==================== block 1
--- src/rtl/key_matrix_scan_pkg.sv ---
// Shared key-matrix dimensions, types and the one-hot active-low row decode
// used by both the key scanner and the LED matrix driver.
package key_matrix_scan_pkg;

   localparam int unsigned KEY_ROWS  = 4;
   localparam int unsigned KEY_COLS  = 4;
   localparam int unsigned KEY_NUM   = KEY_ROWS * KEY_COLS;
   localparam int unsigned ROW_IDX_W = $clog2(KEY_ROWS);
   localparam int unsigned KEY_IDX_W = $clog2(KEY_NUM);

   typedef logic [ROW_IDX_W-1:0] row_idx_t;
   typedef logic [KEY_IDX_W-1:0] key_idx_t;
   typedef logic [KEY_ROWS-1:0]  row_drv_t;
   typedef logic [KEY_COLS-1:0]  col_t;
   typedef logic [KEY_NUM-1:0]   key_map_t;

   // Exactly one row driven low; all others released high.
   function automatic row_drv_t row_decode_n(input row_idx_t idx);
      row_drv_t drv;
      drv      = '1;
      drv[idx] = 1'b0;
      return drv;
   endfunction

   function automatic row_idx_t row_next(input row_idx_t idx);
      return idx + row_idx_t'(1);
   endfunction

endpackage

--- src/rtl/key_matrix_scan_pri_enc16.sv ---
// Combinational lowest-set-bit encoder over a 16-bit key map.
module pri_enc16
   import key_matrix_scan_pkg::*;
(
   input  logic [KEY_NUM-1:0]   vec_i,
   output logic [KEY_IDX_W-1:0] idx_o,
   output logic                 nz_o
);

   // Scan from the top down so the lowest set bit is written last and wins.
   always_comb begin
      idx_o = '0;
      for (int unsigned i = 0; i < KEY_NUM; i++) begin
         if (vec_i[KEY_IDX_W'(KEY_NUM - 1 - i)]) begin
            idx_o = KEY_IDX_W'(KEY_NUM - 1 - i);
         end
      end
   end

   assign nz_o = |vec_i;

endmodule

--- src/rtl/key_matrix_scan.sv ---
// 4x4 active-low key matrix scanner: row strobe, column synchroniser,
// whole-frame debounce and single press-event reporting.
module key_matrix_scan
   import key_matrix_scan_pkg::*;
#(
   parameter int unsigned DWELL    = 4,
   parameter int unsigned DEBOUNCE = 3
) (
   input  logic                 clk1K,
   input  logic                 rst,
   input  logic [KEY_COLS-1:0]  colI,
   output logic [KEY_ROWS-1:0]  rowO,
   output logic [KEY_NUM-1:0]   keys,
   output logic [KEY_IDX_W-1:0] keyCode,
   output logic                 keyValid,
   output logic                 keyDown
);

   localparam int unsigned DW_W = $clog2(DWELL);
   localparam logic [DW_W-1:0] DW_LAST = DW_W'(DWELL - 1);
   localparam logic [3:0]      DB_MAX  = 4'(DEBOUNCE);

   col_t                 col_s1_q, col_s2_q;
   row_idx_t             row_idx_q, row_idx_d;
   logic [DW_W-1:0]      dwell_q, dwell_d;
   row_drv_t             row_o_q, row_o_d;
   key_map_t             raw_q, raw_d;
   key_map_t             prev_q, prev_d;
   logic [3:0]           stable_q, stable_d;
   key_map_t             keys_q, keys_d;
   key_idx_t             code_q, code_d;
   logic                 valid_q, valid_d;
   logic                 down_q, down_d;

   logic                 row_end;
   logic                 frame_end;
   key_map_t             frame_w;
   key_map_t             new_press;
   key_idx_t             press_idx;
   logic                 press_nz;

   assign row_end   = (dwell_q == DW_LAST);
   assign frame_end = row_end && (row_idx_q == ROW_IDX_W'(KEY_ROWS - 1));

   // Raw map with the current row's columns merged in; on the last row this is the finished frame.
   always_comb begin
      frame_w = raw_q;
      for (int unsigned c = 0; c < KEY_COLS; c++) begin
         frame_w[{row_idx_q, ROW_IDX_W'(c)}] = ~col_s2_q[ROW_IDX_W'(c)];
      end
   end

   assign new_press = frame_w & ~keys_q;

   pri_enc16 u_pri_enc16 (
      .vec_i (new_press),
      .idx_o (press_idx),
      .nz_o  (press_nz)
   );

   always_comb begin
      row_idx_d = row_idx_q;
      dwell_d   = dwell_q + 1'b1;
      row_o_d   = row_o_q;
      raw_d     = raw_q;
      prev_d    = prev_q;
      stable_d  = stable_q;
      keys_d    = keys_q;
      code_d    = code_q;
      valid_d   = 1'b0;

      if (row_end) begin
         dwell_d   = '0;
         row_idx_d = row_next(row_idx_q);
         row_o_d   = row_decode_n(row_idx_d);
         raw_d     = frame_w;
      end

      if (frame_end) begin
         prev_d = frame_w;
         if (frame_w == prev_q) begin
            stable_d = (stable_q == DB_MAX) ? stable_q : stable_q + 4'd1;
         end else begin
            stable_d = 4'd1;
         end
         // Only newly pressed keys raise an event; releases update the map silently.
         if ((stable_d == DB_MAX) && (frame_w != keys_q)) begin
            keys_d = frame_w;
            if (press_nz) begin
               code_d  = press_idx;
               valid_d = 1'b1;
            end
         end
      end

      down_d = |keys_d;
   end

   always_ff @(posedge clk1K or posedge rst) begin
      if (rst) begin
         col_s1_q  <= '1;
         col_s2_q  <= '1;
         row_idx_q <= '0;
         dwell_q   <= '0;
         row_o_q   <= row_decode_n('0);
         raw_q     <= '0;
         prev_q    <= '0;
         stable_q  <= '0;
         keys_q    <= '0;
         code_q    <= '0;
         valid_q   <= 1'b0;
         down_q    <= 1'b0;
      end else begin
         col_s1_q  <= colI;
         col_s2_q  <= col_s1_q;
         row_idx_q <= row_idx_d;
         dwell_q   <= dwell_d;
         row_o_q   <= row_o_d;
         raw_q     <= raw_d;
         prev_q    <= prev_d;
         stable_q  <= stable_d;
         keys_q    <= keys_d;
         code_q    <= code_d;
         valid_q   <= valid_d;
         down_q    <= down_d;
      end
   end

   assign rowO     = row_o_q;
   assign keys     = keys_q;
   assign keyCode  = code_q;
   assign keyValid = valid_q;
   assign keyDown  = down_q;

endmodule

--- config.mk ---
export PLATFORM = sky130hd
export DESIGN_NAME = key_matrix_scan
export DESIGN_NICKNAME = d
export VERILOG_FILES = /design/src/rtl/key_matrix_scan_pkg.sv /design/src/rtl/key_matrix_scan_pri_enc16.sv /design/src/rtl/key_matrix_scan.sv
export SDC_FILE = /design/constraint.sdc
export NUM_CORES = 1
export LEC_CHECK = 0
export ABC_CLOCK_PERIOD_IN_PS = 3100
export CAP_MARGIN = 15
export CORE_MARGIN = 2
export CORE_UTILIZATION = 53
export DETAILED_ROUTE_END_ITERATION = 12
export GPL_ROUTABILITY_DRIVEN = 1
export HOLD_SLACK_MARGIN = 0.02
export PLACE_DENSITY = 0.75
export SLEW_MARGIN = 20
export SYNTH_ARGS = -nofsm -noshare
export SYNTH_HDL_FRONTEND = slang
export SYNTH_HIERARCHICAL = 1
export SYNTH_SLANG_ARGS = --single-unit
--- constraint.sdc ---
create_clock -name clk1K -period 3.1 [get_ports clk1K]
set_clock_uncertainty 0.15 [all_clocks]
set_input_delay 0.31 -clock clk1K [delete_from_list [all_inputs] [get_ports clk1K]]
set_output_delay 0.31 -clock clk1K [all_outputs]
set_load 0.02 [all_outputs]
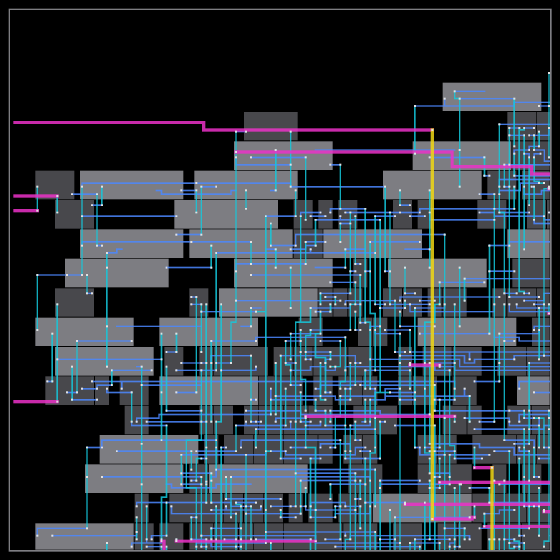
*Zoomed window, block 1*
Region (0, 41) to (50, 91) um. Cells in gray, sequential cells in the stronger gray; small squares are vias.
legend:
  cyan:
    layer: metal 2
  magenta:
    layer: metal 3
  blue:
    layer: metal 1
  yellow:
    layer: metal 4
most frequent: dfrtp_1 (18), nor2_1 (14), nand2_1 (14)
sequential cells in the window: 24
cells with their middle in the window: 132
netlist names of flops here include: `raw_q` (8), `prev_q` (6), `col_s1_q` (3)

==> run_results.csv <==
group,metric,value,unit
global_routing,grt_pass1_vias,3125,
finish,nets,501,
placement,pre_cts_slack,-0.0355,ns
logic_synthesis,ys_top_cells_by_area,"dfrtp_1 (39%), dfstp_2 (7.2%), ha_1 (7.2%), nand2_1 (4.6%), mux2_4 (3.8%)",
floorplanning,initCoreUtil,54.8,%
power_and_ir_drop,max-vdd-ir-drop,0.000312,V
setup_path,slowest_stage,"or4_4",
global_routing,met2_usage,38.1,%
sta,max_freq,327,MHz
cts,clk_pin_slew,0.08,ns
hold_path,min_from,"colI[3]",
routing,dr.max_layer_used,"met4",
logic_synthesis,syn_avg_cell_area,9.80,um^2
global_routing,grt_use_total,23.8,%
setup_path,crit_path_start_kind,"register",
finish,non_clock_inverter_count,25,
power_and_ir_drop,p_per_area,385,nW/um^2
setup_path,end_kind,"register",
outcome,status,"finished clean",
==> cells in the final DEF (no fill, tap or decap), types with 11 or more instances in the layout <==
| master | netlist | routed |
|---|---|---|
| dfrtp_1 | 63 | 61 |
| ha_1 | 23 | 18 |
| nand2_1 | 49 | 47 |
| a21oi_1 | 12 | 12 |
| dfstp_2 | 11 | 11 |
| mux2_4 | 10 | 11 |
| nor2_1 | 40 | 32 |
| o21ai_0 | 28 | 25 |
| mux2_2 | 13 | 12 |
| clkdlybuf4s50_1 | 0 | 31 |
| inv_1 | 25 | 22 |
| buf_4 | 3 | 29 |
==> cells by family (layout without fill, tap and decap cells) <==
logic type               count (synthesis)  in the layout  share of synthesized area (%)
buffers and inverters                   39            106                           4.79
XOR/XNOR                                 1              1                          0.219
flip-flops                              74             74                           46.7
AND-OR/OR-AND                           66             66                           9.76
multiplexers                            24             24                           7.67
AND/OR/NAND/NOR                        181            183                           23.7
adder cells (fa/ha/maj)                 23             23                           7.20
==> worst reg2reg max path: cells and delay by family, from the launching register on <==
family | cells | cell delay [ns]
simple gates | 5 | 0.93
compound gates | 1 | 0.26
mux | 1 | 0.34
fa+ha+maj | 2 | 0.48
flops | 1 | 0.45
buf+inv | 2 | 0.34

==================== block 2
### Supply network, block 2

Pins as bars on the die edge.
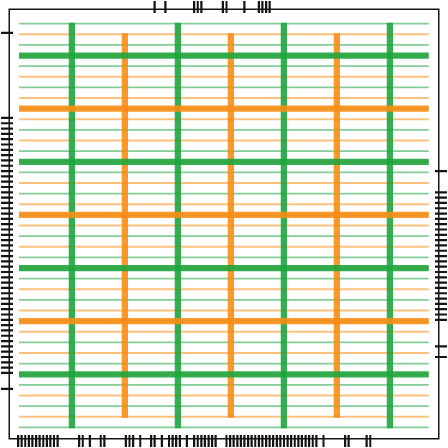
### Sequential cells colored by netlist name, block 2

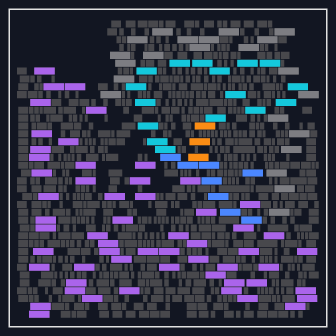
$ cat config.mk
export PLATFORM = sky130hd
export DESIGN_NAME = segment_switch_ctl
export DESIGN_NICKNAME = d
export VERILOG_FILES = /design/src/rtl/segment_switch_ctl.sv
export SDC_FILE = /design/constraint.sdc
export NUM_CORES = 1
export LEC_CHECK = 0
export ABC_AREA = 1
export CAP_MARGIN = 20
export CORE_MARGIN = 2
export CORE_UTILIZATION = 53
export CTS_CLUSTER_SIZE = 28
export DETAILED_ROUTE_END_ITERATION = 8
export GPL_ROUTABILITY_DRIVEN = 0
export HOLD_SLACK_MARGIN = 0.05
export PLACE_DENSITY = 0.86
export SLEW_MARGIN = 30
export SYNTH_ARGS = -nofsm -noshare
export SYNTH_HDL_FRONTEND = slang
export SYNTH_SLANG_ARGS = --single-unit
export TNS_END_PERCENT = 30
$ cat constraint.sdc
create_clock -name CLK -period 3.25 [get_ports CLK]
set_clock_uncertainty 0.05 [all_clocks]
set_input_delay 0.8125 -clock CLK [delete_from_list [all_inputs] [get_ports CLK]]
set_output_delay 0.8125 -clock CLK [all_outputs]
set_load 0.1 [all_outputs]
$ cat src/rtl/segment_switch_ctl.sv
// Segment switch controller: latches a segment-switch request, waits for its trigger, then runs
// the new segment for a finite or infinite loop count. Optional GPIO trigger: SEGMENT_SWITCH_GPIO_EN.
module segment_switch_ctl #(
    parameter int unsigned SysTimeWidth = 56,
    parameter int unsigned RepWidth     = 16
) (
    input  logic                    CLK,
    input  logic                    RST,
    input  logic                    UPDATE,
    input  logic                    REQ_SEGMENT,
    input  logic [RepWidth-1:0]     REP,
    input  logic [7:0]              TRANSITION_MODE,
    input  logic [63:0]             TRANSITION_VALUE,
    input  logic [SysTimeWidth-1:0] SYS_TIME,
    input  logic [3:0]              GPIO_IN,
    input  logic                    LOOP_END,
    output logic                    SEGMENT,
    output logic                    STOP,
    output logic                    PENDING,
    output logic                    SWAP,
    output logic                    INVALID
);

    localparam logic [7:0] ModeSyncIdx = 8'h00;
    localparam logic [7:0] ModeSysTime = 8'h01;
    localparam logic [7:0] ModeGpio    = 8'h02;
    localparam logic [7:0] ModeExt     = 8'hF0;

    typedef enum logic [2:0] {
        StWaitStart,
        StRunInfinite,
        StRunFinite,
        StStopped,
        StExtSwap
    } state_e;

    state_e                  state_q, state_d;
    logic                    req_seg_q, req_seg_d;
    logic [RepWidth-1:0]     rep_q, rep_d;
    logic [7:0]              mode_q, mode_d;
    logic [SysTimeWidth-1:0] value_q, value_d;
    logic [RepWidth-1:0]     cnt_q, cnt_d;
    logic                    segment_q, segment_d;
    logic                    stop_q, stop_d;
    logic                    pending_q, pending_d;
    logic                    swap_q, swap_d;
    logic                    invalid_q, invalid_d;

    logic mode_ok;
    logic trig;

`ifdef SEGMENT_SWITCH_GPIO_EN
    assign mode_ok = (TRANSITION_MODE == ModeSyncIdx) || (TRANSITION_MODE == ModeSysTime) ||
                     (TRANSITION_MODE == ModeGpio) || (TRANSITION_MODE == ModeExt);
    logic unused_inputs;
    assign unused_inputs = ^TRANSITION_VALUE;
`else
    assign mode_ok = (TRANSITION_MODE == ModeSyncIdx) || (TRANSITION_MODE == ModeSysTime) ||
                     (TRANSITION_MODE == ModeExt);
    // GPIO_IN has no functional path in this build.
    logic unused_inputs;
    assign unused_inputs = ^{TRANSITION_VALUE, GPIO_IN};
`endif

    always_comb begin
        trig = 1'b0;
        case (mode_q)
            ModeSyncIdx: trig = LOOP_END;
            ModeSysTime: trig = (SYS_TIME >= value_q);
`ifdef SEGMENT_SWITCH_GPIO_EN
            ModeGpio:    trig = GPIO_IN[value_q[1:0]];
`endif
            ModeExt:     trig = 1'b1;
            default:     trig = 1'b0;
        endcase
    end

    always_comb begin
        state_d   = state_q;
        req_seg_d = req_seg_q;
        rep_d     = rep_q;
        mode_d    = mode_q;
        value_d   = value_q;
        cnt_d     = cnt_q;
        segment_d = segment_q;
        stop_d    = stop_q;
        pending_d = pending_q;
        swap_d    = 1'b0;
        invalid_d = 1'b0;

        // A new request outranks any trigger or loop-end seen in the same cycle.
        if (UPDATE) begin
            if (mode_ok) begin
                req_seg_d = REQ_SEGMENT;
                rep_d     = REP;
                mode_d    = TRANSITION_MODE;
                value_d   = TRANSITION_VALUE[SysTimeWidth-1:0];
                pending_d = 1'b1;
                state_d   = StWaitStart;
            end else begin
                invalid_d = 1'b1;
            end
        end else begin
            case (state_q)
                StWaitStart: begin
                    if (trig) begin
                        segment_d = req_seg_q;
                        swap_d    = 1'b1;
                        pending_d = 1'b0;
                        stop_d    = 1'b0;
                        cnt_d     = '0;
                        if (mode_q == ModeExt) begin
                            state_d = StExtSwap;
                        end else if (&rep_q) begin
                            state_d = StRunInfinite;
                        end else begin
                            state_d = StRunFinite;
                        end
                    end
                end
                StRunFinite: begin
                    if (LOOP_END) begin
                        if (cnt_q == rep_q) begin
                            stop_d  = 1'b1;
                            state_d = StStopped;
                        end else begin
                            cnt_d = cnt_q + RepWidth'(1);
                        end
                    end
                end
                StExtSwap: begin
                    if (LOOP_END) begin
                        segment_d = ~segment_q;
                        swap_d    = 1'b1;
                    end
                end
                default: ;
            endcase
        end
    end

    always_ff @(posedge CLK) begin
        if (RST) begin
            state_q   <= StRunInfinite;
            req_seg_q <= 1'b0;
            rep_q     <= '0;
            mode_q    <= ModeSyncIdx;
            value_q   <= '0;
            cnt_q     <= '0;
            segment_q <= 1'b0;
            stop_q    <= 1'b0;
            pending_q <= 1'b0;
            swap_q    <= 1'b0;
            invalid_q <= 1'b0;
        end else begin
            state_q   <= state_d;
            req_seg_q <= req_seg_d;
            rep_q     <= rep_d;
            mode_q    <= mode_d;
            value_q   <= value_d;
            cnt_q     <= cnt_d;
            segment_q <= segment_d;
            stop_q    <= stop_d;
            pending_q <= pending_d;
            swap_q    <= swap_d;
            invalid_q <= invalid_d;
        end
    end

    assign SEGMENT = segment_q;
    assign STOP    = stop_q;
    assign PENDING = pending_q;
    assign SWAP    = swap_q;
    assign INVALID = invalid_q;

endmodule

==> run_results.csv <==
group,metric,value,unit
floorplanning,core.rowCount,38,
finish,fin_cells,1084,
placement,place_hpwl,10.6,mm
setup_path,critPathArrivalTime,3.04,ns
global_routing,top_usage_layer,"met2",
floorplanning,pin_count,158,
cts,post-cts-setup-buffers,0,
logic_synthesis,ys_warn_count,0,
global_routing,gr-total-overflow,0,
routing,firstDrtPassIters,5,
setup_path,path_common_cell,"nand2_1",
placement,pre_cts_slack,0.0864,ns
sta,max_freq,357,MHz
setup_path,rr_worst_depth,15,
finish,syn_to_final_growth,29.6,%
logic_synthesis,synth_flops,105,
finish,n_antenna_cell,0,
cts,numCtsBuffers,9,
logic_synthesis,synth_cells,812,
routing,via_per_inst,5.17,
outcome,status,"finished clean",
finish,layout_top_cell,"clkdlybuf4s50_1",
sta,relSlewSlack,62.8,%
setup_path,cp_top_family,"simple AND/OR/NAND/NOR gates",
setup_path,cpPeakStageDelay,0.41,ns
setup_path,end_kind,"register",
setup_path,required,3.49,ns
cts,ctsHoldBuffers,0,
Notes on 'Supply network' of block 2 above:
legend:
  orange:
    net: VDD
  green:
    net: VSS
met5 straps: 7
met1 rails: 39
Die W: 110 um
total core area: 10800 um^2
Die Height: 110 um

Notes on 'Sequential cells colored by netlist name' of block 2 above:
legend:
  blue:
    netlist_name: `mode_q`
    sequential_cells: 8
  purple:
    netlist_name: `value_q`
    sequential_cells: 56
  orange:
    netlist_name: `state_q`
    sequential_cells: 3
  cyan:
    netlist_name: `cnt_q`
    sequential_cells: 16
not colored: 22
sequential cell power: 1.30 mW
fraction of area in registers: 27.5%

-- where the power goes --
group	internal, mW	switching, mW
registers	1.29	0.00328
logic	0.216	0.141
clock network	0.353	0.435
-- cell type report --
cell class	count	area share, %
flip-flops and latches	105	27.5
repair buffers	152	20.0
multi-input cells	547	41.7
well taps	140	2.29
inverters	126	6.21
clock buffers	10	1.67
clock inverters	4	0.719
-- state kept, by name, summed over array words and instances (netlist names) --
signal and count:
STOP 1, mode_q 8, state_q 3, SWAP 1, cnt_q 16, rep_q 16
PENDING 1, req_seg_q 1, value_q 56, SEGMENT 1, INVALID 1
-- cells by family (layout without fill, tap and decap cells) --
logic type | count (synthesis) | after routing | share of synthesized area, %
AOI/OAI and AO/OA | 215 | 215 | 18.9
DFF | 105 | 105 | 35.6
and+or+nand+nor | 250 | 250 | 19.2
buffers and inverters | 160 | 292 | 10.6
xor gates and xnor gates | 25 | 25 | 3.71
adders and majority gates | 57 | 57 | 12.1
-- tightest hold or removal path: stages, from the launching register on --
cell and delay (ns):
dfxtp_1 0.32, nand2_1 0.06, nor2_1 0.03

==================== block 3
### src/rtl/conf_stream_loader_pkg.sv
// Shared controller definitions for the configuration stream path:
// loader state encoding, header field layout and half-word selection.
package conf_stream_loader_pkg;

  // Loader states; the reader walks an equivalent read/wait sequence
  typedef enum logic [2:0] {
    ST_IDLE = 3'd0,
    ST_HDR  = 3'd1,
    ST_ACC  = 3'd2,
    ST_DUP  = 3'd3,
    ST_DONE = 3'd4
  } state_e;

  // Header word layout, also used by the configuration memory reader
  localparam int HDR_CNT_LSB  = 0;
  localparam int HDR_CNT_W    = 16;
  localparam int HDR_BASE_LSB = 16;
  localparam int HDR_BASE_W   = 16;

  // Which 16-bit half of a payload word goes onto the bus
  typedef enum logic {
    HALF_LO = 1'b0,
    HALF_HI = 1'b1
  } half_e;

  function automatic logic [15:0] selectHalf(input logic [31:0] word, input half_e sel);
    return (sel == HALF_HI) ? word[31:16] : word[15:0];
  endfunction

endpackage

### src/rtl/conf_stream_loader_writer.sv
// Registered 16-bit write port for the array configuration bus.
// Each strobe presents one half of a payload word at the given address.
module cfg_halfword_writer
  import conf_stream_loader_pkg::*;
#(
  parameter int ADDR_W = 16
) (
  input  logic              clk,
  input  logic              resetn,
  input  logic              wrEn_i,
  input  half_e             halfSel_i,
  input  logic [31:0]       word_i,
  input  logic [ADDR_W-1:0] addr_i,
  output logic              cfgWe_o,
  output logic [ADDR_W-1:0] cfgAddr_o,
  output logic [15:0]       cfgWdata_o
);

  logic              we_q;
  logic [ADDR_W-1:0] addr_q;
  logic [15:0]       data_q;

  // Register the strobe every cycle; address/data only move on a write
  always_ff @(posedge clk or negedge resetn) begin
    if (!resetn) begin
      we_q   <= 1'b0;
      addr_q <= '0;
      data_q <= '0;
    end else begin
      we_q <= wrEn_i;
      if (wrEn_i) begin
        addr_q <= addr_i;
        data_q <= selectHalf(word_i, halfSel_i);
      end
    end
  end

  assign cfgWe_o    = we_q;
  assign cfgAddr_o  = addr_q;
  assign cfgWdata_o = data_q;

endmodule

### src/rtl/conf_stream_loader.sv
// Configuration stream sink: reads a header, then unpacks each payload
// word into two 16-bit bus writes while pacing the reader with rnready.
module conf_stream_loader
  import conf_stream_loader_pkg::*;
#(
  parameter int ADDR_W = 16
) (
  input  logic              clk,
  input  logic              resetn,
  input  logic              conf_en,
  input  logic              pdone,
  input  logic [31:0]       din,
  output logic              rnready,
  output logic              config_done,
  output logic              cfg_we,
  output logic [ADDR_W-1:0] cfg_addr,
  output logic [15:0]       cfg_wdata
);

  state_e            state_q, state_d;
  logic [15:0]       count_q, count_d;
  logic [ADDR_W-1:0] addr_q, addr_d;
  logic [31:0]       hold_q, hold_d;
  logic              rnready_q;
  logic              done_q;

  logic              wrEn;
  half_e             halfSel;
  logic [31:0]       wrWord;
  logic [15:0]       hdrCount;
  logic [ADDR_W-1:0] hdrBase;

  assign hdrCount = din[HDR_CNT_LSB +: HDR_CNT_W];
  assign hdrBase  = ADDR_W'(din[HDR_BASE_LSB +: HDR_BASE_W]);

  // Next state, counters and write request; the low half comes straight
  // from din in ACC so it reaches the bus one cycle after acceptance
  always_comb begin
    state_d = state_q;
    count_d = count_q;
    addr_d  = addr_q;
    hold_d  = hold_q;
    wrEn    = 1'b0;
    halfSel = HALF_LO;
    wrWord  = hold_q;
    case (state_q)
      ST_IDLE: begin
        if (conf_en & pdone) state_d = ST_HDR;
      end
      ST_HDR: begin
        count_d = hdrCount;
        addr_d  = hdrBase;
        state_d = (hdrCount == 16'd0) ? ST_DONE : ST_ACC;
      end
      ST_ACC: begin
        hold_d  = din;
        wrEn    = 1'b1;
        halfSel = HALF_LO;
        wrWord  = din;
        count_d = count_q - 16'd1;
        addr_d  = addr_q + ADDR_W'(1);
        state_d = ST_DUP;
      end
      ST_DUP: begin
        wrEn    = 1'b1;
        halfSel = HALF_HI;
        wrWord  = hold_q;
        addr_d  = addr_q + ADDR_W'(1);
        state_d = (count_q == 16'd0) ? ST_DONE : ST_ACC;
      end
      ST_DONE: begin
        state_d = ST_DONE;
      end
      default: begin
        state_d = ST_IDLE;
      end
    endcase
  end

  // State and counter registers; rnready/config_done are registered
  // from the next state so they line up with ACC and DONE cycles
  always_ff @(posedge clk or negedge resetn) begin
    if (!resetn) begin
      state_q   <= ST_IDLE;
      count_q   <= '0;
      addr_q    <= '0;
      hold_q    <= '0;
      rnready_q <= 1'b0;
      done_q    <= 1'b0;
    end else begin
      state_q   <= state_d;
      count_q   <= count_d;
      addr_q    <= addr_d;
      hold_q    <= hold_d;
      rnready_q <= (state_d == ST_ACC);
      done_q    <= (state_d == ST_DONE);
    end
  end

  cfg_halfword_writer #(
    .ADDR_W(ADDR_W)
  ) u_writer (
    .clk       (clk),
    .resetn    (resetn),
    .wrEn_i    (wrEn),
    .halfSel_i (halfSel),
    .word_i    (wrWord),
    .addr_i    (addr_q),
    .cfgWe_o   (cfg_we),
    .cfgAddr_o (cfg_addr),
    .cfgWdata_o(cfg_wdata)
  );

  assign rnready     = rnready_q;
  assign config_done = done_q;

endmodule

### config.mk
export PLATFORM = sky130hd
export DESIGN_NAME = conf_stream_loader
export DESIGN_NICKNAME = d
export VERILOG_FILES = /design/src/rtl/conf_stream_loader_pkg.sv /design/src/rtl/conf_stream_loader_writer.sv /design/src/rtl/conf_stream_loader.sv
export SDC_FILE = /design/constraint.sdc
export NUM_CORES = 1
export LEC_CHECK = 0
export CAP_MARGIN = 10
export CORE_ASPECT_RATIO = 2
export CORE_MARGIN = 2
export CORE_UTILIZATION = 40
export CTS_CLUSTER_SIZE = 12
export DETAILED_ROUTE_END_ITERATION = 10
export PLACE_DENSITY_LB_ADDON = 0.2
export SLEW_MARGIN = 20
export SYNTH_ARGS = -nofsm -noshare
export SYNTH_HDL_FRONTEND = slang
export SYNTH_SLANG_ARGS = --single-unit
### constraint.sdc
create_clock -name clk -period 2.8 [get_ports clk]
set_clock_uncertainty 0.2 [all_clocks]
set_input_delay 0.56 -clock clk [delete_from_list [all_inputs] [get_ports clk]]
set_output_delay 0.56 -clock clk [all_outputs]
set_load 0.05 [all_outputs]
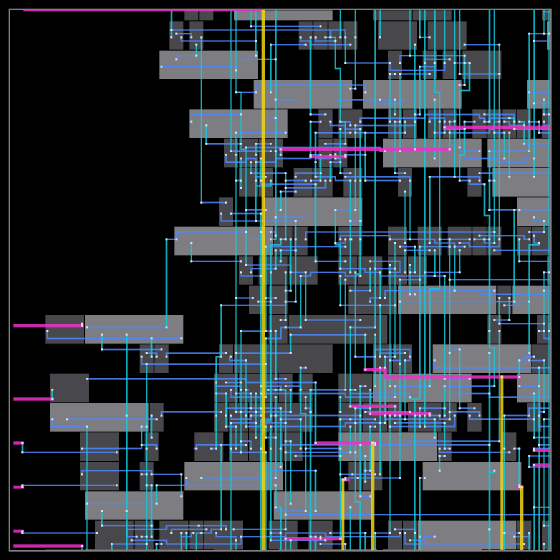
*Zoomed window, block 3*
Region (0, 87) to (50, 137) um. Cells in gray, sequential cells in the stronger gray; small squares are vias.
legend:
  cyan:
    layer: metal 2
  yellow:
    layer: metal 4
  blue:
    layer: metal 1
  magenta:
    layer: metal 3
netlist names of flops here include: `addr_q` (8), `u_writer.cfgAddr_o` (7), `hold_q` (5)
cells with their middle in the window: 128
most frequent: nand2_1 (51), dfrtp_1 (20), a21oi_1 (9)
sequential cells in the window: 20

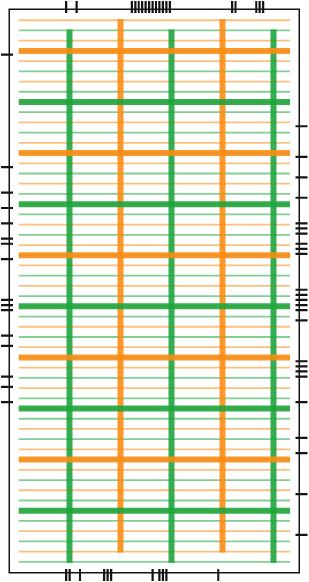
*Supply network, block 3*
Pins as bars on the die edge.
legend:
  orange:
    net: VDD
  green:
    net: VSS
met5 straps: 10
signal pins: 71
met4 straps: 5
Die Height: 150 um
IR Drop Worst-Case VDD: 0.000400 V
total core area: 10400 um^2
Die W: 76.8 um

==> run_results.csv <==
group,metric,value,unit
logic_synthesis,top_cell,"nand2_1",
global_routing,antenna_found_initial,0,
routing,drc,0,
hold_path,min_from,"u_writer.cfgWdata_o[11]",
finish,syn_to_final_growth,26.9,%
logic_synthesis,ys_top_cells_by_area,"dfrtp_1 (51%), nand2_1 (12%), mux2i_1 (5.0%), o21ai_0 (3.4%), a21oi_1 (2.5%)",
placement,gp_congestion,0.878,
outcome,status,"finished clean",
logic_synthesis,yosys_cells,468,
sta,worst_pin_slew,0.670,ns
sta,hold_viol,0,
routing,ant_nets,0,
routing,wire_per_inst,17.7,um
setup_path,reg2reg_from,"state_q[0]",
power_and_ir_drop,power,3.90,mW
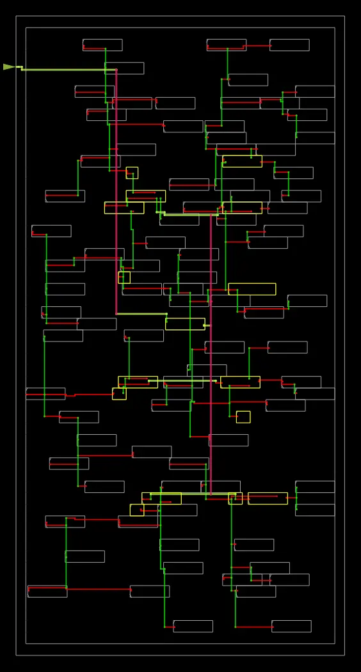
*Clock nets, block 3*
Flops: 86
Latency at later pin: 0.34 ns
clk pwr: 1.23 mW
clock sink total: 86
Layout clock buffers: 9

==> power by group <==
group | switching, mW | internal (mW)
Clock | 0.526 | 0.701
Sequential | 0.244 | 1.45
Combinational | 0.593 | 0.385
==> sequential cells by signal, indices dropped and copies added (netlist names) <==
register,flops
u_writer.cfgWe_o,1
state_q,3
hold_q,16
u_writer.cfgWdata_o,16
rnready,1
config_done,1
u_writer.cfgAddr_o,16
addr_q,16
count_q,16
==> per-layer routing <==
metal  up-vias  global-route usage (%)
met4         0                    10.5
li1       1771                       -
met2       126                    38.4
met3        24                    3.32
met1      1770                    24.7
met5         -                       0
==> cell families (layout without fill, tap and decap cells) <==
kind of cell / count (synthesis) / after routing / synth area share [%]
AND/OR/NAND/NOR: 212 / 212 / 23.3
multiplexers: 21 / 21 / 4.96
AND-OR/OR-AND: 103 / 103 / 15.8
adder cells (fa/ha/maj): 2 / 2 / 0.590
buffers and inverters: 44 / 111 / 4.63
flip-flops: 86 / 86 / 50.8
==> area by class of cell <==
class,instances,area [um^2]
Sequential cell,86,2150
Clock buffer,9,225
Inverter,11,41.3
Multi-Input combinational cell,338,1890
Fill cell,985,5030
Clock inverter,7,80.1
Timing Repair Buffer,84,818
Tap cell,137,171

==================== block 4
### src/rtl/note_sequencer.sv
// Chart playback sequencer.
// Latches a red/blue/yellow note chart on a start pulse, steps one slot every
// BEAT_CYCLES clocks, judges per-lane hit pulses against the current slot and
// keeps saturating hit/miss counters plus a remaining-note count.
// Ports:
//   clk, reset                      clock, synchronous active-high reset
//   start                           load chart and begin play (IDLE/DONE only)
//   red_in/blue_in/yellow_in        note vectors, MSB is slot 0
//   total_notes_in                  note count of the chart
//   hit_red/hit_blue/hit_yellow     single-cycle key-press pulses
//   lane_red/lane_blue/lane_yellow  look-ahead windows, MSB is current slot
//   hits, misses, notes_left        judgement counters
//   beat                            one-cycle pulse after each slot is judged
//   playing, done                   state flags
module note_sequencer #(
  parameter int unsigned SLOTS       = 100,
  parameter int unsigned BEAT_CYCLES = 12500000,
  parameter int unsigned WINDOW      = 8
) (
  input  logic              clk,
  input  logic              reset,
  input  logic              start,
  input  logic [SLOTS-1:0]  red_in,
  input  logic [SLOTS-1:0]  blue_in,
  input  logic [SLOTS-1:0]  yellow_in,
  input  logic [7:0]        total_notes_in,
  input  logic              hit_red,
  input  logic              hit_blue,
  input  logic              hit_yellow,
  output logic [WINDOW-1:0] lane_red,
  output logic [WINDOW-1:0] lane_blue,
  output logic [WINDOW-1:0] lane_yellow,
  output logic [7:0]        hits,
  output logic [7:0]        misses,
  output logic [7:0]        notes_left,
  output logic              beat,
  output logic              playing,
  output logic              done
);

  localparam int unsigned CNT_W = (BEAT_CYCLES > 1) ? $clog2(BEAT_CYCLES) : 1;
  localparam int unsigned IDX_W = 7;
  localparam logic [CNT_W-1:0] BEAT_LAST = CNT_W'(BEAT_CYCLES - 1);
  localparam logic [IDX_W-1:0] SLOT_LAST = IDX_W'(SLOTS - 1);

  typedef enum logic [1:0] {IDLE, PLAY, DONE} state_t;

  state_t           state, state_nxt;
  logic             playing_nxt, done_nxt;

  logic [SLOTS-1:0] red_sr, blue_sr, yellow_sr;
  logic [CNT_W-1:0] beat_cnt;
  logic [IDX_W-1:0] slot_idx;
  logic [2:0]       hit_flag;  // {red, blue, yellow}

  logic             judge_c, load_c;
  logic [2:0]       note_c, pulse_c, eff_c;
  logic [1:0]       n_hit_c, n_miss_c, n_note_c;
  logic [8:0]       hits_sum_c, misses_sum_c;
  logic [7:0]       hits_upd_c, misses_upd_c, left_upd_c;

  function automatic logic [1:0] count3(input logic [2:0] v);
    return 2'({1'b0, v[0]} + {1'b0, v[1]} + {1'b0, v[2]});
  endfunction

  // Judge decode for the slot at the register MSBs
  always_comb begin
    judge_c      = (state == PLAY) && (beat_cnt == BEAT_LAST);
    load_c       = (state != PLAY) && start;
    note_c       = {red_sr[SLOTS-1], blue_sr[SLOTS-1], yellow_sr[SLOTS-1]};
    pulse_c      = {hit_red, hit_blue, hit_yellow};
    // a pulse in the judge cycle still counts toward the slot being judged
    eff_c        = hit_flag | pulse_c;
    n_hit_c      = count3(note_c & eff_c);
    n_miss_c     = count3(note_c & ~eff_c);
    n_note_c     = count3(note_c);
    hits_sum_c   = {1'b0, hits} + 9'(n_hit_c);
    misses_sum_c = {1'b0, misses} + 9'(n_miss_c);
    hits_upd_c   = hits_sum_c[8] ? 8'hFF : hits_sum_c[7:0];
    misses_upd_c = misses_sum_c[8] ? 8'hFF : misses_sum_c[7:0];
    left_upd_c   = (notes_left < 8'(n_note_c)) ? 8'd0 : notes_left - 8'(n_note_c);
  end

  // State register
  always_ff @(posedge clk) begin
    if (reset) state <= IDLE;
    else       state <= state_nxt;
  end

  // Next-state logic
  always_comb begin
    state_nxt = state;
    case (state)
      IDLE, DONE: if (start) state_nxt = PLAY;
      PLAY:       if (judge_c && (slot_idx == SLOT_LAST)) state_nxt = DONE;
      default:    state_nxt = IDLE;
    endcase
  end

  // Flag values for the coming cycle
  always_comb begin
    playing_nxt = (state_nxt == PLAY);
    done_nxt    = (state_nxt == DONE);
  end

  // Chart registers, beat timing, hit flags and counters
  always_ff @(posedge clk) begin
    if (reset) begin
      red_sr     <= '0;
      blue_sr    <= '0;
      yellow_sr  <= '0;
      beat_cnt   <= '0;
      slot_idx   <= '0;
      hit_flag   <= '0;
      hits       <= '0;
      misses     <= '0;
      notes_left <= '0;
      beat       <= 1'b0;
      playing    <= 1'b0;
      done       <= 1'b0;
    end else begin
      beat    <= judge_c;
      playing <= playing_nxt;
      done    <= done_nxt;
      if (load_c) begin
        red_sr     <= red_in;
        blue_sr    <= blue_in;
        yellow_sr  <= yellow_in;
        notes_left <= total_notes_in;
        hits       <= '0;
        misses     <= '0;
        slot_idx   <= '0;
        beat_cnt   <= '0;
        hit_flag   <= '0;
      end else if (state == PLAY) begin
        if (judge_c) begin
          beat_cnt   <= '0;
          hit_flag   <= '0;
          hits       <= hits_upd_c;
          misses     <= misses_upd_c;
          notes_left <= left_upd_c;
          red_sr     <= {red_sr[SLOTS-2:0], 1'b0};
          blue_sr    <= {blue_sr[SLOTS-2:0], 1'b0};
          yellow_sr  <= {yellow_sr[SLOTS-2:0], 1'b0};
          slot_idx   <= slot_idx + IDX_W'(1);
        end else begin
          beat_cnt <= beat_cnt + CNT_W'(1);
          hit_flag <= hit_flag | pulse_c;
        end
      end
    end
  end

  assign lane_red    = red_sr[SLOTS-1 -: WINDOW];
  assign lane_blue   = blue_sr[SLOTS-1 -: WINDOW];
  assign lane_yellow = yellow_sr[SLOTS-1 -: WINDOW];

endmodule
### config.mk
export PLATFORM = sky130hd
export DESIGN_NAME = note_sequencer
export DESIGN_NICKNAME = d
export VERILOG_FILES = /design/src/rtl/note_sequencer.sv
export SDC_FILE = /design/constraint.sdc
export NUM_CORES = 1
export LEC_CHECK = 0
export CAP_MARGIN = 20
export CORE_ASPECT_RATIO = 2
export CORE_UTILIZATION = 46
export DETAILED_ROUTE_END_ITERATION = 10
export GPL_ROUTABILITY_DRIVEN = 1
export GPL_TIMING_DRIVEN = 0
export PLACE_DENSITY = 0.77
export SLEW_MARGIN = 20
export SYNTH_ARGS = -nofsm -noshare
export SYNTH_HDL_FRONTEND = slang
export SYNTH_SLANG_ARGS = --single-unit
### constraint.sdc
create_clock -name clk -period 2.6 [get_ports clk]
set_input_delay 0.52 -clock clk [delete_from_list [all_inputs] [get_ports clk]]
set_output_delay 0.52 -clock clk [all_outputs]
set_load 0.1 [all_outputs]
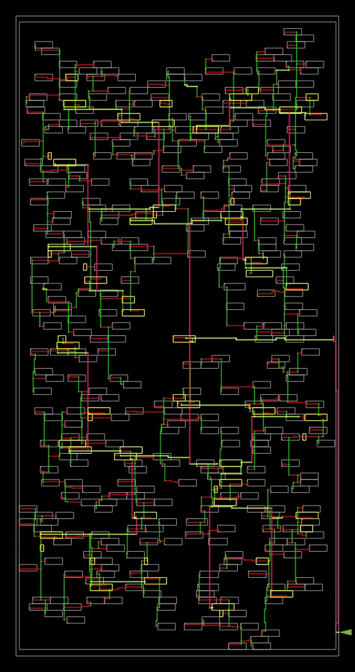
*Clock nets, block 4*
CTS buffer count: 35
clock sink total: 363

==> run_results.csv <==
group,metric,value,unit
setup_path,cpPeakStageDelay,1.15,ns
outcome,status,"finished clean",
floorplanning,coreArea,34400,um^2
floorplanning,pin_count,365,
logic_synthesis,mux_area_share,0,%
logic_synthesis,ys_warn_count,0,
setup_path,critPathKind,"reg -> out",
setup_path,critPathArrivalTime,2.05,ns
placement,place_area,20300,um^2
logic_synthesis,common_cells,"nand2_1 (628), dfxtp_1 (363), nor2_1 (345), a311oi_1 (304), clkbuf_1 (153)",
power_and_ir_drop,power_leader,"registers",
cts,ctsHoldBuffers,0,
placement,place_hpwl,40.3,mm
finish,fin_cells,2942,
hold_path,min_from,"hit_red",
global_routing,gr-total-overflow,0,
floorplanning,core.rowCount,96,
finish,drive_gt1_share,6.53,%
setup_path,cp_top_family,"buffers and inverters",
global_routing,grt_pass1_vias,17203,
setup_path,endpoint,"hits[5]",
routing by layer:
layer,vias to the layer above,routed length (um)
li1,8014,-
met1,7907,18900
met2,591,28000
met3,172,3100
met4,0,3580
met5,-,0
timing repair:
item | CTS | global route
hold endpoints to repair | 0 | 0
pin swaps | 1 | 6
buffers inserted | 3 | 0
setup endpoints to repair | 367 | 255
resized | 70 | 53
layout make-up:
type | count | area, um^2 | share of cell area (%)
antenna | 4 | 10.0 | 0.0464
buffer | 207 | 970 | 4.50
clock buffer | 57 | 1090 | 5.06
clock inverter | 5 | 78.8 | 0.366
inverter | 12 | 45.0 | 0.209
multi-input combinational | 1487 | 7910 | 36.7
sequential | 363 | 7280 | 33.8
tap | 441 | 552 | 2.56
timing repair buffer | 366 | 3610 | 16.8
state kept, by name (all words and copies together), names as in the netlist:
| register | cells |
|---|---|
| beat | 1 |
| beat_cnt | 24 |
| blue_sr | 100 |
| done | 1 |
| hit_flag | 3 |
| hits | 8 |
| misses | 8 |
| notes_left | 8 |
| playing | 1 |
| red_sr | 100 |
| slot_idx | 7 |
| state | 2 |
| yellow_sr | 100 |

==================== block 5
### Zoomed window, block 5

Region (0, 41) to (50, 91) um. Cells in gray, sequential cells in the stronger gray; small squares are vias.
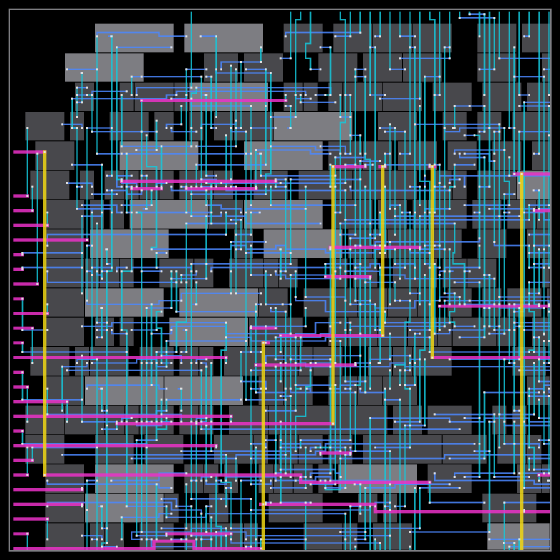
[src/rtl/wb_arbiter.sv]
// Writeback arbiter: merges the in-order MEM/WB result with a buffered long-latency
// result onto the single register file write port. Load formatting is applied here.
module wb_arbiter #(
  parameter int unsigned XLEN         = 32,
  parameter int unsigned STARVE_LIMIT = 4
) (
  input  logic            i_clk,
  input  logic            i_reset_n,
  input  logic            i_wb_valid,
  input  logic [4:0]      i_wb_rd,
  input  logic            i_wb_is_load,
  input  logic [2:0]      i_wb_funct3,
  input  logic [1:0]      i_wb_addr_lo,
  input  logic [XLEN-1:0] i_wb_data,
  input  logic            i_lu_valid,
  output logic            o_lu_ready,
  input  logic [4:0]      i_lu_rd,
  input  logic [XLEN-1:0] i_lu_data,
  output logic [4:0]      o_rd,
  output logic [XLEN-1:0] o_rd_data,
  output logic            o_stall,
  output logic            o_pending,
  output logic [4:0]      o_pending_rd
);

  localparam logic [3:0] StarveMax = 4'(STARVE_LIMIT);

  logic            buf_valid_q, buf_valid_d;
  logic [4:0]      buf_rd_q, buf_rd_d;
  logic [XLEN-1:0] buf_data_q, buf_data_d;
  logic [3:0]      starve_q, starve_d;
  logic [4:0]      rd_q, rd_d;
  logic [XLEN-1:0] rd_data_q, rd_data_d;
  logic [XLEN-1:0] wb_fmt;
  logic [7:0]      ld_byte;
  logic [15:0]     ld_half;
  logic            pipe_we;
  logic            lu_hs;

  assign o_lu_ready   = i_reset_n & ~buf_valid_q;
  // Gated by reset so a buffer that is about to be discarded never freezes the pipe.
  assign o_stall      = i_reset_n & buf_valid_q & (starve_q == StarveMax);
  assign o_pending    = buf_valid_q;
  assign o_pending_rd = buf_valid_q ? buf_rd_q : 5'd0;
  assign o_rd         = rd_q;
  assign o_rd_data    = rd_data_q;
  assign pipe_we      = i_wb_valid & (i_wb_rd != 5'd0);
  assign lu_hs        = i_lu_valid & o_lu_ready;

  // Load result formatting (byte/half select with sign or zero extension).
  always_comb begin
    ld_byte = i_wb_data[8*i_wb_addr_lo +: 8];
    ld_half = i_wb_data[16*i_wb_addr_lo[1] +: 16];
    wb_fmt  = i_wb_data;
    if (i_wb_is_load) begin
      case (i_wb_funct3)
        3'b000:  wb_fmt = {{(XLEN-8){ld_byte[7]}}, ld_byte};
        3'b100:  wb_fmt = {{(XLEN-8){1'b0}}, ld_byte};
        3'b001:  wb_fmt = {{(XLEN-16){ld_half[15]}}, ld_half};
        3'b101:  wb_fmt = {{(XLEN-16){1'b0}}, ld_half};
        default: wb_fmt = i_wb_data;
      endcase
    end
  end

  // Arbitration between forced drain, pipe write, idle-slot drain, and buffer capture.
  always_comb begin
    buf_valid_d = buf_valid_q;
    buf_rd_d    = buf_rd_q;
    buf_data_d  = buf_data_q;
    starve_d    = starve_q;
    rd_d        = 5'd0;
    rd_data_d   = rd_data_q;
    if (o_stall) begin
      rd_d        = buf_rd_q;
      rd_data_d   = buf_data_q;
      buf_valid_d = 1'b0;
      starve_d    = 4'd0;
    end else if (pipe_we) begin
      rd_d      = i_wb_rd;
      rd_data_d = wb_fmt;
      if (buf_valid_q) starve_d = starve_q + 4'd1;
    end else if (buf_valid_q) begin
      rd_d        = buf_rd_q;
      rd_data_d   = buf_data_q;
      buf_valid_d = 1'b0;
      starve_d    = 4'd0;
    end
    // Capture only happens with the buffer empty; rd=0 results are accepted and dropped.
    if (lu_hs && (i_lu_rd != 5'd0)) begin
      buf_valid_d = 1'b1;
      buf_rd_d    = i_lu_rd;
      buf_data_d  = i_lu_data;
      starve_d    = 4'd0;
    end
  end

  // State registers with synchronous active-low reset.
  always_ff @(posedge i_clk) begin
    if (!i_reset_n) begin
      buf_valid_q <= 1'b0;
      buf_rd_q    <= 5'd0;
      buf_data_q  <= '0;
      starve_q    <= 4'd0;
      rd_q        <= 5'd0;
      rd_data_q   <= '0;
    end else begin
      buf_valid_q <= buf_valid_d;
      buf_rd_q    <= buf_rd_d;
      buf_data_q  <= buf_data_d;
      starve_q    <= starve_d;
      rd_q        <= rd_d;
      rd_data_q   <= rd_data_d;
    end
  end

endmodule
[config.mk]
export PLATFORM = sky130hd
export DESIGN_NAME = wb_arbiter
export DESIGN_NICKNAME = d
export VERILOG_FILES = /design/src/rtl/wb_arbiter.sv
export SDC_FILE = /design/constraint.sdc
export NUM_CORES = 1
export LEC_CHECK = 0
export CORE_UTILIZATION = 45
export DETAILED_ROUTE_END_ITERATION = 10
export PLACE_DENSITY = 0.8
export SLEW_MARGIN = 20
export SYNTH_ARGS = -nofsm -noshare
export SYNTH_HDL_FRONTEND = slang
export SYNTH_SLANG_ARGS = --single-unit
export TNS_END_PERCENT = 100
[constraint.sdc]
create_clock -name i_clk -period 1.9 [get_ports i_clk]
set_input_delay 0.285 -clock i_clk [delete_from_list [all_inputs] [get_ports i_clk]]
set_output_delay 0.285 -clock i_clk [all_outputs]
set_load 0.02 [all_outputs]
==> run_results.csv <==
group,metric,value,unit
logic_synthesis,syn_avg_cell_area,8.22,um^2
routing,vias,3772,
hold_path,min_to,"buf_rd_q[3]",
power_and_ir_drop,power,4.18,mW
placement,pre_cts_slack,-0.405,ns
finish,postLayoutCoreUtil,69.5,%
placement,place_area,5130,um^2
routing,firstDrtPassIters,4,
setup_path,cp_top_family,"buffers and inverters",
setup_path,cp.depth,2,
finish,comb_cells,319,
outcome,status,"finished clean",
power_and_ir_drop,p_per_area,778,nW/um^2
setup_path,endpoint,"o_pending",
global_routing,grt_use_total,27.5,%
finish,largestClassByArea,"multi-input combinational cells",
finish,clock_area_share,4.21,%
sta,whs,0.453,ns
power_and_ir_drop,clk-power,1.41,mW
logic_synthesis,top_cell_area_share,44.1,%
logic_synthesis,synthFlopType,"dfxtp_1",
cts,cts_sinks,79,
Notes on 'Zoomed window' of block 5 above:
legend:
  cyan:
    layer: metal 2
  blue:
    layer: metal 1
  magenta:
    layer: metal 3
  yellow:
    layer: metal 4
most frequent: clkdlybuf4s50_1 (48), nand2_1 (36), a21oi_1 (23)
sequential cells in the window: 20
cells with their middle in the window: 203
netlist names of flops here include: `buf_data_q` (10), `o_rd_data` (10)

worst register-to-register path: cells and delay by family, from the launching register on:
| family | cells | cell delay, ns |
|---|---|---|
| adder cells (fa/ha/maj) | 1 | 0.19 |
| AND-OR/OR-AND | 2 | 0.52 |
| AND/OR/NAND/NOR | 3 | 0.35 |
| buffers and inverters | 2 | 0.19 |
| flip-flops | 1 | 0.37 |
cell usage in the layout, fill, tap and decap left out, drive strengths merged, types with 10 or more instances in the layout:
cell / instances
o21ai: 11
clkdlybuf4s50: 121
nand2: 113
nor2: 11
buf: 35
o221ai: 24
a21oi: 72
nand3: 10
dfxtp: 79
a22oi: 11
flip-flops by register name, summed over array words and instances, names as in the netlist:
name        count
buf_data_q     32
buf_rd_q        5
starve_q        4
o_rd            5
o_rd_data      32
o_pending       1
logic make-up (layout without fill, tap and decap cells):
group           after synthesis  after routing  share of synthesized area, %
fa+ha+maj                     2              2                         0.698
compound gates              144            144                          26.2
xor+xnor                      2              2                         0.489
simple gates                161            161                          20.0
buf+inv                      38            184                          5.34
flops                        79             79                          44.1
mux                          10             10                          3.07
layer usage:
layer	GRT usage [%]	part of all wire, %
met5	0	0
met4	12.4	2.2
met3	5.78	6.2
met2	46.5	49
met1	33.6	42

==================== block 6
File: src/rtl/sonar_pkg.sv
// sonar_pkg: shared state encoding, protocol bytes, sensor count and the round-robin picker for sonar_scheduler
package sonar_pkg;
  localparam int NUM_SENS = 4;
  typedef logic [2:0] state_t;
  // DIG0..WAIT_CR are consecutive so a good digit advances with state + 1
  localparam state_t S_IDLE    = 3'd0;
  localparam state_t S_TRIG    = 3'd1;
  localparam state_t S_WAIT_R  = 3'd2;
  localparam state_t S_DIG0    = 3'd3;
  localparam state_t S_DIG1    = 3'd4;
  localparam state_t S_DIG2    = 3'd5;
  localparam state_t S_WAIT_CR = 3'd6;
  localparam state_t S_PUBLISH = 3'd7;
  localparam logic [7:0] ASCII_R  = 8'h52;
  localparam logic [7:0] ASCII_0  = 8'h30;
  localparam logic [7:0] ASCII_9  = 8'h39;
  localparam logic [7:0] ASCII_CR = 8'h0D;
  localparam logic [15:0] ERR_RANGE = 16'h0FFF;
  // First set bit of mask at or after start, wrapping; returns start when mask is empty
  function automatic logic [1:0] rr_pick(input logic [3:0] mask, input logic [1:0] start);
    logic [1:0] id;
    rr_pick = start;
    for (int i = 3; i >= 0; i--) begin
      id = start + 2'(i);
      if (mask[id]) rr_pick = id;
    end
  endfunction
endpackage

File: src/rtl/sonar_scheduler.sv
// sonar_scheduler: round-robin sonar ranging sequencer; triggers one sensor at a time, parses its "Rddd\r" reply
//   clock, reset_n      : system clock, synchronous active-low reset
//   enable, sensor_en   : run the continuous schedule / per-sensor participation mask
//   byte_data/ready     : bytes from the shared UART receiver
//   trig                : one-hot trigger pulse to the selected sensor
//   result_*            : valid/ready handshake carrying id, BCD range and error flag
//   busy                : high whenever the scheduler is not idle
module sonar_scheduler #(
  parameter int NUM_SENS    = sonar_pkg::NUM_SENS,
  parameter int TRIG_CYC    = 1000,
  parameter int TIMEOUT_CYC = 5_000_000
) (
  input  logic                clock,
  input  logic                reset_n,
  input  logic                enable,
  input  logic [NUM_SENS-1:0] sensor_en,
  input  logic [7:0]          byte_data,
  input  logic                byte_ready,
  output logic [NUM_SENS-1:0] trig,
  output logic                result_valid,
  input  logic                result_ready,
  output logic [1:0]          result_id,
  output logic [15:0]         result_range,
  output logic                result_err,
  output logic                busy
);
  import sonar_pkg::*;
  localparam int TW = $clog2(TRIG_CYC + 1);
  localparam int OW = $clog2(TIMEOUT_CYC + 1);
  state_t state;
  logic [1:0] cur_id;
  logic [TW-1:0] trig_cnt;
  logic [OW-1:0] tmo_cnt;
  logic [3:0] hund, tens, units, digit;
  logic in_meas, tmo_hit, is_digit, any_en;
  always_comb begin
    any_en = |sensor_en;
    in_meas = state inside {S_TRIG, S_WAIT_R, S_DIG0, S_DIG1, S_DIG2, S_WAIT_CR};
    tmo_hit = in_meas && tmo_cnt == OW'(TIMEOUT_CYC - 1);
    is_digit = byte_data >= ASCII_0 && byte_data <= ASCII_9;
    digit = 4'(byte_data - ASCII_0);
  end
  assign trig = state == S_TRIG ? NUM_SENS'(1) << cur_id : '0;
  assign result_valid = state == S_PUBLISH;
  assign result_id = cur_id;
  assign busy = state != S_IDLE;
  always_ff @(posedge clock) begin
    if (!reset_n) begin
      state <= S_IDLE;
      cur_id <= '0;
      trig_cnt <= '0;
      tmo_cnt <= '0;
      hund <= '0;
      tens <= '0;
      units <= '0;
      result_range <= '0;
      result_err <= 1'b0;
    end else begin
      if (in_meas) tmo_cnt <= tmo_cnt + 1'b1;
      // the timeout overrides any byte or trigger-end event in the same cycle
      if (tmo_hit) begin
        state <= S_PUBLISH;
        result_range <= ERR_RANGE;
        result_err <= 1'b1;
      end else begin
        case (state)
          S_IDLE: if (enable && any_en) begin
            cur_id <= rr_pick(sensor_en, cur_id);
            trig_cnt <= '0;
            tmo_cnt <= '0;
            state <= S_TRIG;
          end
          S_TRIG: begin
            trig_cnt <= trig_cnt + 1'b1;
            if (trig_cnt == TW'(TRIG_CYC - 1)) state <= S_WAIT_R;
          end
          S_WAIT_R: if (byte_ready && byte_data == ASCII_R) state <= S_DIG0;
          S_DIG0, S_DIG1, S_DIG2: if (byte_ready) begin
            if (!is_digit) begin
              state <= S_PUBLISH;
              result_range <= ERR_RANGE;
              result_err <= 1'b1;
            end else begin
              if (state == S_DIG0) hund <= digit;
              if (state == S_DIG1) tens <= digit;
              if (state == S_DIG2) units <= digit;
              state <= state + 3'd1;
            end
          end
          S_WAIT_CR: if (byte_ready) begin
            state <= S_PUBLISH;
            result_err <= byte_data != ASCII_CR;
            result_range <= byte_data == ASCII_CR ? {4'h0, hund, tens, units} : ERR_RANGE;
          end
          default: if (result_ready) begin
            if (any_en) cur_id <= rr_pick(sensor_en, cur_id + 2'd1);
            trig_cnt <= '0;
            tmo_cnt <= '0;
            state <= enable && any_en ? S_TRIG : S_IDLE;
          end
        endcase
      end
    end
  end
endmodule

File: config.mk
export PLATFORM = sky130hd
export DESIGN_NAME = sonar_scheduler
export DESIGN_NICKNAME = d
export VERILOG_FILES = /design/src/rtl/sonar_pkg.sv /design/src/rtl/sonar_scheduler.sv
export SDC_FILE = /design/constraint.sdc
export NUM_CORES = 1
export LEC_CHECK = 0
export CELL_PAD_IN_SITES_DETAIL_PLACEMENT = 1
export CELL_PAD_IN_SITES_GLOBAL_PLACEMENT = 1
export CORE_ASPECT_RATIO = 1.2
export CORE_UTILIZATION = 38
export CTS_CLUSTER_SIZE = 20
export DETAILED_ROUTE_END_ITERATION = 8
export HOLD_SLACK_MARGIN = 0.02
export PLACE_DENSITY_LB_ADDON = 0.1
export SYNTH_ARGS = -nofsm -noshare
export SYNTH_HDL_FRONTEND = slang
export SYNTH_SLANG_ARGS = --single-unit
export TNS_END_PERCENT = 5
File: constraint.sdc
create_clock -name clock -period 2.3 [get_ports clock]
set_input_delay 0.345 -clock clock [delete_from_list [all_inputs] [get_ports clock]]
set_output_delay 0.345 -clock clock [all_outputs]
set_load 0.01 [all_outputs]
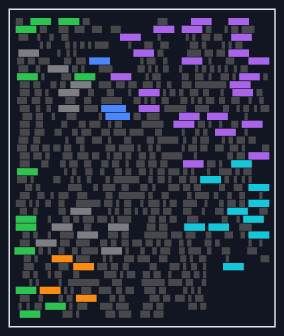
*Sequential cells colored by netlist name, block 6*
legend:
  green:
    netlist_name: `result_range`
    sequential_cells: 12
  purple:
    netlist_name: `tmo_cnt`
    sequential_cells: 23
  cyan:
    netlist_name: `trig_cnt`
    sequential_cells: 10
  orange:
    netlist_name: `units`
    sequential_cells: 4
    where: lower left
  blue:
    netlist_name: `state`
    sequential_cells: 3
not colored: 11
fraction of area in registers: 25.8%
post-layout util: 54.0%
Flop area: 1270 um^2
sequential cell power: 1.26 mW

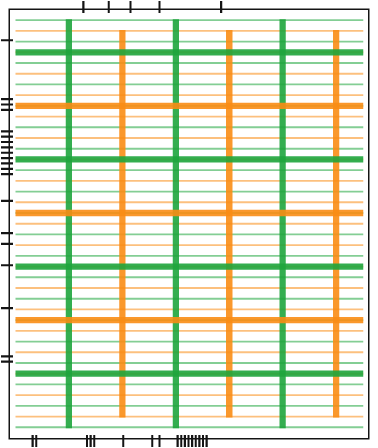
*Supply network, block 6*
Pins as bars on the die edge.
legend:
  green:
    net: VSS
  orange:
    net: VDD
signal pins: 42
met4 straps: 6
Die Height: 109 um
total core area: 9130 um^2

==> run_results.csv <==
group,metric,value,unit
outcome,status,"finished clean",
setup_path,rr_worst_depth,8,
global_routing,grt_use_met1,23.8,%
setup_path,timing.rr.end,"trig_cnt[4]",
routing,dr_wl_met3,256,um
logic_synthesis,synthFlopType,"dfxtp_1",
placement,place_hpwl,7.52,mm
setup_path,cpPeakStageDelay,0.49,ns
placement,gp_congestion,0.852,
logic_synthesis,ys_warn_count,0,
logic_synthesis,yosysUniqueCellTypes,63,
global_routing,gr-total-overflow,0,
cts,cts_tree,"yes",
finish,flops,63,
power_and_ir_drop,p_per_area,876,nW/um^2
global_routing,antenna_found_initial,0,
setup_path,crit_buf_inv,1,
routing,firstDrtPassIters,4,
global_routing,grt_pass1_vias,3484,
finish,clock_area_share,4.65,%
global_routing,grt_use_total,21.2,%
power_and_ir_drop,power,4.31,mW
finish,n_all_buffers,108,
logic_synthesis,mux_area_share,7.47,%
finish,nClkBuffers,10,
finish,layout_top_cell,"nor2_1",
cts,post-cts-setup-buffers,0,
cts,ctsHtreeMaxLevel,3,
[synthesized netlist by cell type, types with 2 or more instances]
cell type and count:
o32ai_1 2, a31oi_1 3, xor2_1 16, nand4b_1 2
mux2i_1 19, and2_1 7, nor2b_1 15, o211a_1 2
nand2b_1 3, xnor2_1 12, a21o_1 3, dfxtp_1 63
o21bai_1 2, buf_2 5, or3b_2 2, nand4_1 6
clkbuf_1 18, nor3_2 2, buf_4 5, mux2_2 3
o21ai_1 2, nor2_1 71, and3_1 4, a211oi_1 2
or3_1 4, nor4_1 5, inv_1 10, a21oi_1 20
nor4b_1 3, o21ai_0 11, o41ai_1 2, ha_1 12
mux4_2 2, o21a_1 15, nor3_1 12, nand3_1 15
nand2_1 26
[where the power goes]
part	switching (mW)	internal, mW
combinational	0.977	0.944
sequential	0.0792	1.18
clock	0.483	0.646
total	1.54	2.77
[metrics by stage]
step	cell area [um^2]	std cells	setup TNS [ns]	worst slack [ns]
after floorplan	3640	435	-0.397	-0.0929
after global placement	4550	630	-1.98	-0.282
after detailed placement	4550	630	-3.27	-0.336
after CTS	4790	646	-0.0963	-0.0469
after global routing	4930	650	-0.201	-0.0395
final	4930	650	0	0.0573

==================== block 7
### Sequential cells colored by netlist name, block 7

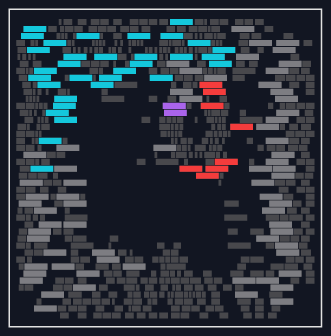
### Supply network, block 7

Pins as bars on the die edge.
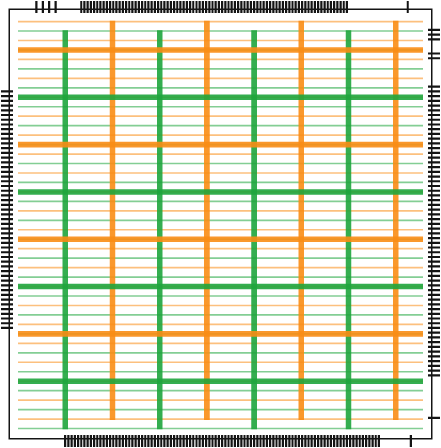
`config.mk`:
```
export PLATFORM = sky130hd
export DESIGN_NAME = mem_stage_sram
export DESIGN_NICKNAME = d
export VERILOG_FILES = /design/src/rtl/mem_pkg.sv /design/src/rtl/mem_timeout_cnt.sv /design/src/rtl/mem_stage_sram.sv
export SDC_FILE = /design/constraint.sdc
export NUM_CORES = 1
export LEC_CHECK = 0
export ABC_CLOCK_PERIOD_IN_PS = 12300
export CORE_AREA = 2 2 119 121
export DETAILED_ROUTE_END_ITERATION = 8
export DIE_AREA = 0 0 121 123
export MAX_ROUTING_LAYER = met4
export PLACE_DENSITY = 0.86
export SYNTH_ARGS = -nofsm -noshare
export SYNTH_HDL_FRONTEND = slang
export SYNTH_SLANG_ARGS = --single-unit
export TNS_END_PERCENT = 30
```
`constraint.sdc`:
```
create_clock -name clk -period 12.3 [get_ports clk]
set_input_delay 3.69 -clock clk [delete_from_list [all_inputs] [get_ports clk]]
set_output_delay 3.69 -clock clk [all_outputs]
set_load 0.05 [all_outputs]
```
`src/rtl/mem_pkg.sv`:
```
// mem_pkg: shared state encoding, default window and SRAM request layout for the SRAM-backed MEM stage.
package mem_pkg;
    typedef enum logic [1:0] {IDLE, BUSY, DONE} state_e;
    localparam int BASE_ADDR_DEF = 1024;
    localparam int DEPTH_BYTES_DEF = 256;
    localparam int SRAM_W = 32;
    typedef struct packed {
        logic              req;
        logic              we;
        logic [SRAM_W-1:0] addr;
        logic [SRAM_W-1:0] wdata;
    } sram_req_t;
endpackage

```
`src/rtl/mem_timeout_cnt.sv`:
```
// mem_timeout_cnt: BUSY-cycle counter; tc_o marks the last cycle allowed before aborting.
module mem_timeout_cnt #(
    parameter int TIMEOUT = 15
) (
    input  logic clk,
    input  logic rst,
    input  logic clr_i,
    input  logic en_i,
    output logic tc_o
);
    logic [7:0] cnt_q, cnt_d;
    always_comb cnt_d = clr_i ? 8'd0 : en_i ? cnt_q + 8'd1 : cnt_q;
    always_ff @(posedge clk or negedge rst)
        if (!rst) cnt_q <= '0;
        else      cnt_q <= cnt_d;
    assign tc_o = cnt_q == 8'(TIMEOUT - 1);
endmodule

```
`src/rtl/mem_stage_sram.sv`:
```
// mem_stage_sram: MEM stage talking to a variable-latency SRAM controller, stalling the pipeline
// until the access completes, times out, or is rejected as out of range.
module mem_stage_sram
    import mem_pkg::*;
#(
    parameter int DATA_W      = 32,
    parameter int BASE_ADDR   = BASE_ADDR_DEF,
    parameter int DEPTH_BYTES = DEPTH_BYTES_DEF,
    parameter int TIMEOUT     = 15
) (
    input  logic              clk,
    input  logic              rst,
    input  logic              MEM_W_EN,
    input  logic              MEM_R_EN,
    input  logic              WB_EN,
    input  logic [DATA_W-1:0] ALU_result_in,
    input  logic [DATA_W-1:0] PC,
    input  logic [DATA_W-1:0] val_Rm,
    input  logic [3:0]        Dest_in,
    input  logic              mem_ack,
    input  logic [DATA_W-1:0] mem_rdata,
    output logic [3:0]        Dest_out,
    output logic              WB_EN_out,
    output logic              MEM_R_EN_out,
    output logic [DATA_W-1:0] PC_out,
    output logic [DATA_W-1:0] ALU_result,
    output logic [DATA_W-1:0] data,
    output logic              mem_req,
    output logic              mem_we,
    output logic [DATA_W-1:0] mem_addr,
    output logic [DATA_W-1:0] mem_wdata,
    output logic              stall,
    output logic              addr_err
);
    state_e            state_q, state_d;
    logic [DATA_W-1:0] data_q, data_d, addr_q, addr_d, wdata_q, wdata_d, off;
    logic              we_q, we_d, err_q, err_d, acc, in_rng, tc;
    assign Dest_out     = Dest_in;
    assign WB_EN_out    = WB_EN;
    assign MEM_R_EN_out = MEM_R_EN;
    assign PC_out       = PC;
    assign ALU_result   = ALU_result_in;
    // Underflowing addresses wrap to huge offsets and fall out of range naturally.
    assign off    = ALU_result_in - DATA_W'(BASE_ADDR);
    assign in_rng = off < DATA_W'(DEPTH_BYTES);
    assign acc    = MEM_R_EN | MEM_W_EN;
    mem_timeout_cnt #(.TIMEOUT(TIMEOUT)) u_cnt (
        .clk  (clk),
        .rst  (rst),
        .clr_i(state_q == IDLE),
        .en_i (state_q == BUSY),
        .tc_o (tc)
    );
    always_comb begin
        state_d = state_q;
        data_d  = data_q;
        we_d    = we_q;
        addr_d  = addr_q;
        wdata_d = wdata_q;
        err_d   = 1'b0;
        stall   = 1'b0;
        unique case (state_q)
            IDLE: if (acc && in_rng) begin
                stall   = 1'b1;
                we_d    = MEM_W_EN;
                addr_d  = off;
                wdata_d = val_Rm;
                state_d = BUSY;
            end else if (acc) begin
                err_d  = 1'b1;
                data_d = MEM_W_EN ? data_q : '0;
            end
            BUSY: begin
                stall = 1'b1;
                if (mem_ack || tc) begin
                    err_d   = !mem_ack;
                    data_d  = we_q ? data_q : mem_ack ? mem_rdata : '0;
                    state_d = DONE;
                end
            end
            default: state_d = IDLE;
        endcase
    end
    always_ff @(posedge clk or negedge rst)
        if (!rst) begin
            state_q <= IDLE;
            data_q  <= '0;
            we_q    <= 1'b0;
            addr_q  <= '0;
            wdata_q <= '0;
            err_q   <= 1'b0;
        end else begin
            state_q <= state_d;
            data_q  <= data_d;
            we_q    <= we_d;
            addr_q  <= addr_d;
            wdata_q <= wdata_d;
            err_q   <= err_d;
        end
    assign data      = data_q;
    assign mem_req   = state_q == BUSY;
    assign mem_we    = we_q;
    assign mem_addr  = addr_q;
    assign mem_wdata = wdata_q;
    assign addr_err  = err_q;
endmodule
```
==> run_results.csv <==
group,metric,value,unit
logic_synthesis,async_reset_ff_share,100,%
power_and_ir_drop,power,0.720,mW
placement,gp_congestion,0.888,
routing,drtIter0Drc,139,
logic_synthesis,ys_sh_aoi,5.64,%
floorplanning,pin_count,308,
logic_synthesis,ys_top_cells_by_area,"dfrtp_1 (54%), buf_4 (10%), mux2_2 (5.8%), mux2_4 (4.5%), nand2_1 (3.1%)",
power_and_ir_drop,p_leak,3.19,nW
finish,drive_gt1_share,11.2,%
routing,vias,3737,
outcome,status,"finished clean",
logic_synthesis,simple_gate_area_share,12.1,%
sta,min_period,10.11,ns
finish,non_clock_inverter_count,38,
setup_path,cp.depth,9,
hold_path,min_from,"mem_addr[18]",
setup_path,crit_path_start,"ALU_result_in[21]",
logic_synthesis,synth-edff-count,0,
finish,nClkBuffers,10,
finish,postLayoutCoreUtil,53.6,%
sta,hold_viol,0,
finish,comb_cells,225,
cts,cts_root_buf,"clkbuf_16",
logic_synthesis,synthAdderAreaFrac,0.998,%
routing,wire_per_inst,15.7,um
sta,finalWorstSetupSlack,2.19,ns
logic_synthesis,syn_area,5010,um^2
routing,ant_nets,0,
Notes on 'Sequential cells colored by netlist name' of block 7 above:
legend:
  purple:
    netlist_name: `state_q`
    sequential_cells: 2
  red:
    netlist_name: `u_cnt.cnt_q`
    sequential_cells: 8
  cyan:
    netlist_name: `data`
    sequential_cells: 32
not colored: 66
fraction of area in registers: 37.0%
sequential cell power: 0.355 mW
Flop area: 2700 um^2

Notes on 'Supply network' of block 7 above:
legend:
  green:
    net: VSS
  orange:
    net: VDD
met5 straps: 8
signal pins: 308
met1 rails: 44
met4 straps: 8
total core area: 13600 um^2
IR Drop Worst-Case VDD: 0.0000573 V
Die Height: 123 um
Die W: 121 um

==> cell families (layout without fill, tap and decap cells) <==
kind of cell / after synthesis / count (layout)
compound gates: 52 / 52
flops: 108 / 108
fa+ha+maj: 4 / 4
buf+inv: 122 / 291
xor+xnor: 9 / 9
mux: 44 / 44
simple gates: 116 / 116
==> metal layers <==
metal	up-vias	wire (um)	global-route usage, %
li1	1742	-	-
met1	1805	5110	20.1
met2	164	6310	28.4
met3	26	954	4.89
met4	0	261	7.12
met5	-	0	-
==> where the power goes <==
group | internal [mW] | switching, mW | total, mW
sequential | 0.355 | 0.0000435 | 0.355
clock | 0.147 | 0.134 | 0.281
combinational | 0.0406 | 0.0442 | 0.0848
==> cell usage in the layout (no fill, tap or decap), types with 2 or more instances in the layout <==
cell type	n
mux2_4	15
mux2_2	26
nand2_1	42
nor4_1	2
clkinv_4	2
clkbuf_16	9
nor3_1	10
xnor2_1	3
inv_1	38
nor2_1	14
dfrtp_1	108
o21ai_1	8
clkinvlp_4	2
ha_1	4
and2_1	22
nor2b_1	2
xor2_1	6
mux2i_1	3
nand4_1	7
clkdlybuf4s50_1	231
buf_4	6
o21ai_0	30
a21oi_1	6
nand2b_1	5
nand3_1	3

==================== block 8
File: src/rtl/radix4_pkg.sv
`default_nettype none
// ============================================================================
//  Module      : radix4_pkg
//  Description : Items shared by the radix-4 Booth recoder and its digit
//                decoder. Contains the FSM state codes, the digit code
//                constants, the digits-per-frame helper and the legal-digit
//                check.
//  Revision    : 1.0 - initial release
// ============================================================================
package radix4_pkg;

  // Decoder FSM state encoding
  localparam logic [1:0] IDLE    = 2'd0;
  localparam logic [1:0] COLLECT = 2'd1;
  localparam logic [1:0] DONE    = 2'd2;

  // Signed 3-bit two's-complement digit codes
  localparam logic [2:0] D_M2 = 3'b110;
  localparam logic [2:0] D_M1 = 3'b111;
  localparam logic [2:0] D_0  = 3'b000;
  localparam logic [2:0] D_P1 = 3'b001;
  localparam logic [2:0] D_P2 = 3'b010;

  // Radix-4 digits needed to cover a width-bit signed operand
  function automatic int n_digits(input int width);
    return (width + 1) / 2;
  endfunction

  // Only -2..+2 are legal; +3, -4 and -3 are not
  function automatic logic digit_legal(input logic [2:0] code);
    return !((code == 3'b011) || (code == 3'b100) || (code == 3'b101));
  endfunction

endpackage
`default_nettype wire

File: src/rtl/radix4_digit_decoder_if.sv
`default_nettype none
// ============================================================================
//  Module      : radix4_digit_decoder_if
//  Description : Digit stream and result bundle of the radix-4 digit decoder.
//    in_valid   source -> decoder  a digit is presented
//    in_first   source -> decoder  presented digit is digit 0 of a frame
//    in_digit   source -> decoder  signed 3-bit digit
//    in_ready   decoder -> source  decoder accepts a digit
//    y_out      decoder -> sink    reconstructed operand (Y_WIDTH bits)
//    out_valid  decoder -> sink    one-cycle completion pulse
//    out_err    decoder -> sink    illegal digit / protocol error in frame
//    out_ovf    decoder -> sink    value does not fit Y_WIDTH signed
//  master = digit source / result consumer, slave = decoder.
//  Revision    : 1.0 - initial release
// ============================================================================
interface radix4_digit_decoder_if #(
  parameter int Y_WIDTH = 8
);
  logic               in_valid;
  logic               in_first;
  logic [2:0]         in_digit;
  logic               in_ready;
  logic [Y_WIDTH-1:0] y_out;
  logic               out_valid;
  logic               out_err;
  logic               out_ovf;

  modport master (
    output in_valid, in_first, in_digit,
    input  in_ready, y_out, out_valid, out_err, out_ovf
  );

  modport slave (
    input  in_valid, in_first, in_digit,
    output in_ready, y_out, out_valid, out_err, out_ovf
  );
endinterface
`default_nettype wire

File: src/rtl/radix4_digit_acc.sv
`default_nettype none
// ============================================================================
//  Module      : radix4_digit_acc
//  Description : Signed accumulator of the digit decoder. Loads digit 0 or
//                adds a later digit weighted by 4^pos, and exposes the
//                post-update value and its Y_WIDTH overflow status
//                combinationally so the caller can register them on the
//                completing edge.
//    clk, rst  clock, asynchronous active-high reset
//    load      start a frame: acc = digit
//    add       acc += digit << (2*pos)
//    digit     legal (already sanitised) 3-bit signed digit
//    pos       index of the digit being added
//    y_next    low Y_WIDTH bits of the post-update accumulator
//    ovf_next  post-update accumulator outside Y_WIDTH signed range
//  Revision    : 1.0 - initial release
// ============================================================================
module radix4_digit_acc
  import radix4_pkg::*;
#(
  parameter int Y_WIDTH = 8,
  parameter int CNT_W   = 3
) (
  input  logic               clk,
  input  logic               rst,
  input  logic               load,
  input  logic               add,
  input  logic [2:0]         digit,
  input  logic [CNT_W-1:0]   pos,
  output logic [Y_WIDTH-1:0] y_next,
  output logic               ovf_next
);

  localparam int N_DIGITS = n_digits(Y_WIDTH);
  // Two guard bits above the largest weight keep every legal frame exact
  localparam int ACC_W    = 2 * N_DIGITS + 2;

  localparam logic signed [ACC_W-1:0] Y_MAX = ACC_W'((1 << (Y_WIDTH - 1)) - 1);
  localparam logic signed [ACC_W-1:0] Y_MIN = ~Y_MAX;  // -(2^(Y-1))

  logic signed [ACC_W-1:0] acc;
  logic signed [ACC_W-1:0] acc_next;
  logic signed [ACC_W-1:0] digit_ext;
  logic signed [ACC_W-1:0] term;

  assign digit_ext = {{(ACC_W-3){digit[2]}}, digit};
  assign term      = digit_ext <<< {pos, 1'b0};

  always_comb begin
    acc_next = acc;
    if (load) begin
      acc_next = digit_ext;
    end else if (add) begin
      acc_next = acc + term;
    end
  end

  always_ff @(posedge clk or posedge rst) begin
    if (rst) begin
      acc <= '0;
    end else begin
      acc <= acc_next;
    end
  end

  assign y_next   = acc_next[Y_WIDTH-1:0];
  assign ovf_next = (acc_next > Y_MAX) || (acc_next < Y_MIN);

endmodule
`default_nettype wire

File: src/rtl/radix4_digit_decoder.sv
`default_nettype none
// ============================================================================
//  Module      : radix4_digit_decoder
//  Description : Serial receiver for radix-4 Booth digits. Accepts one signed
//                digit per handshake, LSB digit first, rebuilds the Y_WIDTH
//                two's-complement operand and pulses out_valid one cycle after
//                the last digit, with illegal-digit and overflow flags.
//    clk   rising-edge clock
//    rst   asynchronous active-high reset
//    bus   radix4_digit_decoder_if.slave (digit stream in, result out)
//  Revision    : 1.0 - initial release
// ============================================================================
module radix4_digit_decoder
  import radix4_pkg::*;
#(
  parameter int Y_WIDTH = 8
) (
  input  logic                  clk,
  input  logic                  rst,
  radix4_digit_decoder_if.slave bus
);

  localparam int N_DIGITS = n_digits(Y_WIDTH);
  localparam int CNT_W    = $clog2(N_DIGITS + 1);
  localparam logic [CNT_W-1:0] LAST = CNT_W'(N_DIGITS);
  localparam logic [CNT_W-1:0] ONE  = CNT_W'(1);

  logic [1:0]         state;
  logic [1:0]         state_next;
  logic [CNT_W-1:0]   count;
  logic [CNT_W-1:0]   count_next;
  logic               err;
  logic               err_next;
  logic               legal;
  logic [2:0]         digit_eff;
  logic               start;
  logic               add;
  logic               accept;
  logic               finish;
  logic [Y_WIDTH-1:0] y_next;
  logic               ovf_next;
  logic [Y_WIDTH-1:0] y_q;
  logic               err_q;
  logic               ovf_q;
  logic               ready;
  logic               valid;

  // Illegal codes contribute nothing to the value but taint the frame
  assign legal     = digit_legal(bus.in_digit);
  assign digit_eff = legal ? bus.in_digit : D_0;

  // in_first always (re)starts a frame, in any state; plain digits only
  // count while collecting, so strays in IDLE/DONE are dropped silently
  assign start      = bus.in_valid & bus.in_first;
  assign add        = bus.in_valid & ~bus.in_first & (state == COLLECT);
  assign accept     = start | add;
  assign count_next = start ? ONE : count + ONE;
  assign finish     = accept & (count_next == LAST);

  // A restart while collecting marks the new frame as erroneous
  always_comb begin
    err_next = err;
    if (start) begin
      err_next = (state == COLLECT) | ~legal;
    end else if (add) begin
      err_next = err | ~legal;
    end
  end

  radix4_digit_acc #(
    .Y_WIDTH (Y_WIDTH),
    .CNT_W   (CNT_W)
  ) u_acc (
    .clk      (clk),
    .rst      (rst),
    .load     (start),
    .add      (add),
    .digit    (digit_eff),
    .pos      (count),
    .y_next   (y_next),
    .ovf_next (ovf_next)
  );

  // FSM: state register
  always_ff @(posedge clk or posedge rst) begin
    if (rst) begin
      state <= IDLE;
    end else begin
      state <= state_next;
    end
  end

  // FSM: next state
  always_comb begin
    state_next = state;
    case (state)
      IDLE: begin
        if (finish)     state_next = DONE;
        else if (start) state_next = COLLECT;
      end
      COLLECT: begin
        if (finish)     state_next = DONE;
      end
      DONE: begin
        // in_first here starts the next frame without a bubble
        if (finish)     state_next = DONE;
        else if (start) state_next = COLLECT;
        else            state_next = IDLE;
      end
      default:          state_next = IDLE;
    endcase
  end

  // FSM: outputs
  always_comb begin
    ready = 1'b0;
    valid = 1'b0;
    case (state)
      IDLE, COLLECT: ready = 1'b1;
      DONE: begin
        ready = 1'b1;
        valid = 1'b1;
      end
      default: ;
    endcase
  end

  // Frame bookkeeping and result registers
  always_ff @(posedge clk or posedge rst) begin
    if (rst) begin
      count <= '0;
      err   <= 1'b0;
      y_q   <= '0;
      err_q <= 1'b0;
      ovf_q <= 1'b0;
    end else begin
      if (accept) begin
        count <= count_next;
        err   <= err_next;
      end
      if (finish) begin
        y_q   <= y_next;
        err_q <= err_next;
        ovf_q <= ovf_next;
      end
    end
  end

  assign bus.in_ready  = ready;
  assign bus.out_valid = valid;
  assign bus.y_out     = y_q;
  assign bus.out_err   = err_q;
  assign bus.out_ovf   = ovf_q;

endmodule
`default_nettype wire

File: src/flat_wrapper.sv
// flat-port wrapper written by rule: the top's interface ports become plain ports
module radix4_digit_decoder_flat import radix4_pkg::*;
#(
  parameter int Y_WIDTH = 8
)
  (clk, rst, bus_in_valid, bus_in_first, bus_in_digit, bus_in_ready, bus_y_out, bus_out_valid, bus_out_err, bus_out_ovf);
  radix4_digit_decoder_if #(.Y_WIDTH(Y_WIDTH)) bus_i ();
  input  logic clk;
  input  logic rst;
  input wire logic [$bits(bus_i.in_valid)-1:0] bus_in_valid;
  input wire logic [$bits(bus_i.in_first)-1:0] bus_in_first;
  input wire logic [$bits(bus_i.in_digit)-1:0] bus_in_digit;
  output wire logic [$bits(bus_i.in_ready)-1:0] bus_in_ready;
  output wire logic [$bits(bus_i.y_out)-1:0] bus_y_out;
  output wire logic [$bits(bus_i.out_valid)-1:0] bus_out_valid;
  output wire logic [$bits(bus_i.out_err)-1:0] bus_out_err;
  output wire logic [$bits(bus_i.out_ovf)-1:0] bus_out_ovf;
  assign bus_i.in_valid = bus_in_valid;
  assign bus_i.in_first = bus_in_first;
  assign bus_i.in_digit = bus_in_digit;
  assign bus_in_ready = bus_i.in_ready;
  assign bus_y_out = bus_i.y_out;
  assign bus_out_valid = bus_i.out_valid;
  assign bus_out_err = bus_i.out_err;
  assign bus_out_ovf = bus_i.out_ovf;
  radix4_digit_decoder #(.Y_WIDTH(Y_WIDTH)) u_core (.clk(clk), .rst(rst), .bus(bus_i));
endmodule
File: config.mk
export PLATFORM = sky130hd
export DESIGN_NAME = radix4_digit_decoder_flat
export DESIGN_NICKNAME = d
export VERILOG_FILES = /design/src/rtl/radix4_pkg.sv /design/src/rtl/radix4_digit_decoder_if.sv /design/src/rtl/radix4_digit_acc.sv /design/src/rtl/radix4_digit_decoder.sv /design/src/flat_wrapper.sv
export SDC_FILE = /design/constraint.sdc
export NUM_CORES = 1
export LEC_CHECK = 0
export ABC_AREA = 1
export ABC_CLOCK_PERIOD_IN_PS = 3100
export CORE_MARGIN = 2
export CORE_UTILIZATION = 35
export CTS_BUF_LIST = sky130_fd_sc_hd__clkbuf_2 sky130_fd_sc_hd__clkbuf_4 sky130_fd_sc_hd__clkbuf_8
export DETAILED_ROUTE_END_ITERATION = 10
export GPL_TIMING_DRIVEN = 0
export PLACE_DENSITY = 0.58
export SYNTH_ARGS = -nofsm -noshare
export SYNTH_HDL_FRONTEND = slang
export SYNTH_SLANG_ARGS = --single-unit
export TNS_END_PERCENT = 30
File: constraint.sdc
create_clock -name clk -period 3.1 [get_ports clk]
set_clock_uncertainty 0.1 [all_clocks]
set_input_delay 0.465 -clock clk [delete_from_list [all_inputs] [get_ports clk]]
set_output_delay 0.465 -clock clk [all_outputs]
set_load 0.03 [all_outputs]
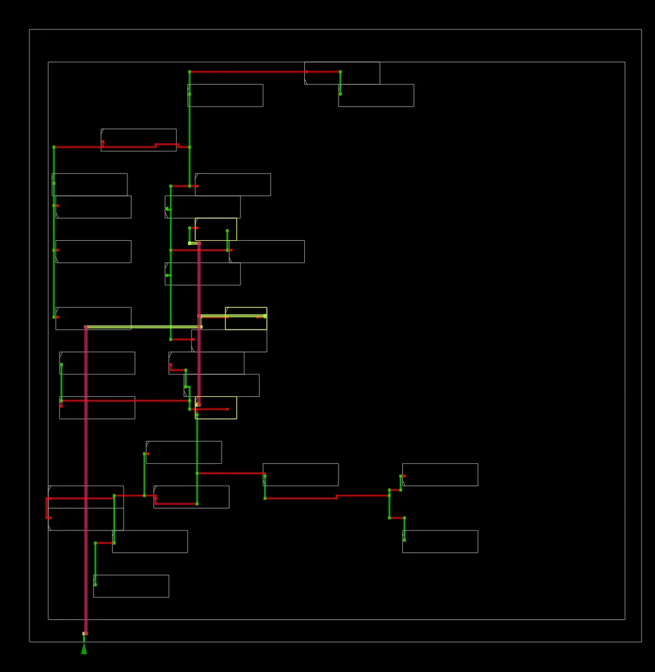
*Clock nets, block 8*
Layout clock buffers: 3
clk pwr: 0.186 mW
clock sink total: 26

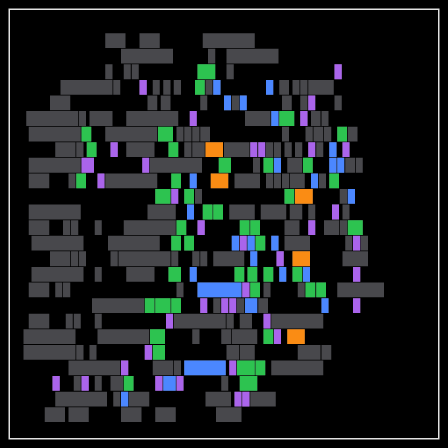
*Selected gate families, block 8*
legend:
  green:
    family: inverting AOI/OAI gates
    cells: 44
    most_used: a21oi_1
  orange:
    family: XOR/XNOR gates
    cells: 5
    most_used: xnor2_1
  blue:
    family: NOR gates
    cells: 26
    most_used: nor2_1
  purple:
    family: inverters
    cells: 38
    most_used: inv_1
final non-filler cell total: 336
logic share of the area: 45.2%
most numerous logic cell after layout: nand2_1

==> run_results.csv <==
group,metric,value,unit
hold_path,holdPathStages,2,
global_routing,grt_max_degree,27,
logic_synthesis,yosys_area,1750,um^2
placement,gp_congestion,0.858,
finish,stdcell_area,2120,um^2
cts,numCtsBuffers,3,
setup_path,critPathMaxFanout,3,
sta,min_period,2.79,ns
floorplanning,fp.dieH,74.7,um
finish,nFillCells,494,
logic_synthesis,mux_area_share,0,%
setup_path,cp_top_family,"simple AND/OR/NAND/NOR gates",
floorplanning,pin_count,19,
floorplanning,coreArea,4790,um^2
cts,clk_latency,0.27,ns
sta,worst_pin_slew,0.986,ns
sta,finalSetupViolCount,0,
sta,timing.final.crit_share,89.9,%
global_routing,grt_use_total,15.5,%
logic_synthesis,syn_avg_cell_area,7.17,um^2
hold_path,min_from,"u_core.bus.y_out[2]",
outcome,status,"finished clean",
floorplanning,die_area,5580,um^2
cts,ctsHoldBuffers,0,
run,cap_violations,0,
logic_synthesis,ys_sh_aoi,13.7,%
setup_path,required,3.16,ns
sequential cells by signal, summed over array words and instances (netlist names):
name,cells
u_core.state,2
u_core.bus.out_ovf,1
u_core.bus.y_out,8
u_core.err,1
u_core.u_acc.acc,10
u_core.count,3
u_core.bus.out_err,1
through the flow:
| step | total power [mW] | util [%] | worst slack, ns | std cells | TNS, ns |
|---|---|---|---|---|---|
| after global placement | 1.83 | 42.1 | -0.685 | 329 | -3.61 |
| after global routing | 2.27 | 44.3 | 0.0632 | 336 | 0 |
| after CTS | 2.07 | 43.9 | 0.0179 | 336 | 0 |
| after detailed placement | 1.82 | 42.1 | -0.715 | 329 | -3.54 |
| after floorplan | 1.51 | - | 0.242 | 244 | 0 |
| final | 2.08 | 44.3 | 0.314 | 336 | 0 |
routing by layer:
metal	track usage, %	routed length (um)	vias to the layer above
met5	0	0	-
met4	5.95	57	0
met3	2.01	165	5
met2	23.6	1710	33
met1	22.4	1980	699
li1	-	-	823
final cells by class:
cell class,instances,share of cell area (%)
Buffer,3,1.00
Clock buffer,3,1.95
Inverter,38,6.85
Multi-Input combinational cell,177,45.2
Sequential cell,26,30.7
Tap cell,67,3.96
Timing Repair Buffer,22,10.3

==================== block 9
### Sequential cells colored by netlist name, block 9

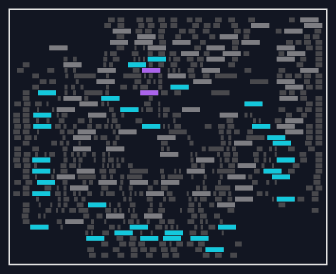
### Selected gate families, block 9

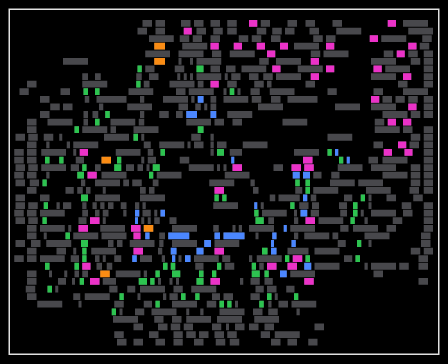
===== src/rtl/mips_pkg.sv =====
// Shared MIPS pipeline definitions: reset/bubble constants, fetch FSM encoding
// and a saturating increment used by the optional fetch statistics.
package mips_pkg;

    localparam logic [31:0] RESET_PC  = 32'h0000_0000;
    localparam logic [31:0] NOP_INSTR = 32'h0000_0000;  // sll $0,$0,0

    typedef enum logic [1:0] {
        BOOT    = 2'd0,
        FETCH   = 2'd1,
        DISCARD = 2'd2
    } fetch_state_e;

    function automatic logic [31:0] sat_inc(input logic [31:0] v);
        return (v == 32'hFFFF_FFFF) ? v : v + 32'd1;
    endfunction

endpackage


===== src/rtl/fetch_ctrl_fsm.sv =====
// Fetch controller: owns the BOOT/FETCH/DISCARD state, drives ImemReq and decides
// whether the beat returned this cycle is accepted or dropped as stale.
module fetch_ctrl_fsm
    import mips_pkg::*;
(
    input  logic Clk,
    input  logic Rst_n,
    input  logic Flush,
    input  logic ImemReady,
    output logic ImemReq,
    output logic Accept
);

    fetch_state_e state_q, state_d;

    // NOTE: sequential state uses non-blocking assignments so every register
    // samples its next value from the same pre-edge snapshot.
    always_ff @(posedge Clk or negedge Rst_n) begin
        if (!Rst_n) state_q <= BOOT;
        else        state_q <= state_d;
    end

    // NOTE: every output gets a default before the case so no path can leave one
    // unassigned, which would otherwise infer a latch.
    always_comb begin
        state_d = state_q;
        ImemReq = 1'b0;
        Accept  = 1'b0;
        unique case (state_q)
            BOOT: state_d = FETCH;
            FETCH: begin
                ImemReq = 1'b1;
                Accept  = ImemReady && !Flush;
                // A flush with the request still in flight leaves one stale beat owed.
                if (Flush && !ImemReady) state_d = DISCARD;
            end
            DISCARD: begin
                if (ImemReady && !Flush) state_d = FETCH;
            end
            default: state_d = BOOT;
        endcase
    end

endmodule


===== src/rtl/if_fetch_stage.sv =====
// MIPS IF stage: PC, instruction-memory handshake and the IF/ID pipeline register.
// Define FETCH_STATS_EN to add saturating stall / imem-wait / flush counters.
module if_fetch_stage #(
    parameter logic [31:0] RESET_PC  = mips_pkg::RESET_PC,
    parameter logic [31:0] NOP_INSTR = mips_pkg::NOP_INSTR
) (
    input  logic        Clk,
    input  logic        Rst_n,
    input  logic        PCWrite,
    input  logic        IFIDWrite,
    input  logic        Flush,
    input  logic [31:0] BranchTarget,
    output logic        ImemReq,
    output logic [31:0] ImemAddr,
    input  logic        ImemReady,
    input  logic [31:0] ImemRdata,
    output logic [31:0] PC,
    output logic [31:0] IFID_Instr,
    output logic [31:0] IFID_PCPlus4,
    output logic        IFID_Valid
`ifdef FETCH_STATS_EN
    ,
    output logic [31:0] StallCycles,
    output logic [31:0] ImemWaitCycles,
    output logic [31:0] FlushCount
`endif
);

    logic        accept;
    logic        advance;
    logic [31:0] pc_q, pc_d;
    logic [31:0] pc_plus4;
    logic [31:0] instr_q, instr_d;
    logic [31:0] pcplus4_q, pcplus4_d;
    logic        valid_q, valid_d;

    fetch_ctrl_fsm u_ctrl (
        .Clk       (Clk),
        .Rst_n     (Rst_n),
        .Flush     (Flush),
        .ImemReady (ImemReady),
        .ImemReq   (ImemReq),
        .Accept    (accept)
    );

    assign pc_plus4 = pc_q + 32'd4;
    assign advance  = accept && PCWrite;

    always_comb begin
        pc_d = pc_q;
        if (Flush)        pc_d = BranchTarget;
        else if (advance) pc_d = pc_plus4;
    end

    always_comb begin
        instr_d   = instr_q;
        pcplus4_d = pcplus4_q;
        valid_d   = valid_q;
        if (Flush) begin
            instr_d = NOP_INSTR;
            valid_d = 1'b0;
        end else if (IFIDWrite) begin
            if (advance) begin
                instr_d   = ImemRdata;
                pcplus4_d = pc_plus4;
                valid_d   = 1'b1;
            end else begin
                // Nothing usable this cycle: hand decode a bubble.
                instr_d = NOP_INSTR;
                valid_d = 1'b0;
            end
        end
    end

    always_ff @(posedge Clk or negedge Rst_n) begin
        if (!Rst_n) begin
            pc_q      <= RESET_PC;
            instr_q   <= NOP_INSTR;
            pcplus4_q <= 32'd0;
            valid_q   <= 1'b0;
        end else begin
            pc_q      <= pc_d;
            instr_q   <= instr_d;
            pcplus4_q <= pcplus4_d;
            valid_q   <= valid_d;
        end
    end

    assign ImemAddr     = pc_q;
    assign PC           = pc_q;
    assign IFID_Instr   = instr_q;
    assign IFID_PCPlus4 = pcplus4_q;
    assign IFID_Valid   = valid_q;

`ifdef FETCH_STATS_EN
    logic [31:0] stall_q, wait_q, flush_q;

    // ImemReq is high exactly while the controller is in FETCH.
    always_ff @(posedge Clk or negedge Rst_n) begin
        if (!Rst_n) begin
            stall_q <= 32'd0;
            wait_q  <= 32'd0;
            flush_q <= 32'd0;
        end else begin
            if (ImemReq && !PCWrite)   stall_q <= mips_pkg::sat_inc(stall_q);
            if (ImemReq && !ImemReady) wait_q  <= mips_pkg::sat_inc(wait_q);
            if (Flush)                 flush_q <= mips_pkg::sat_inc(flush_q);
        end
    end

    assign StallCycles    = stall_q;
    assign ImemWaitCycles = wait_q;
    assign FlushCount     = flush_q;
`endif

endmodule


===== config.mk =====
export PLATFORM = sky130hd
export DESIGN_NAME = if_fetch_stage
export DESIGN_NICKNAME = d
export VERILOG_FILES = /design/src/rtl/mips_pkg.sv /design/src/rtl/fetch_ctrl_fsm.sv /design/src/rtl/if_fetch_stage.sv
export SDC_FILE = /design/constraint.sdc
export NUM_CORES = 1
export LEC_CHECK = 0
export CAP_MARGIN = 20
export CELL_PAD_IN_SITES_DETAIL_PLACEMENT = 1
export CELL_PAD_IN_SITES_GLOBAL_PLACEMENT = 2
export CORE_ASPECT_RATIO = 0.8
export CORE_UTILIZATION = 27
export CTS_CLUSTER_SIZE = 28
export DETAILED_ROUTE_END_ITERATION = 6
export HOLD_SLACK_MARGIN = 0.05
export PLACE_DENSITY = 0.95
export SETUP_SLACK_MARGIN = 0.02
export SLEW_MARGIN = 20
export SYNTH_ARGS = -nofsm -noshare
export SYNTH_HDL_FRONTEND = slang
export SYNTH_SLANG_ARGS = --single-unit

===== constraint.sdc =====
create_clock -name Clk -period 6.1 [get_ports Clk]
set_input_delay 1.22 -clock Clk [delete_from_list [all_inputs] [get_ports Clk]]
set_output_delay 1.22 -clock Clk [all_outputs]
set_load 0.005 [all_outputs]

==> run_results.csv <==
group,metric,value,unit
placement,pre_cts_slack,2.18,ns
routing,firstDrtPassIters,4,
cts,cts_sinks,99,
global_routing,antenna_found_initial,0,
setup_path,required,6.33,ns
routing,dr_wl_met3,977,um
logic_synthesis,top_cell_area_share,50.0,%
global_routing,grt_use_total,17.3,%
outcome,status,"finished clean",
routing,wire_per_inst,18.8,um
cts,ctsHoldBuffers,0,
setup_path,rrSetupSlack,3.36,ns
logic_synthesis,yosys_cells,487,
sta,finalSetupViolCount,0,
routing,drtIter0Drc,206,
run,log.warning_count,26,
cts,post-cts-setup-buffers,0,
sta,relSlewSlack,36.1,%
logic_synthesis,async_reset_ff_share,100,%
cts,ctsHtreeMaxLevel,3,
logic_synthesis,synth_flops,99,
placement,gp_congestion,0.758,
routing,wl_met1,7.40,mm
power_and_ir_drop,p_leak,2.92,nW
global_routing,top_usage_layer,"met2",
finish,n_all_buffers,201,
placement,place_area,6810,um^2
cts,clk_latency,0.35,ns
logic_synthesis,ys_top_cells_by_area,"dfrtp_1 (50%), buf_4 (5.5%), nand2_1 (4.9%), o21ai_0 (4.6%), a22o_1 (4.6%)",
sta,max_freq,277,MHz
About 'Sequential cells colored by netlist name' of block 9:
legend:
  cyan:
    netlist_name: `IFID_PCPlus4`
    sequential_cells: 32
  purple:
    netlist_name: `u_ctrl.state_q`
    sequential_cells: 2
not colored: 65
fraction of area in registers: 34.8%
post-layout util: 40.4%
sequential cell power: 0.925 mW

About 'Selected gate families' of block 9:
legend:
  blue:
    family: NOR gates
    cells: 31
    most_used: nor2_1
  magenta:
    family: AND-OR and OR-AND gates
    cells: 47
    most_used: a22o_1
    where: spread over the die
  green:
    family: inverting AOI/OAI gates
    cells: 75
    most_used: o21ai_0
  orange:
    family: multiplexers
    cells: 5
    most_used: mux2i_1
final non-filler cell total: 861
most numerous logic cell after layout: clkdlybuf4s50_1
logic share of the area: 28.5%

-- worst max-delay path, stage by stage --
cell and delay, ns:
buf_2 0.39, nor2b_1 0.35, nand3_2 0.66, nand2b_1 0.65
o21ai_0 0.21, a221o_1 0.33
-- cell families after synthesis --
kind of cell               Yosys count  share of synthesized area [%]
and+or+nand+nor                    159                           17.3
AOI/OAI and AO/OA                  122                           17.1
DFF                                 99                           50.0
buffers and inverters               73                           9.30
xor gates and xnor gates            28                           4.95
muxes                                5                           1.06
adders and majority gates            1                          0.253
-- final timing paths --
kind / endpoint / startpoint
max in group asynchronous: IFID_PCPlus4[8] / Rst_n
worst min register to register: IFID_PCPlus4[29] / IFID_PCPlus4[29]
min in group asynchronous: IFID_PCPlus4[19] / Rst_n
worst max-delay path: ImemAddr[9] / Flush
worst min-delay path: IFID_PCPlus4[29] / IFID_PCPlus4[29]
worst max register to register: ImemAddr[9] / u_ctrl.state_q[0]
-- power by group --
group	total (mW)	switching (mW)	internal, mW	leakage, nW
combinational	0.640	0.241	0.400	1.49
sequential	0.925	0.129	0.796	1.28
clock	0.620	0.252	0.367	0.154

==================== block 10
==> config.mk <==
export PLATFORM = sky130hd
export DESIGN_NAME = reg_write_arbiter
export DESIGN_NICKNAME = d
export VERILOG_FILES = /design/src/rtl/reg_write_arbiter_pkg.sv /design/src/rtl/reg_write_arbiter_rr_pick.sv /design/src/rtl/reg_write_arbiter.sv
export SDC_FILE = /design/constraint.sdc
export NUM_CORES = 1
export LEC_CHECK = 0
export CORE_MARGIN = 2
export CORE_UTILIZATION = 41
export DETAILED_ROUTE_END_ITERATION = 16
export PLACE_DENSITY = 0.74
export SLEW_MARGIN = 20
export SYNTH_ARGS = -nofsm -noshare
export SYNTH_HDL_FRONTEND = slang
export SYNTH_SLANG_ARGS = --single-unit
==> constraint.sdc <==
create_clock -name clock -period 1.73 [get_ports clock]
set_clock_uncertainty 0.15 [all_clocks]
set_input_delay 0.346 -clock clock [delete_from_list [all_inputs] [get_ports clock]]
set_output_delay 0.346 -clock clock [all_outputs]
set_load 0.01 [all_outputs]
==> src/rtl/reg_write_arbiter_pkg.sv <==
// Shared types and widths for the round-robin register-write arbiter.
package reg_arb_pkg;

    // Arbiter FSM: pick a winner, perform its write, then dwell.
    typedef enum logic [1:0] {
        ST_IDLE  = 2'd0,
        ST_WRITE = 2'd1,
        ST_HOLD  = 2'd2
    } state_t;

    // Completed-write counter width (wraps 255 -> 0).
    localparam int CNT_W  = 8;

    // Dwell counter width; covers HOLD_CYCLES up to 15.
    localparam int HOLD_W = 4;

endpackage

==> src/rtl/reg_write_arbiter_rr_pick.sv <==
// Combinational round-robin selector: lowest requesting index at or above
// the pointer wins, wrapping around to index 0.
module rr_pick #(
    parameter int NUM_REQ = 4,
    localparam int IDX_W  = $clog2(NUM_REQ)
) (
    input  logic [NUM_REQ-1:0] req,
    input  logic [IDX_W-1:0]   ptr,
    output logic               any_req,
    output logic [IDX_W-1:0]   winner
);

    logic found;
    int   idx;

    // Scan NUM_REQ positions starting at ptr; first hit wins.
    always_comb begin
        any_req = |req;
        winner  = '0;
        found   = 1'b0;
        idx     = 0;
        for (int i = 0; i < NUM_REQ; i++) begin
            idx = int'(ptr) + i;
            if (idx >= NUM_REQ) begin
                idx = idx - NUM_REQ;
            end
            if (!found && req[idx]) begin
                found  = 1'b1;
                winner = IDX_W'(idx);
            end
        end
    end

endmodule

==> src/rtl/reg_write_arbiter.sv <==
// Round-robin arbiter sharing one WIDTH-bit register among NUM_REQ
// requesters, with a dwell period after every write.
//
// Handshake: a requester raises req_valid[i] with req_data slice i and holds
// both stable until it sees req_ready[i]; the transfer happens in the single
// cycle where req_valid[i] && req_ready[i], and only then is data sampled.
// Dropping valid before ready withdraws the request with no transfer.
module reg_write_arbiter
    import reg_arb_pkg::*;
#(
    parameter int NUM_REQ     = 4,
    parameter int WIDTH       = 4,
    parameter int HOLD_CYCLES = 2,
    localparam int IDX_W      = $clog2(NUM_REQ)
) (
    input  logic                     clock,
    input  logic                     rst_n,
    input  logic [NUM_REQ-1:0]       req_valid,
    input  logic [NUM_REQ*WIDTH-1:0] req_data,
    output logic [NUM_REQ-1:0]       req_ready,
    output logic [WIDTH-1:0]         q,
    output logic [IDX_W-1:0]         q_owner,
    output logic                     q_changed,
    output logic                     busy,
    output logic [CNT_W-1:0]         wr_count,
    output logic [1:0]               dbg_state
);

    localparam logic [HOLD_W-1:0] HOLD_LAST =
        (HOLD_CYCLES > 0) ? HOLD_W'(HOLD_CYCLES - 1) : '0;
    localparam logic [IDX_W-1:0]  LAST_IDX  = IDX_W'(NUM_REQ - 1);

    state_t             state;
    state_t             state_nxt;
    logic [IDX_W-1:0]   grant_idx;
    logic [IDX_W-1:0]   ptr;
    logic [IDX_W-1:0]   pick_idx;
    logic               any_req;
    logic [HOLD_W-1:0]  hold_cnt;
    logic               wr_fire;
    logic [WIDTH-1:0]   wr_data;

    rr_pick #(
        .NUM_REQ (NUM_REQ)
    ) u_pick (
        .req     (req_valid),
        .ptr     (ptr),
        .any_req (any_req),
        .winner  (pick_idx)
    );

    assign wr_data   = req_data[int'(grant_idx)*WIDTH +: WIDTH];
    assign wr_fire   = (state == ST_WRITE) && req_valid[grant_idx];
    assign busy      = (state != ST_IDLE);
    assign dbg_state = state;

    // Next state and ready decode from the registered state and grant index.
    always_comb begin
        state_nxt = state;
        req_ready = '0;
        case (state)
            ST_IDLE: begin
                if (any_req) begin
                    state_nxt = ST_WRITE;
                end
            end
            ST_WRITE: begin
                if (req_valid[grant_idx]) begin
                    req_ready[grant_idx] = 1'b1;
                    state_nxt = (HOLD_CYCLES == 0) ? ST_IDLE : ST_HOLD;
                end else begin
                    state_nxt = ST_IDLE;
                end
            end
            ST_HOLD: begin
                if (hold_cnt == HOLD_LAST) begin
                    state_nxt = ST_IDLE;
                end
            end
            default: state_nxt = ST_IDLE;
        endcase
    end

    // State register, grant capture in IDLE and dwell counter.
    always_ff @(posedge clock or negedge rst_n) begin
        if (!rst_n) begin
            state     <= ST_IDLE;
            grant_idx <= '0;
            hold_cnt  <= '0;
        end else begin
            state <= state_nxt;
            if (state == ST_IDLE && any_req) begin
                grant_idx <= pick_idx;
            end
            if (state == ST_HOLD) begin
                hold_cnt <= hold_cnt + HOLD_W'(1);
            end else begin
                hold_cnt <= '0;
            end
        end
    end

    // Shared register, owner, pointer, write counter and change pulse.
    always_ff @(posedge clock or negedge rst_n) begin
        if (!rst_n) begin
            q         <= '0;
            q_owner   <= '0;
            q_changed <= 1'b0;
            ptr       <= '0;
            wr_count  <= '0;
        end else begin
            q_changed <= 1'b0;
            if (wr_fire) begin
                q         <= wr_data;
                q_owner   <= grant_idx;
                q_changed <= (wr_data != q);
                ptr       <= (grant_idx == LAST_IDX) ? '0 : grant_idx + IDX_W'(1);
                wr_count  <= wr_count + CNT_W'(1);
            end
        end
    end

endmodule

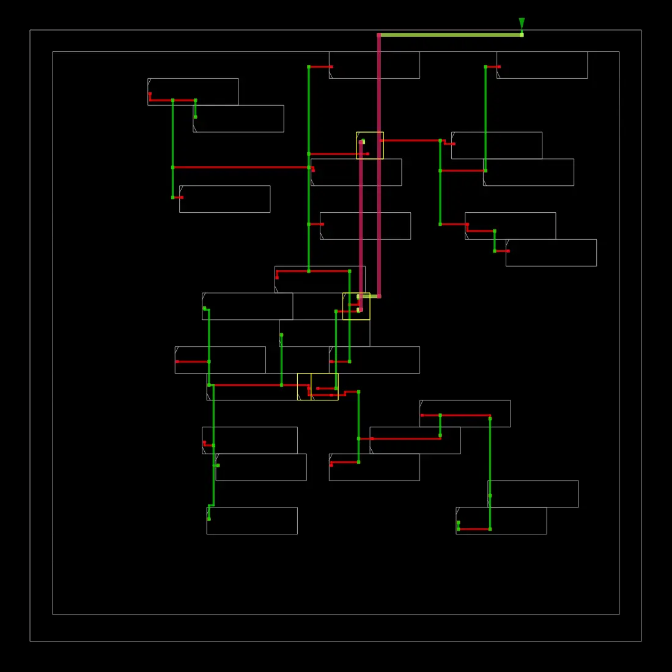
*Clock nets, block 10*
Latency at later pin: 0.32 ns
clk pwr: 0.260 mW

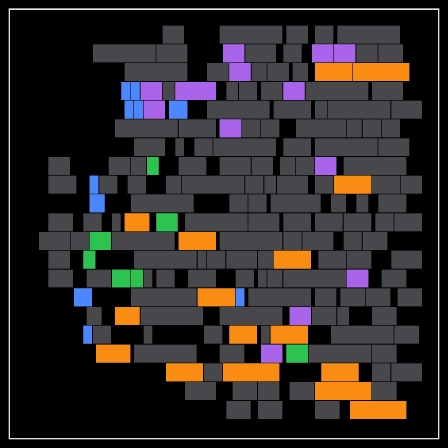
*Selected gate families, block 10*
legend:
  green:
    family: inverting AOI/OAI gates
    cells: 7
    most_used: o21ai_0
  purple:
    family: XOR/XNOR gates
    cells: 13
    most_used: xnor2_1
  blue:
    family: NOR gates
    cells: 10
    most_used: nor2_1
  orange:
    family: multiplexers
    cells: 16
    most_used: mux2_4
logic share of the area: 35.4%
most numerous logic cell after layout: dfrtp_1
final non-filler cell total: 231

==> run_results.csv <==
group,metric,value,unit
outcome,status,"finished, violations left",
outcome,violations,"negative setup slack",
placement,dp_cells,212,
setup_path,path_common_cell,"buf_6",
finish,regMostFlops,"wr_count",
global_routing,grt_use_total,21.0,%
setup_path,critPathArrivalTime,1.55,ns
setup_path,rr_worst_depth,4,
sta,finalSetupViolCount,12,
cts,ctsHoldBuffers,0,
global_routing,grt_max_degree,26,
sta,timing.final.crit_share,118,%
logic_synthesis,top_logic_kind,"multiplexers",
sta,finalWorstSetupSlack,-0.315,ns
power_and_ir_drop,combinationalPowerShare,64.7,%
finish,syn_to_final_growth,58.2,%
logic_synthesis,simple_gate_area_share,13.7,%
setup_path,cp_top_family,"flip-flops",
placement,pre_cts_slack,-0.758,ns
repair_timing:
| item | in CTS | in global routing |
|---|---|---|
| pin swaps | 7 | 2 |
| cloned | 1 | 0 |
| buffers inserted | 15 | 2 |
| endpoints found under the setup margin | 31 | 25 |
| gates resized | 47 | 19 |
cell type report:
cell class              count  area [um^2]  share of cell area (%)
clock buffers               4         26.3                    1.20
inverters                   4         15.0                   0.687
multi-input cells          80          773                    35.4
flip-flops and latches     25          627                    28.7
well taps                  46         57.6                    2.63
repair buffers             72          686                    31.4
stage by stage:
stage                     hold WS [ns]  util [%]
after CTS                        0.244      65.2
final                            0.239      66.5
after floorplan                -0.0996         -
after global placement           0.311      59.2
after global routing             0.245      66.5
after detailed placement         0.317      59.2
how the worst min path moves through the flow:
stage,endpoint,slack (ns),cells past startpoint
after floorplan,dbg_state[0],-0.1,0
after CTS,wr_count[2],0.24,2
after global routing,q_owner[1],0.25,2
after detailed placement,wr_count[7],0.32,1
after global placement,wr_count[7],0.31,1
final,wr_count[2],0.24,2

==================== block 11
--- config.mk ---
export PLATFORM = sky130hd
export DESIGN_NAME = pipeline_hazard_ctrl
export DESIGN_NICKNAME = d
export VERILOG_FILES = /design/src/rtl/pipeline_hazard_ctrl.sv
export SDC_FILE = /design/constraint.sdc
export NUM_CORES = 1
export LEC_CHECK = 0
export CAP_MARGIN = 5
export CORE_UTILIZATION = 45
export CTS_CLUSTER_SIZE = 8
export DETAILED_ROUTE_END_ITERATION = 16
export PLACE_DENSITY_LB_ADDON = 0.12
export SLEW_MARGIN = 0
export SYNTH_ARGS = -nofsm -noshare
export SYNTH_HDL_FRONTEND = slang
export SYNTH_SLANG_ARGS = --single-unit
--- constraint.sdc ---
create_clock -name clk -period 3.42 [get_ports clk]
set_clock_uncertainty 0.15 [all_clocks]
set_input_delay 0.513 -clock clk [delete_from_list [all_inputs] [get_ports clk]]
set_output_delay 0.513 -clock clk [all_outputs]
set_load 0.01 [all_outputs]
--- src/rtl/pipeline_hazard_ctrl.sv ---
`default_nettype none
// pipeline_hazard_ctrl: per-stage stall/flush generation with memory-wait watchdog,
// debug halt/single-step and a saturating stall-cycle counter.
module pipeline_hazard_ctrl #(
   parameter int unsigned WD_LIMIT = 255
) (
   input  logic        clk,
   input  logic        reset,
   input  logic [2:0]  RA1_D,
   input  logic [2:0]  RA2_D,
   input  logic        SrcVec_D,
   input  logic [2:0]  WA_E,
   input  logic        MemtoReg_E,
   input  logic        ScalarWrite_E,
   input  logic        VectorWrite_E,
   input  logic        PCSrc_E,
   input  logic        MemReq_M,
   input  logic        MemReady_M,
   input  logic        halt_req,
   input  logic        step,
   input  logic        clr_count,
   output logic        Stall_F,
   output logic        Stall_D,
   output logic        Stall_E,
   output logic        Flush_D,
   output logic        Flush_E,
   output logic [15:0] stall_count,
   output logic        timeout_err,
   output logic [1:0]  state
);

   typedef enum logic [1:0] {
      RUN      = 2'd0,
      MEM_WAIT = 2'd1,
      HALT     = 2'd2
   } state_t;

   localparam logic [7:0] WD_LIM = 8'(WD_LIMIT);

   state_t      state_q, state_d;
   logic [7:0]  wd_q, wd_d;
   logic [15:0] cnt_q, cnt_d;
   logic        terr_q, terr_d;

   logic load_use, mem_busy;
   logic run_rules, release_rules, timeout_hit;
   logic raw_stall_f, raw_stall_d, raw_stall_e, raw_flush_d, raw_flush_e;

   assign load_use = MemtoReg_E
                   & ((~SrcVec_D & ScalarWrite_E) | (SrcVec_D & VectorWrite_E))
                   & ((WA_E == RA1_D) | (WA_E == RA2_D));
   assign mem_busy = MemReq_M & ~MemReady_M;

   always_comb begin
      state_d       = state_q;
      wd_d          = wd_q;
      run_rules     = 1'b0;
      release_rules = 1'b0;
      timeout_hit   = 1'b0;
      raw_stall_f   = 1'b0;
      raw_stall_d   = 1'b0;
      raw_stall_e   = 1'b0;
      raw_flush_d   = 1'b0;
      raw_flush_e   = 1'b0;

      case (state_q)
         RUN: run_rules = 1'b1;
         MEM_WAIT: begin
            if (mem_busy && (wd_q != WD_LIM)) begin
               raw_stall_f = 1'b1;
               raw_stall_d = 1'b1;
               raw_stall_e = 1'b1;
               wd_d        = wd_q + 8'd1;
            end else begin
               timeout_hit   = mem_busy;
               release_rules = 1'b1;
            end
         end
         HALT: begin
            if (step) begin
               run_rules = 1'b1;
            end else begin
               raw_stall_f = 1'b1;
               raw_stall_d = 1'b1;
               raw_stall_e = 1'b1;
               state_d     = halt_req ? HALT : RUN;
            end
         end
         default: state_d = RUN;
      endcase

      // A stepped HALT cycle and a MEM_WAIT exit share the normal RUN hazard rules.
      if (run_rules && mem_busy) begin
         raw_stall_f = 1'b1;
         raw_stall_d = 1'b1;
         raw_stall_e = 1'b1;
         state_d     = MEM_WAIT;
         wd_d        = 8'd0;
      end else if (run_rules || release_rules) begin
         if (PCSrc_E) begin
            raw_flush_d = 1'b1;
            raw_flush_e = 1'b1;
         end else if (load_use) begin
            raw_stall_f = 1'b1;
            raw_stall_d = 1'b1;
            raw_flush_e = 1'b1;
         end
         state_d = halt_req ? HALT : RUN;
      end
   end

   always_comb begin
      cnt_d  = cnt_q;
      terr_d = terr_q | timeout_hit;
      if (clr_count) begin
         cnt_d  = 16'd0;
         terr_d = 1'b0;
      end else if (Stall_F && (cnt_q != 16'hFFFF)) begin
         cnt_d = cnt_q + 16'd1;
      end
   end

   always_ff @(posedge clk or negedge reset) begin
      if (!reset) begin
         state_q <= RUN;
         wd_q    <= 8'd0;
         cnt_q   <= 16'd0;
         terr_q  <= 1'b0;
      end else begin
         state_q <= state_d;
         wd_q    <= wd_d;
         cnt_q   <= cnt_d;
         terr_q  <= terr_d;
      end
   end

   // Controls are forced low for the whole time reset is held, not just at the edge.
   assign Stall_F     = reset & raw_stall_f;
   assign Stall_D     = reset & raw_stall_d;
   assign Stall_E     = reset & raw_stall_e;
   assign Flush_D     = reset & raw_flush_d;
   assign Flush_E     = reset & raw_flush_e;
   assign stall_count = cnt_q;
   assign timeout_err = terr_q;
   assign state       = state_q;

endmodule
`default_nettype wire

==> run_results.csv <==
group,metric,value,unit
outcome,status,"finished clean",
hold_path,worstHoldPathType,"reg -> reg",
routing,wl_met1,1.70,mm
power_and_ir_drop,p_per_area,292,nW/um^2
sta,min_period,3.15,ns
setup_path,critPathMaxFanout,2,
routing,route.met2.wl,2.12,mm
sta,whs,0.377,ns
finish,n_all_buffers,50,
floorplanning,initCoreUtil,48.8,%
setup_path,endpoint,"Stall_D",
cts,clock_path_buffers,2,
hold_path,holdPathStages,2,
hold_path,min_to,"timeout_err",
global_routing,top_usage_layer,"met2",
setup_path,timing.rr.end,"stall_count[14]",
finish,nFillCells,314,
power_and_ir_drop,clk-power,0.187,mW
logic_synthesis,yosysUniqueCellTypes,41,
sta,tns,0,ns
routing,ant_nets,0,
power_and_ir_drop,switchingPower,0.179,mW
cts,numCtsBuffers,3,
routing,drtIter0Drc,74,
## cells in the mapped netlist, drive strengths merged
cell    number  share of area, %
nor2b        3               1.1
nand3b       3               1.3
buf          3               1.4
o211ai       1              0.44
a21oi       16               4.7
dfrtp       27                40
mux2i        1              0.59
a211oi       1              0.44
o31ai        1              0.44
nand3        5               1.8
o31a         1               1.0
and4         3               1.7
nand4       12               4.8
inv          7               1.6
a31oi        1               1.3
mux2         3               2.0
or3         13               4.8
nand2       11               2.4
or4          4               1.8
o22ai        2              0.74
and2         2              0.89
o21bai       1              0.44
o221ai       2               1.8
ha           5               3.7
nand2b       1              0.37
xnor2        3               1.6
and4bb       1              0.74
nor2        16               3.5
clkbuf       4              0.89
o21ai       14               4.1
xor2        10               5.2
nor3         5               1.5
and3         1              0.37
nor4         2              0.74
## through the flow
stage / instances / utilization (%) / power (mW) / setup WS [ns]
floorplan: 185 / - / 0.408 / 0.934
global placement: 274 / 63.4 / 0.468 / 0.355
detailed placement: 274 / 63.4 / 0.474 / 0.291
CTS: 278 / 64.8 / 0.662 / 0.284
global route: 278 / 64.8 / 0.691 / 0.165
finish: 278 / 64.8 / 0.655 / 0.275
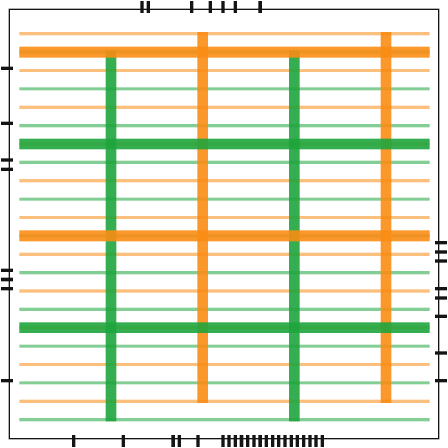
*Supply network, block 11*
Pins as bars on the die edge.
legend:
  orange:
    net: VDD
  green:
    net: VSS
met4 straps: 4
signal pins: 45
Die Height: 63.4 um
Die W: 63.4 um
total core area: 3470 um^2
IR Drop Worst-Case VDD: 0.000284 V

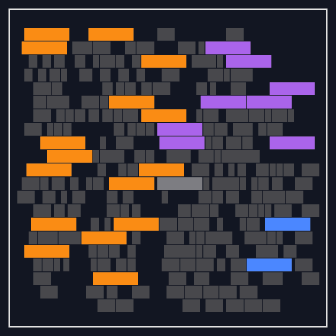
*Sequential cells colored by netlist name, block 11*
legend:
  orange:
    netlist_name: `stall_count`
    sequential_cells: 16
  blue:
    netlist_name: `state`
    sequential_cells: 2
  purple:
    netlist_name: `wd_q`
    sequential_cells: 8
not colored: 1
post-layout util: 64.8%
sequential cell power: 0.334 mW
Flop area: 676 um^2


==================== block 12
File: src/rtl/logic_unit_pkg.sv
// Shared operation encoding, limits and bitwise evaluation for logic_unit.
package logic_unit_pkg;

    typedef enum logic [2:0] {
        OP_NOT  = 3'd0,
        OP_AND  = 3'd1,
        OP_OR   = 3'd2,
        OP_XOR  = 3'd3,
        OP_NAND = 3'd4,
        OP_NOR  = 3'd5,
        OP_XNOR = 3'd6,
        OP_PASS = 3'd7
    } op_e;

    localparam int unsigned LU_MAX_STAGES = 4;

    // Evaluated one bit at a time so it stays independent of the operand width.
    function automatic logic lu_eval(input op_e op, input logic a, input logic b);
        logic r;
        case (op)
            OP_NOT:  r = ~a;
            OP_AND:  r = a & b;
            OP_OR:   r = a | b;
            OP_XOR:  r = a ^ b;
            OP_NAND: r = ~(a & b);
            OP_NOR:  r = ~(a | b);
            OP_XNOR: r = ~(a ^ b);
            default: r = a;
        endcase
        return r;
    endfunction

endpackage

File: src/rtl/logic_unit_stage.sv
// One pipeline register slice carrying {data, zero, parity} with its valid bit.
module logic_unit_stage #(
    parameter int unsigned WIDTH = 8
) (
    input  logic             clk,
    input  logic             rst,
    input  logic             in_valid,
    input  logic [WIDTH-1:0] in_data,
    input  logic             in_zero,
    input  logic             in_parity,
    input  logic             load,
    output logic             out_valid,
    output logic [WIDTH-1:0] out_data,
    output logic             out_zero,
    output logic             out_parity
);

    logic             valid_q;
    logic [WIDTH-1:0] data_q;
    logic             zero_q;
    logic             parity_q;

    // Payload only moves with a real beat, so an emptied stage keeps its last data.
    always_ff @(posedge clk or posedge rst) begin
        if (rst) begin
            valid_q  <= 1'b0;
            data_q   <= '0;
            zero_q   <= 1'b0;
            parity_q <= 1'b0;
        end else if (load) begin
            valid_q <= in_valid;
            if (in_valid) begin
                data_q   <= in_data;
                zero_q   <= in_zero;
                parity_q <= in_parity;
            end
        end
    end

    assign out_valid  = valid_q;
    assign out_data   = data_q;
    assign out_zero   = zero_q;
    assign out_parity = parity_q;

endmodule

File: src/rtl/logic_unit.sv
// Pipelined bitwise logic unit with valid/ready handshake, result flags and a
// saturating delivered-result counter.
module logic_unit
    import logic_unit_pkg::*;
#(
    parameter int unsigned WIDTH  = 8,
    parameter int unsigned STAGES = 2,
    parameter int unsigned CNT_W  = 16
) (
    input  logic             clk,
    input  logic             rst,
    input  logic             in_valid,
    output logic             in_ready,
    input  logic [2:0]       op,
    input  logic [WIDTH-1:0] in1,
    input  logic [WIDTH-1:0] in2,
    output logic             out_valid,
    input  logic             out_ready,
    output logic [WIDTH-1:0] out,
    output logic             zero,
    output logic             parity,
    input  logic             cnt_clr,
    output logic [CNT_W-1:0] done_cnt
);

    // Out-of-range STAGES is clamped into the supported 1..LU_MAX_STAGES window.
    localparam int unsigned NStages = (STAGES == 0) ? 1 :
                                      ((STAGES > LU_MAX_STAGES) ? LU_MAX_STAGES : STAGES);

    logic [WIDTH-1:0] res;
    logic [NStages:0] v_vec;
    logic [NStages:0] z_vec;
    logic [NStages:0] p_vec;
    logic [NStages:0] rdy_vec;
    logic [WIDTH-1:0] d_arr [NStages+1];

    always_comb begin
        res = '0;
        for (int i = 0; i < WIDTH; i++) begin
            res[i] = lu_eval(op_e'(op), in1[i], in2[i]);
        end
    end

    assign v_vec[0] = in_valid;
    assign d_arr[0] = res;
    assign z_vec[0] = ~|res;
    assign p_vec[0] = ^res;

    // Ready chain unrolled from the stage valids so no signal feeds back on itself.
    always_comb begin
        logic r;
        r                = out_ready;
        rdy_vec          = '0;
        rdy_vec[NStages] = out_ready;
        for (int k = int'(NStages) - 1; k >= 0; k--) begin
            r          = !v_vec[k+1] || r;
            rdy_vec[k] = r;
        end
    end

    for (genvar k = 0; k < NStages; k++) begin : g_stage
        logic_unit_stage #(
            .WIDTH(WIDTH)
        ) u_stage (
            .clk       (clk),
            .rst       (rst),
            .in_valid  (v_vec[k]),
            .in_data   (d_arr[k]),
            .in_zero   (z_vec[k]),
            .in_parity (p_vec[k]),
            .load      (rdy_vec[k]),
            .out_valid (v_vec[k+1]),
            .out_data  (d_arr[k+1]),
            .out_zero  (z_vec[k+1]),
            .out_parity(p_vec[k+1])
        );
    end

    assign in_ready  = rdy_vec[0];
    assign out_valid = v_vec[NStages];
    assign out       = d_arr[NStages];
    assign zero      = z_vec[NStages];
    assign parity    = p_vec[NStages];

    logic [CNT_W-1:0] cnt_q;
    logic             deliver;

    assign deliver = out_valid && out_ready;

    always_ff @(posedge clk or posedge rst) begin
        if (rst) begin
            cnt_q <= '0;
        end else if (cnt_clr) begin
            cnt_q <= '0;
        end else if (deliver && (cnt_q != {CNT_W{1'b1}})) begin
            cnt_q <= cnt_q + CNT_W'(1);
        end
    end

    assign done_cnt = cnt_q;

endmodule

File: config.mk
export PLATFORM = sky130hd
export DESIGN_NAME = logic_unit
export DESIGN_NICKNAME = d
export VERILOG_FILES = /design/src/rtl/logic_unit_pkg.sv /design/src/rtl/logic_unit_stage.sv /design/src/rtl/logic_unit.sv
export SDC_FILE = /design/constraint.sdc
export NUM_CORES = 1
export LEC_CHECK = 0
export ABC_AREA = 1
export CORE_ASPECT_RATIO = 0.8
export CORE_MARGIN = 10
export CORE_UTILIZATION = 55
export CTS_BUF_LIST = sky130_fd_sc_hd__clkbuf_16
export DETAILED_ROUTE_END_ITERATION = 10
export GPL_TIMING_DRIVEN = 1
export MAX_ROUTING_LAYER = met4
export PLACE_DENSITY = 0.83
export SYNTH_ARGS = -nofsm -noshare
export SYNTH_HDL_FRONTEND = slang
export SYNTH_HIERARCHICAL = 1
export SYNTH_SLANG_ARGS = --single-unit
File: constraint.sdc
create_clock -name clk -period 4.5 [get_ports clk]
set_input_delay 0.9 -clock clk [delete_from_list [all_inputs] [get_ports clk]]
set_output_delay 0.9 -clock clk [all_outputs]
set_load 0.02 [all_outputs]
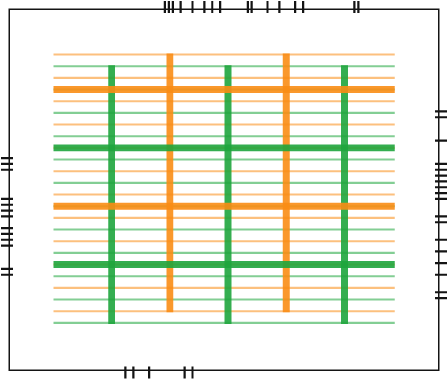
*Supply network, block 12*
Pins as bars on the die edge.
legend:
  orange:
    net: VDD
  green:
    net: VSS
met4 straps: 5
met5 straps: 4
met1 rails: 24
Die W: 99.8 um
Die Height: 83.8 um
IR Drop Worst-Case VDD: 0.000297 V
total core area: 4980 um^2

==> run_results.csv <==
group,metric,value,unit
outcome,status,"finished clean",
sta,tns,0,ns
setup_path,crit_path_start,"out_ready",
logic_synthesis,yosys_area,2800,um^2
power_and_ir_drop,swShare,28.6,%
setup_path,required,3.60,ns
power_and_ir_drop,power,1.17,mW
logic_synthesis,syn-num-nets,454,
global_routing,gr-total-overflow,0,
power_and_ir_drop,combinationalPowerShare,25.0,%
logic_synthesis,ys_warn_count,6,
logic_synthesis,syn_avg_cell_area,6.85,um^2
setup_path,end_kind,"primary output",
finish,seq_area_share,27.1,%
power_and_ir_drop,switchingPower,0.334,mW
setup_path,crit_buf_inv,3,
floorplanning,pin_count,52,
cts,cts_tree,"yes",
sta,relSlewSlack,39.0,%
finish,nets,503,
routing,ant_nets,0,
logic_synthesis,xor_area_share,1.88,%
hold_path,worstHoldPathType,"reg -> reg",
finish,comb_cells,313,
power_and_ir_drop,intPower,0.832,mW
power_and_ir_drop,p_seq_share,35.6,%
finish,stdcell_area,3510,um^2
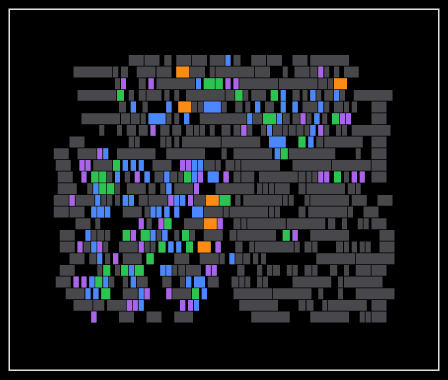
*Selected gate families, block 12*
legend:
  orange:
    family: XOR/XNOR gates
    cells: 6
  purple:
    family: inverters
    cells: 49
    most_used: inv_1
  green:
    family: inverting AOI/OAI gates
    cells: 31
    most_used: o21ai_0
  blue:
    family: NOR gates
    cells: 70
    most_used: nor2_1
most numerous logic cell after layout: nand2_1
final non-filler cell total: 521
logic share of the area: 45.4%

## cell usage in the layout (no fill, tap or decap)
| master | synthesis | routed |
|---|---|---|
| xor2_1 | 3 | 3 |
| nor3_1 | 1 | 1 |
| o211ai_1 | 1 | 1 |
| dfrtp_1 | 38 | 38 |
| bufinv_16 | 0 | 2 |
| nand3b_1 | 5 | 5 |
| o21ai_0 | 20 | 20 |
| nand4_1 | 10 | 10 |
| clkdlybuf4s50_1 | 0 | 51 |
| clkbuf_16 | 0 | 5 |
| xnor2_1 | 3 | 3 |
| nand3_1 | 42 | 42 |
| nor2_4 | 3 | 3 |
| nand2_1 | 120 | 120 |
| nor3b_1 | 3 | 3 |
| inv_2 | 1 | 1 |
| nor2_1 | 63 | 63 |
| nand2_2 | 3 | 3 |
| o21bai_1 | 1 | 1 |
| ha_1 | 21 | 21 |
| a21oi_1 | 5 | 5 |
| inv_1 | 48 | 48 |
| o21ai_2 | 1 | 1 |
| or2_2 | 5 | 5 |
| o22ai_1 | 3 | 3 |
| clkinv_4 | 0 | 1 |
## metal layers
metal	track usage, %	vias up	wire, um
met5	-	-	0
met3	4.22	12	451
met1	22.2	1281	3330
met4	6.11	0	109
li1	-	1404	-
met2	28.2	109	3260


==> screenshots <==
Zoomed window.
image #1
Region (9, 175) to (59, 225) um. Cells in gray, sequential cells in the stronger gray; small squares are vias.
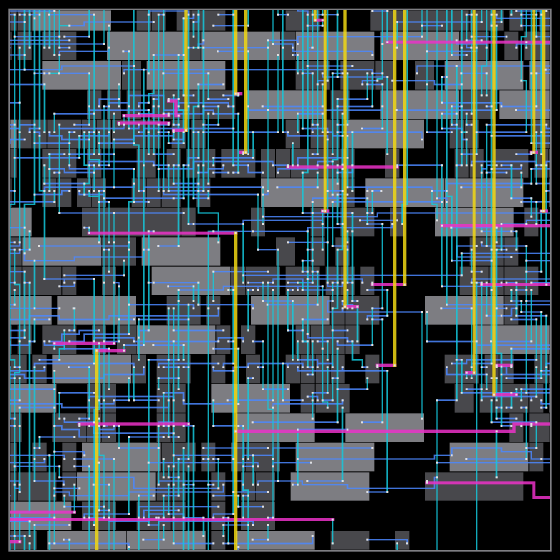
image #2
Region (13, 67) to (63, 117) um. Cells in gray, sequential cells in the stronger gray; small squares are vias.
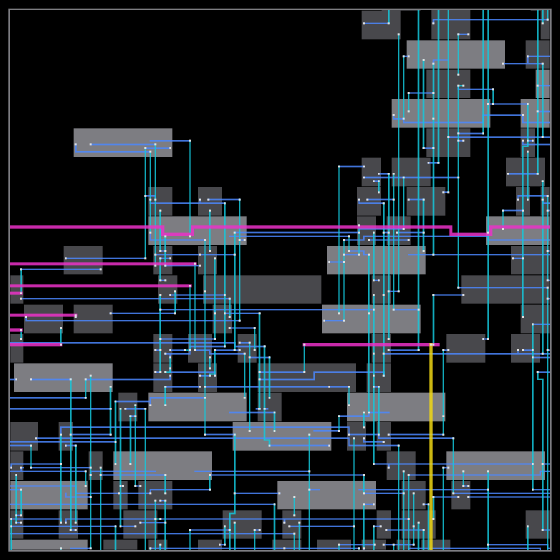
image #3
Region (0, 34) to (50, 84) um. Cells in gray, sequential cells in the stronger gray; small squares are vias.
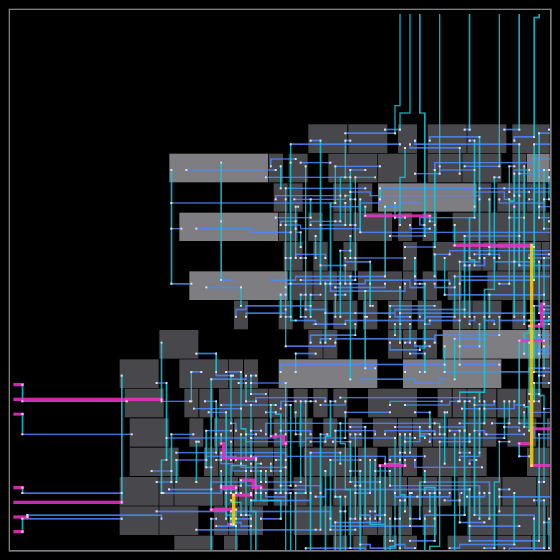
image #4
Region (0, 56) to (50, 106) um. Cells in gray, sequential cells in the stronger gray; small squares are vias.
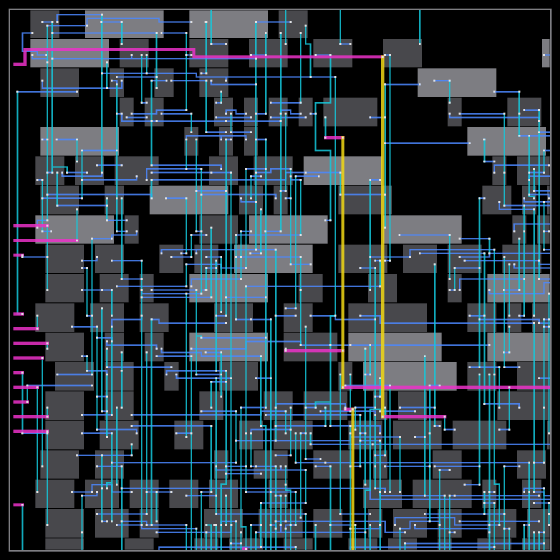
image #5
Region (5, 67) to (55, 117) um. Cells in gray, sequential cells in the stronger gray; small squares are vias.
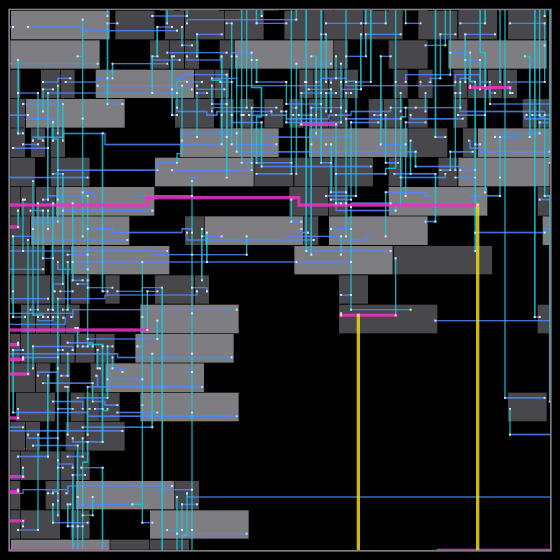
image #6
Region (2, 57) to (52, 107) um. Cells in gray, sequential cells in the stronger gray; small squares are vias.
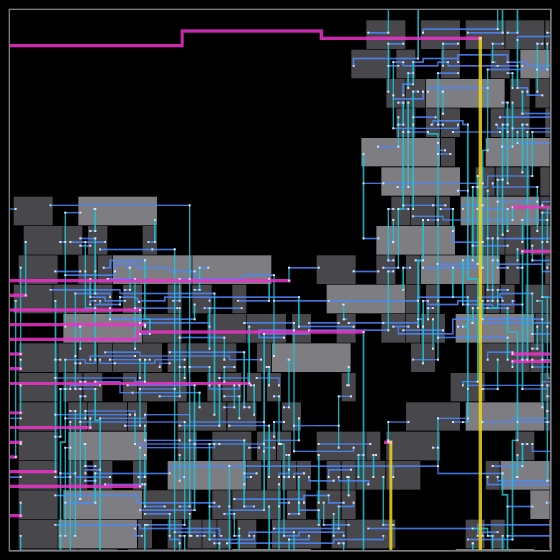
block 9: image #2
block 7: image #5
block 12: image #3
block 4: image #1
block 6: image #4
block 2: image #6

Key to image #5:
legend:
  yellow:
    layer: metal 4
  cyan:
    layer: metal 2
  blue:
    layer: metal 1
  magenta:
    layer: metal 3
netlist names of flops here include: `data` (23), `mem_addr` (1)
sequential cells in the window: 24
cells with their middle in the window: 125
most frequent: clkdlybuf4s50_1 (29), dfrtp_1 (24), nand2_1 (23)


## Gallery

Selected gate families.
Plate I
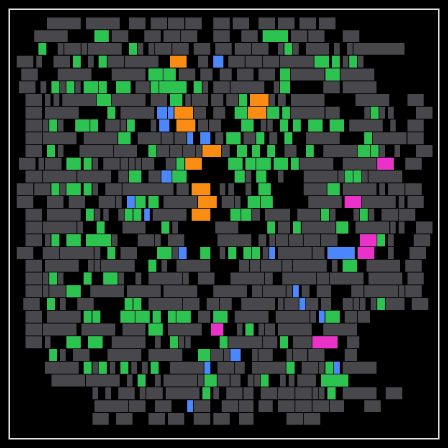
Plate II
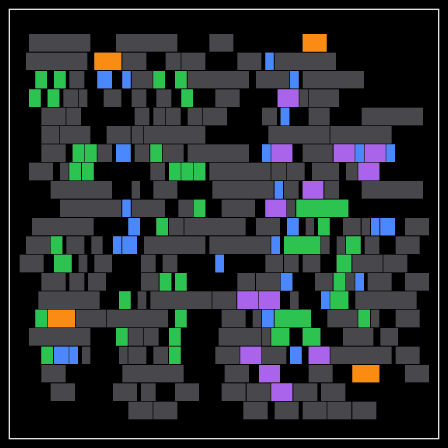
Plate III
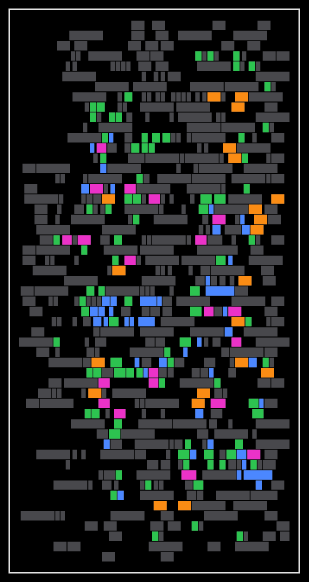
Plate IV
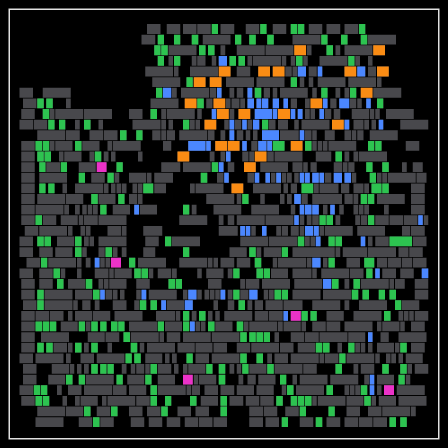
Plate V
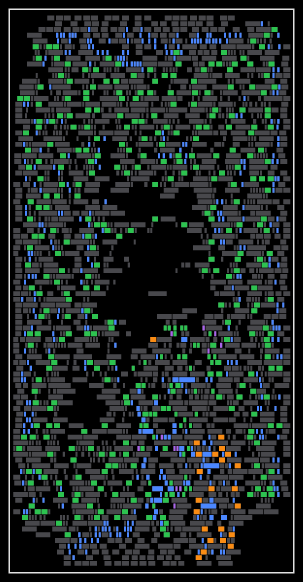
Plate VI
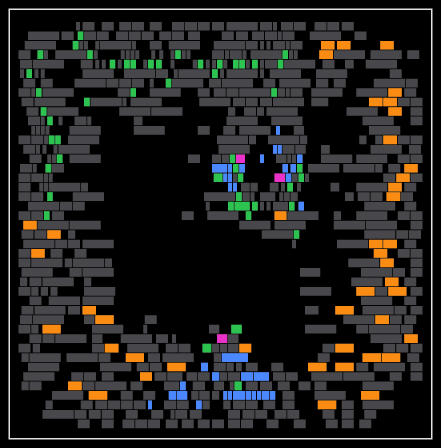
Plate I -> block 5
Plate VI -> block 7
Plate IV -> block 2
Plate III -> block 3
Plate II -> block 11
Plate V -> block 4
- fewest cells: Plate II
- most cells: Plate V

No activity file was given, so power comes from the tool's default toggle rates.
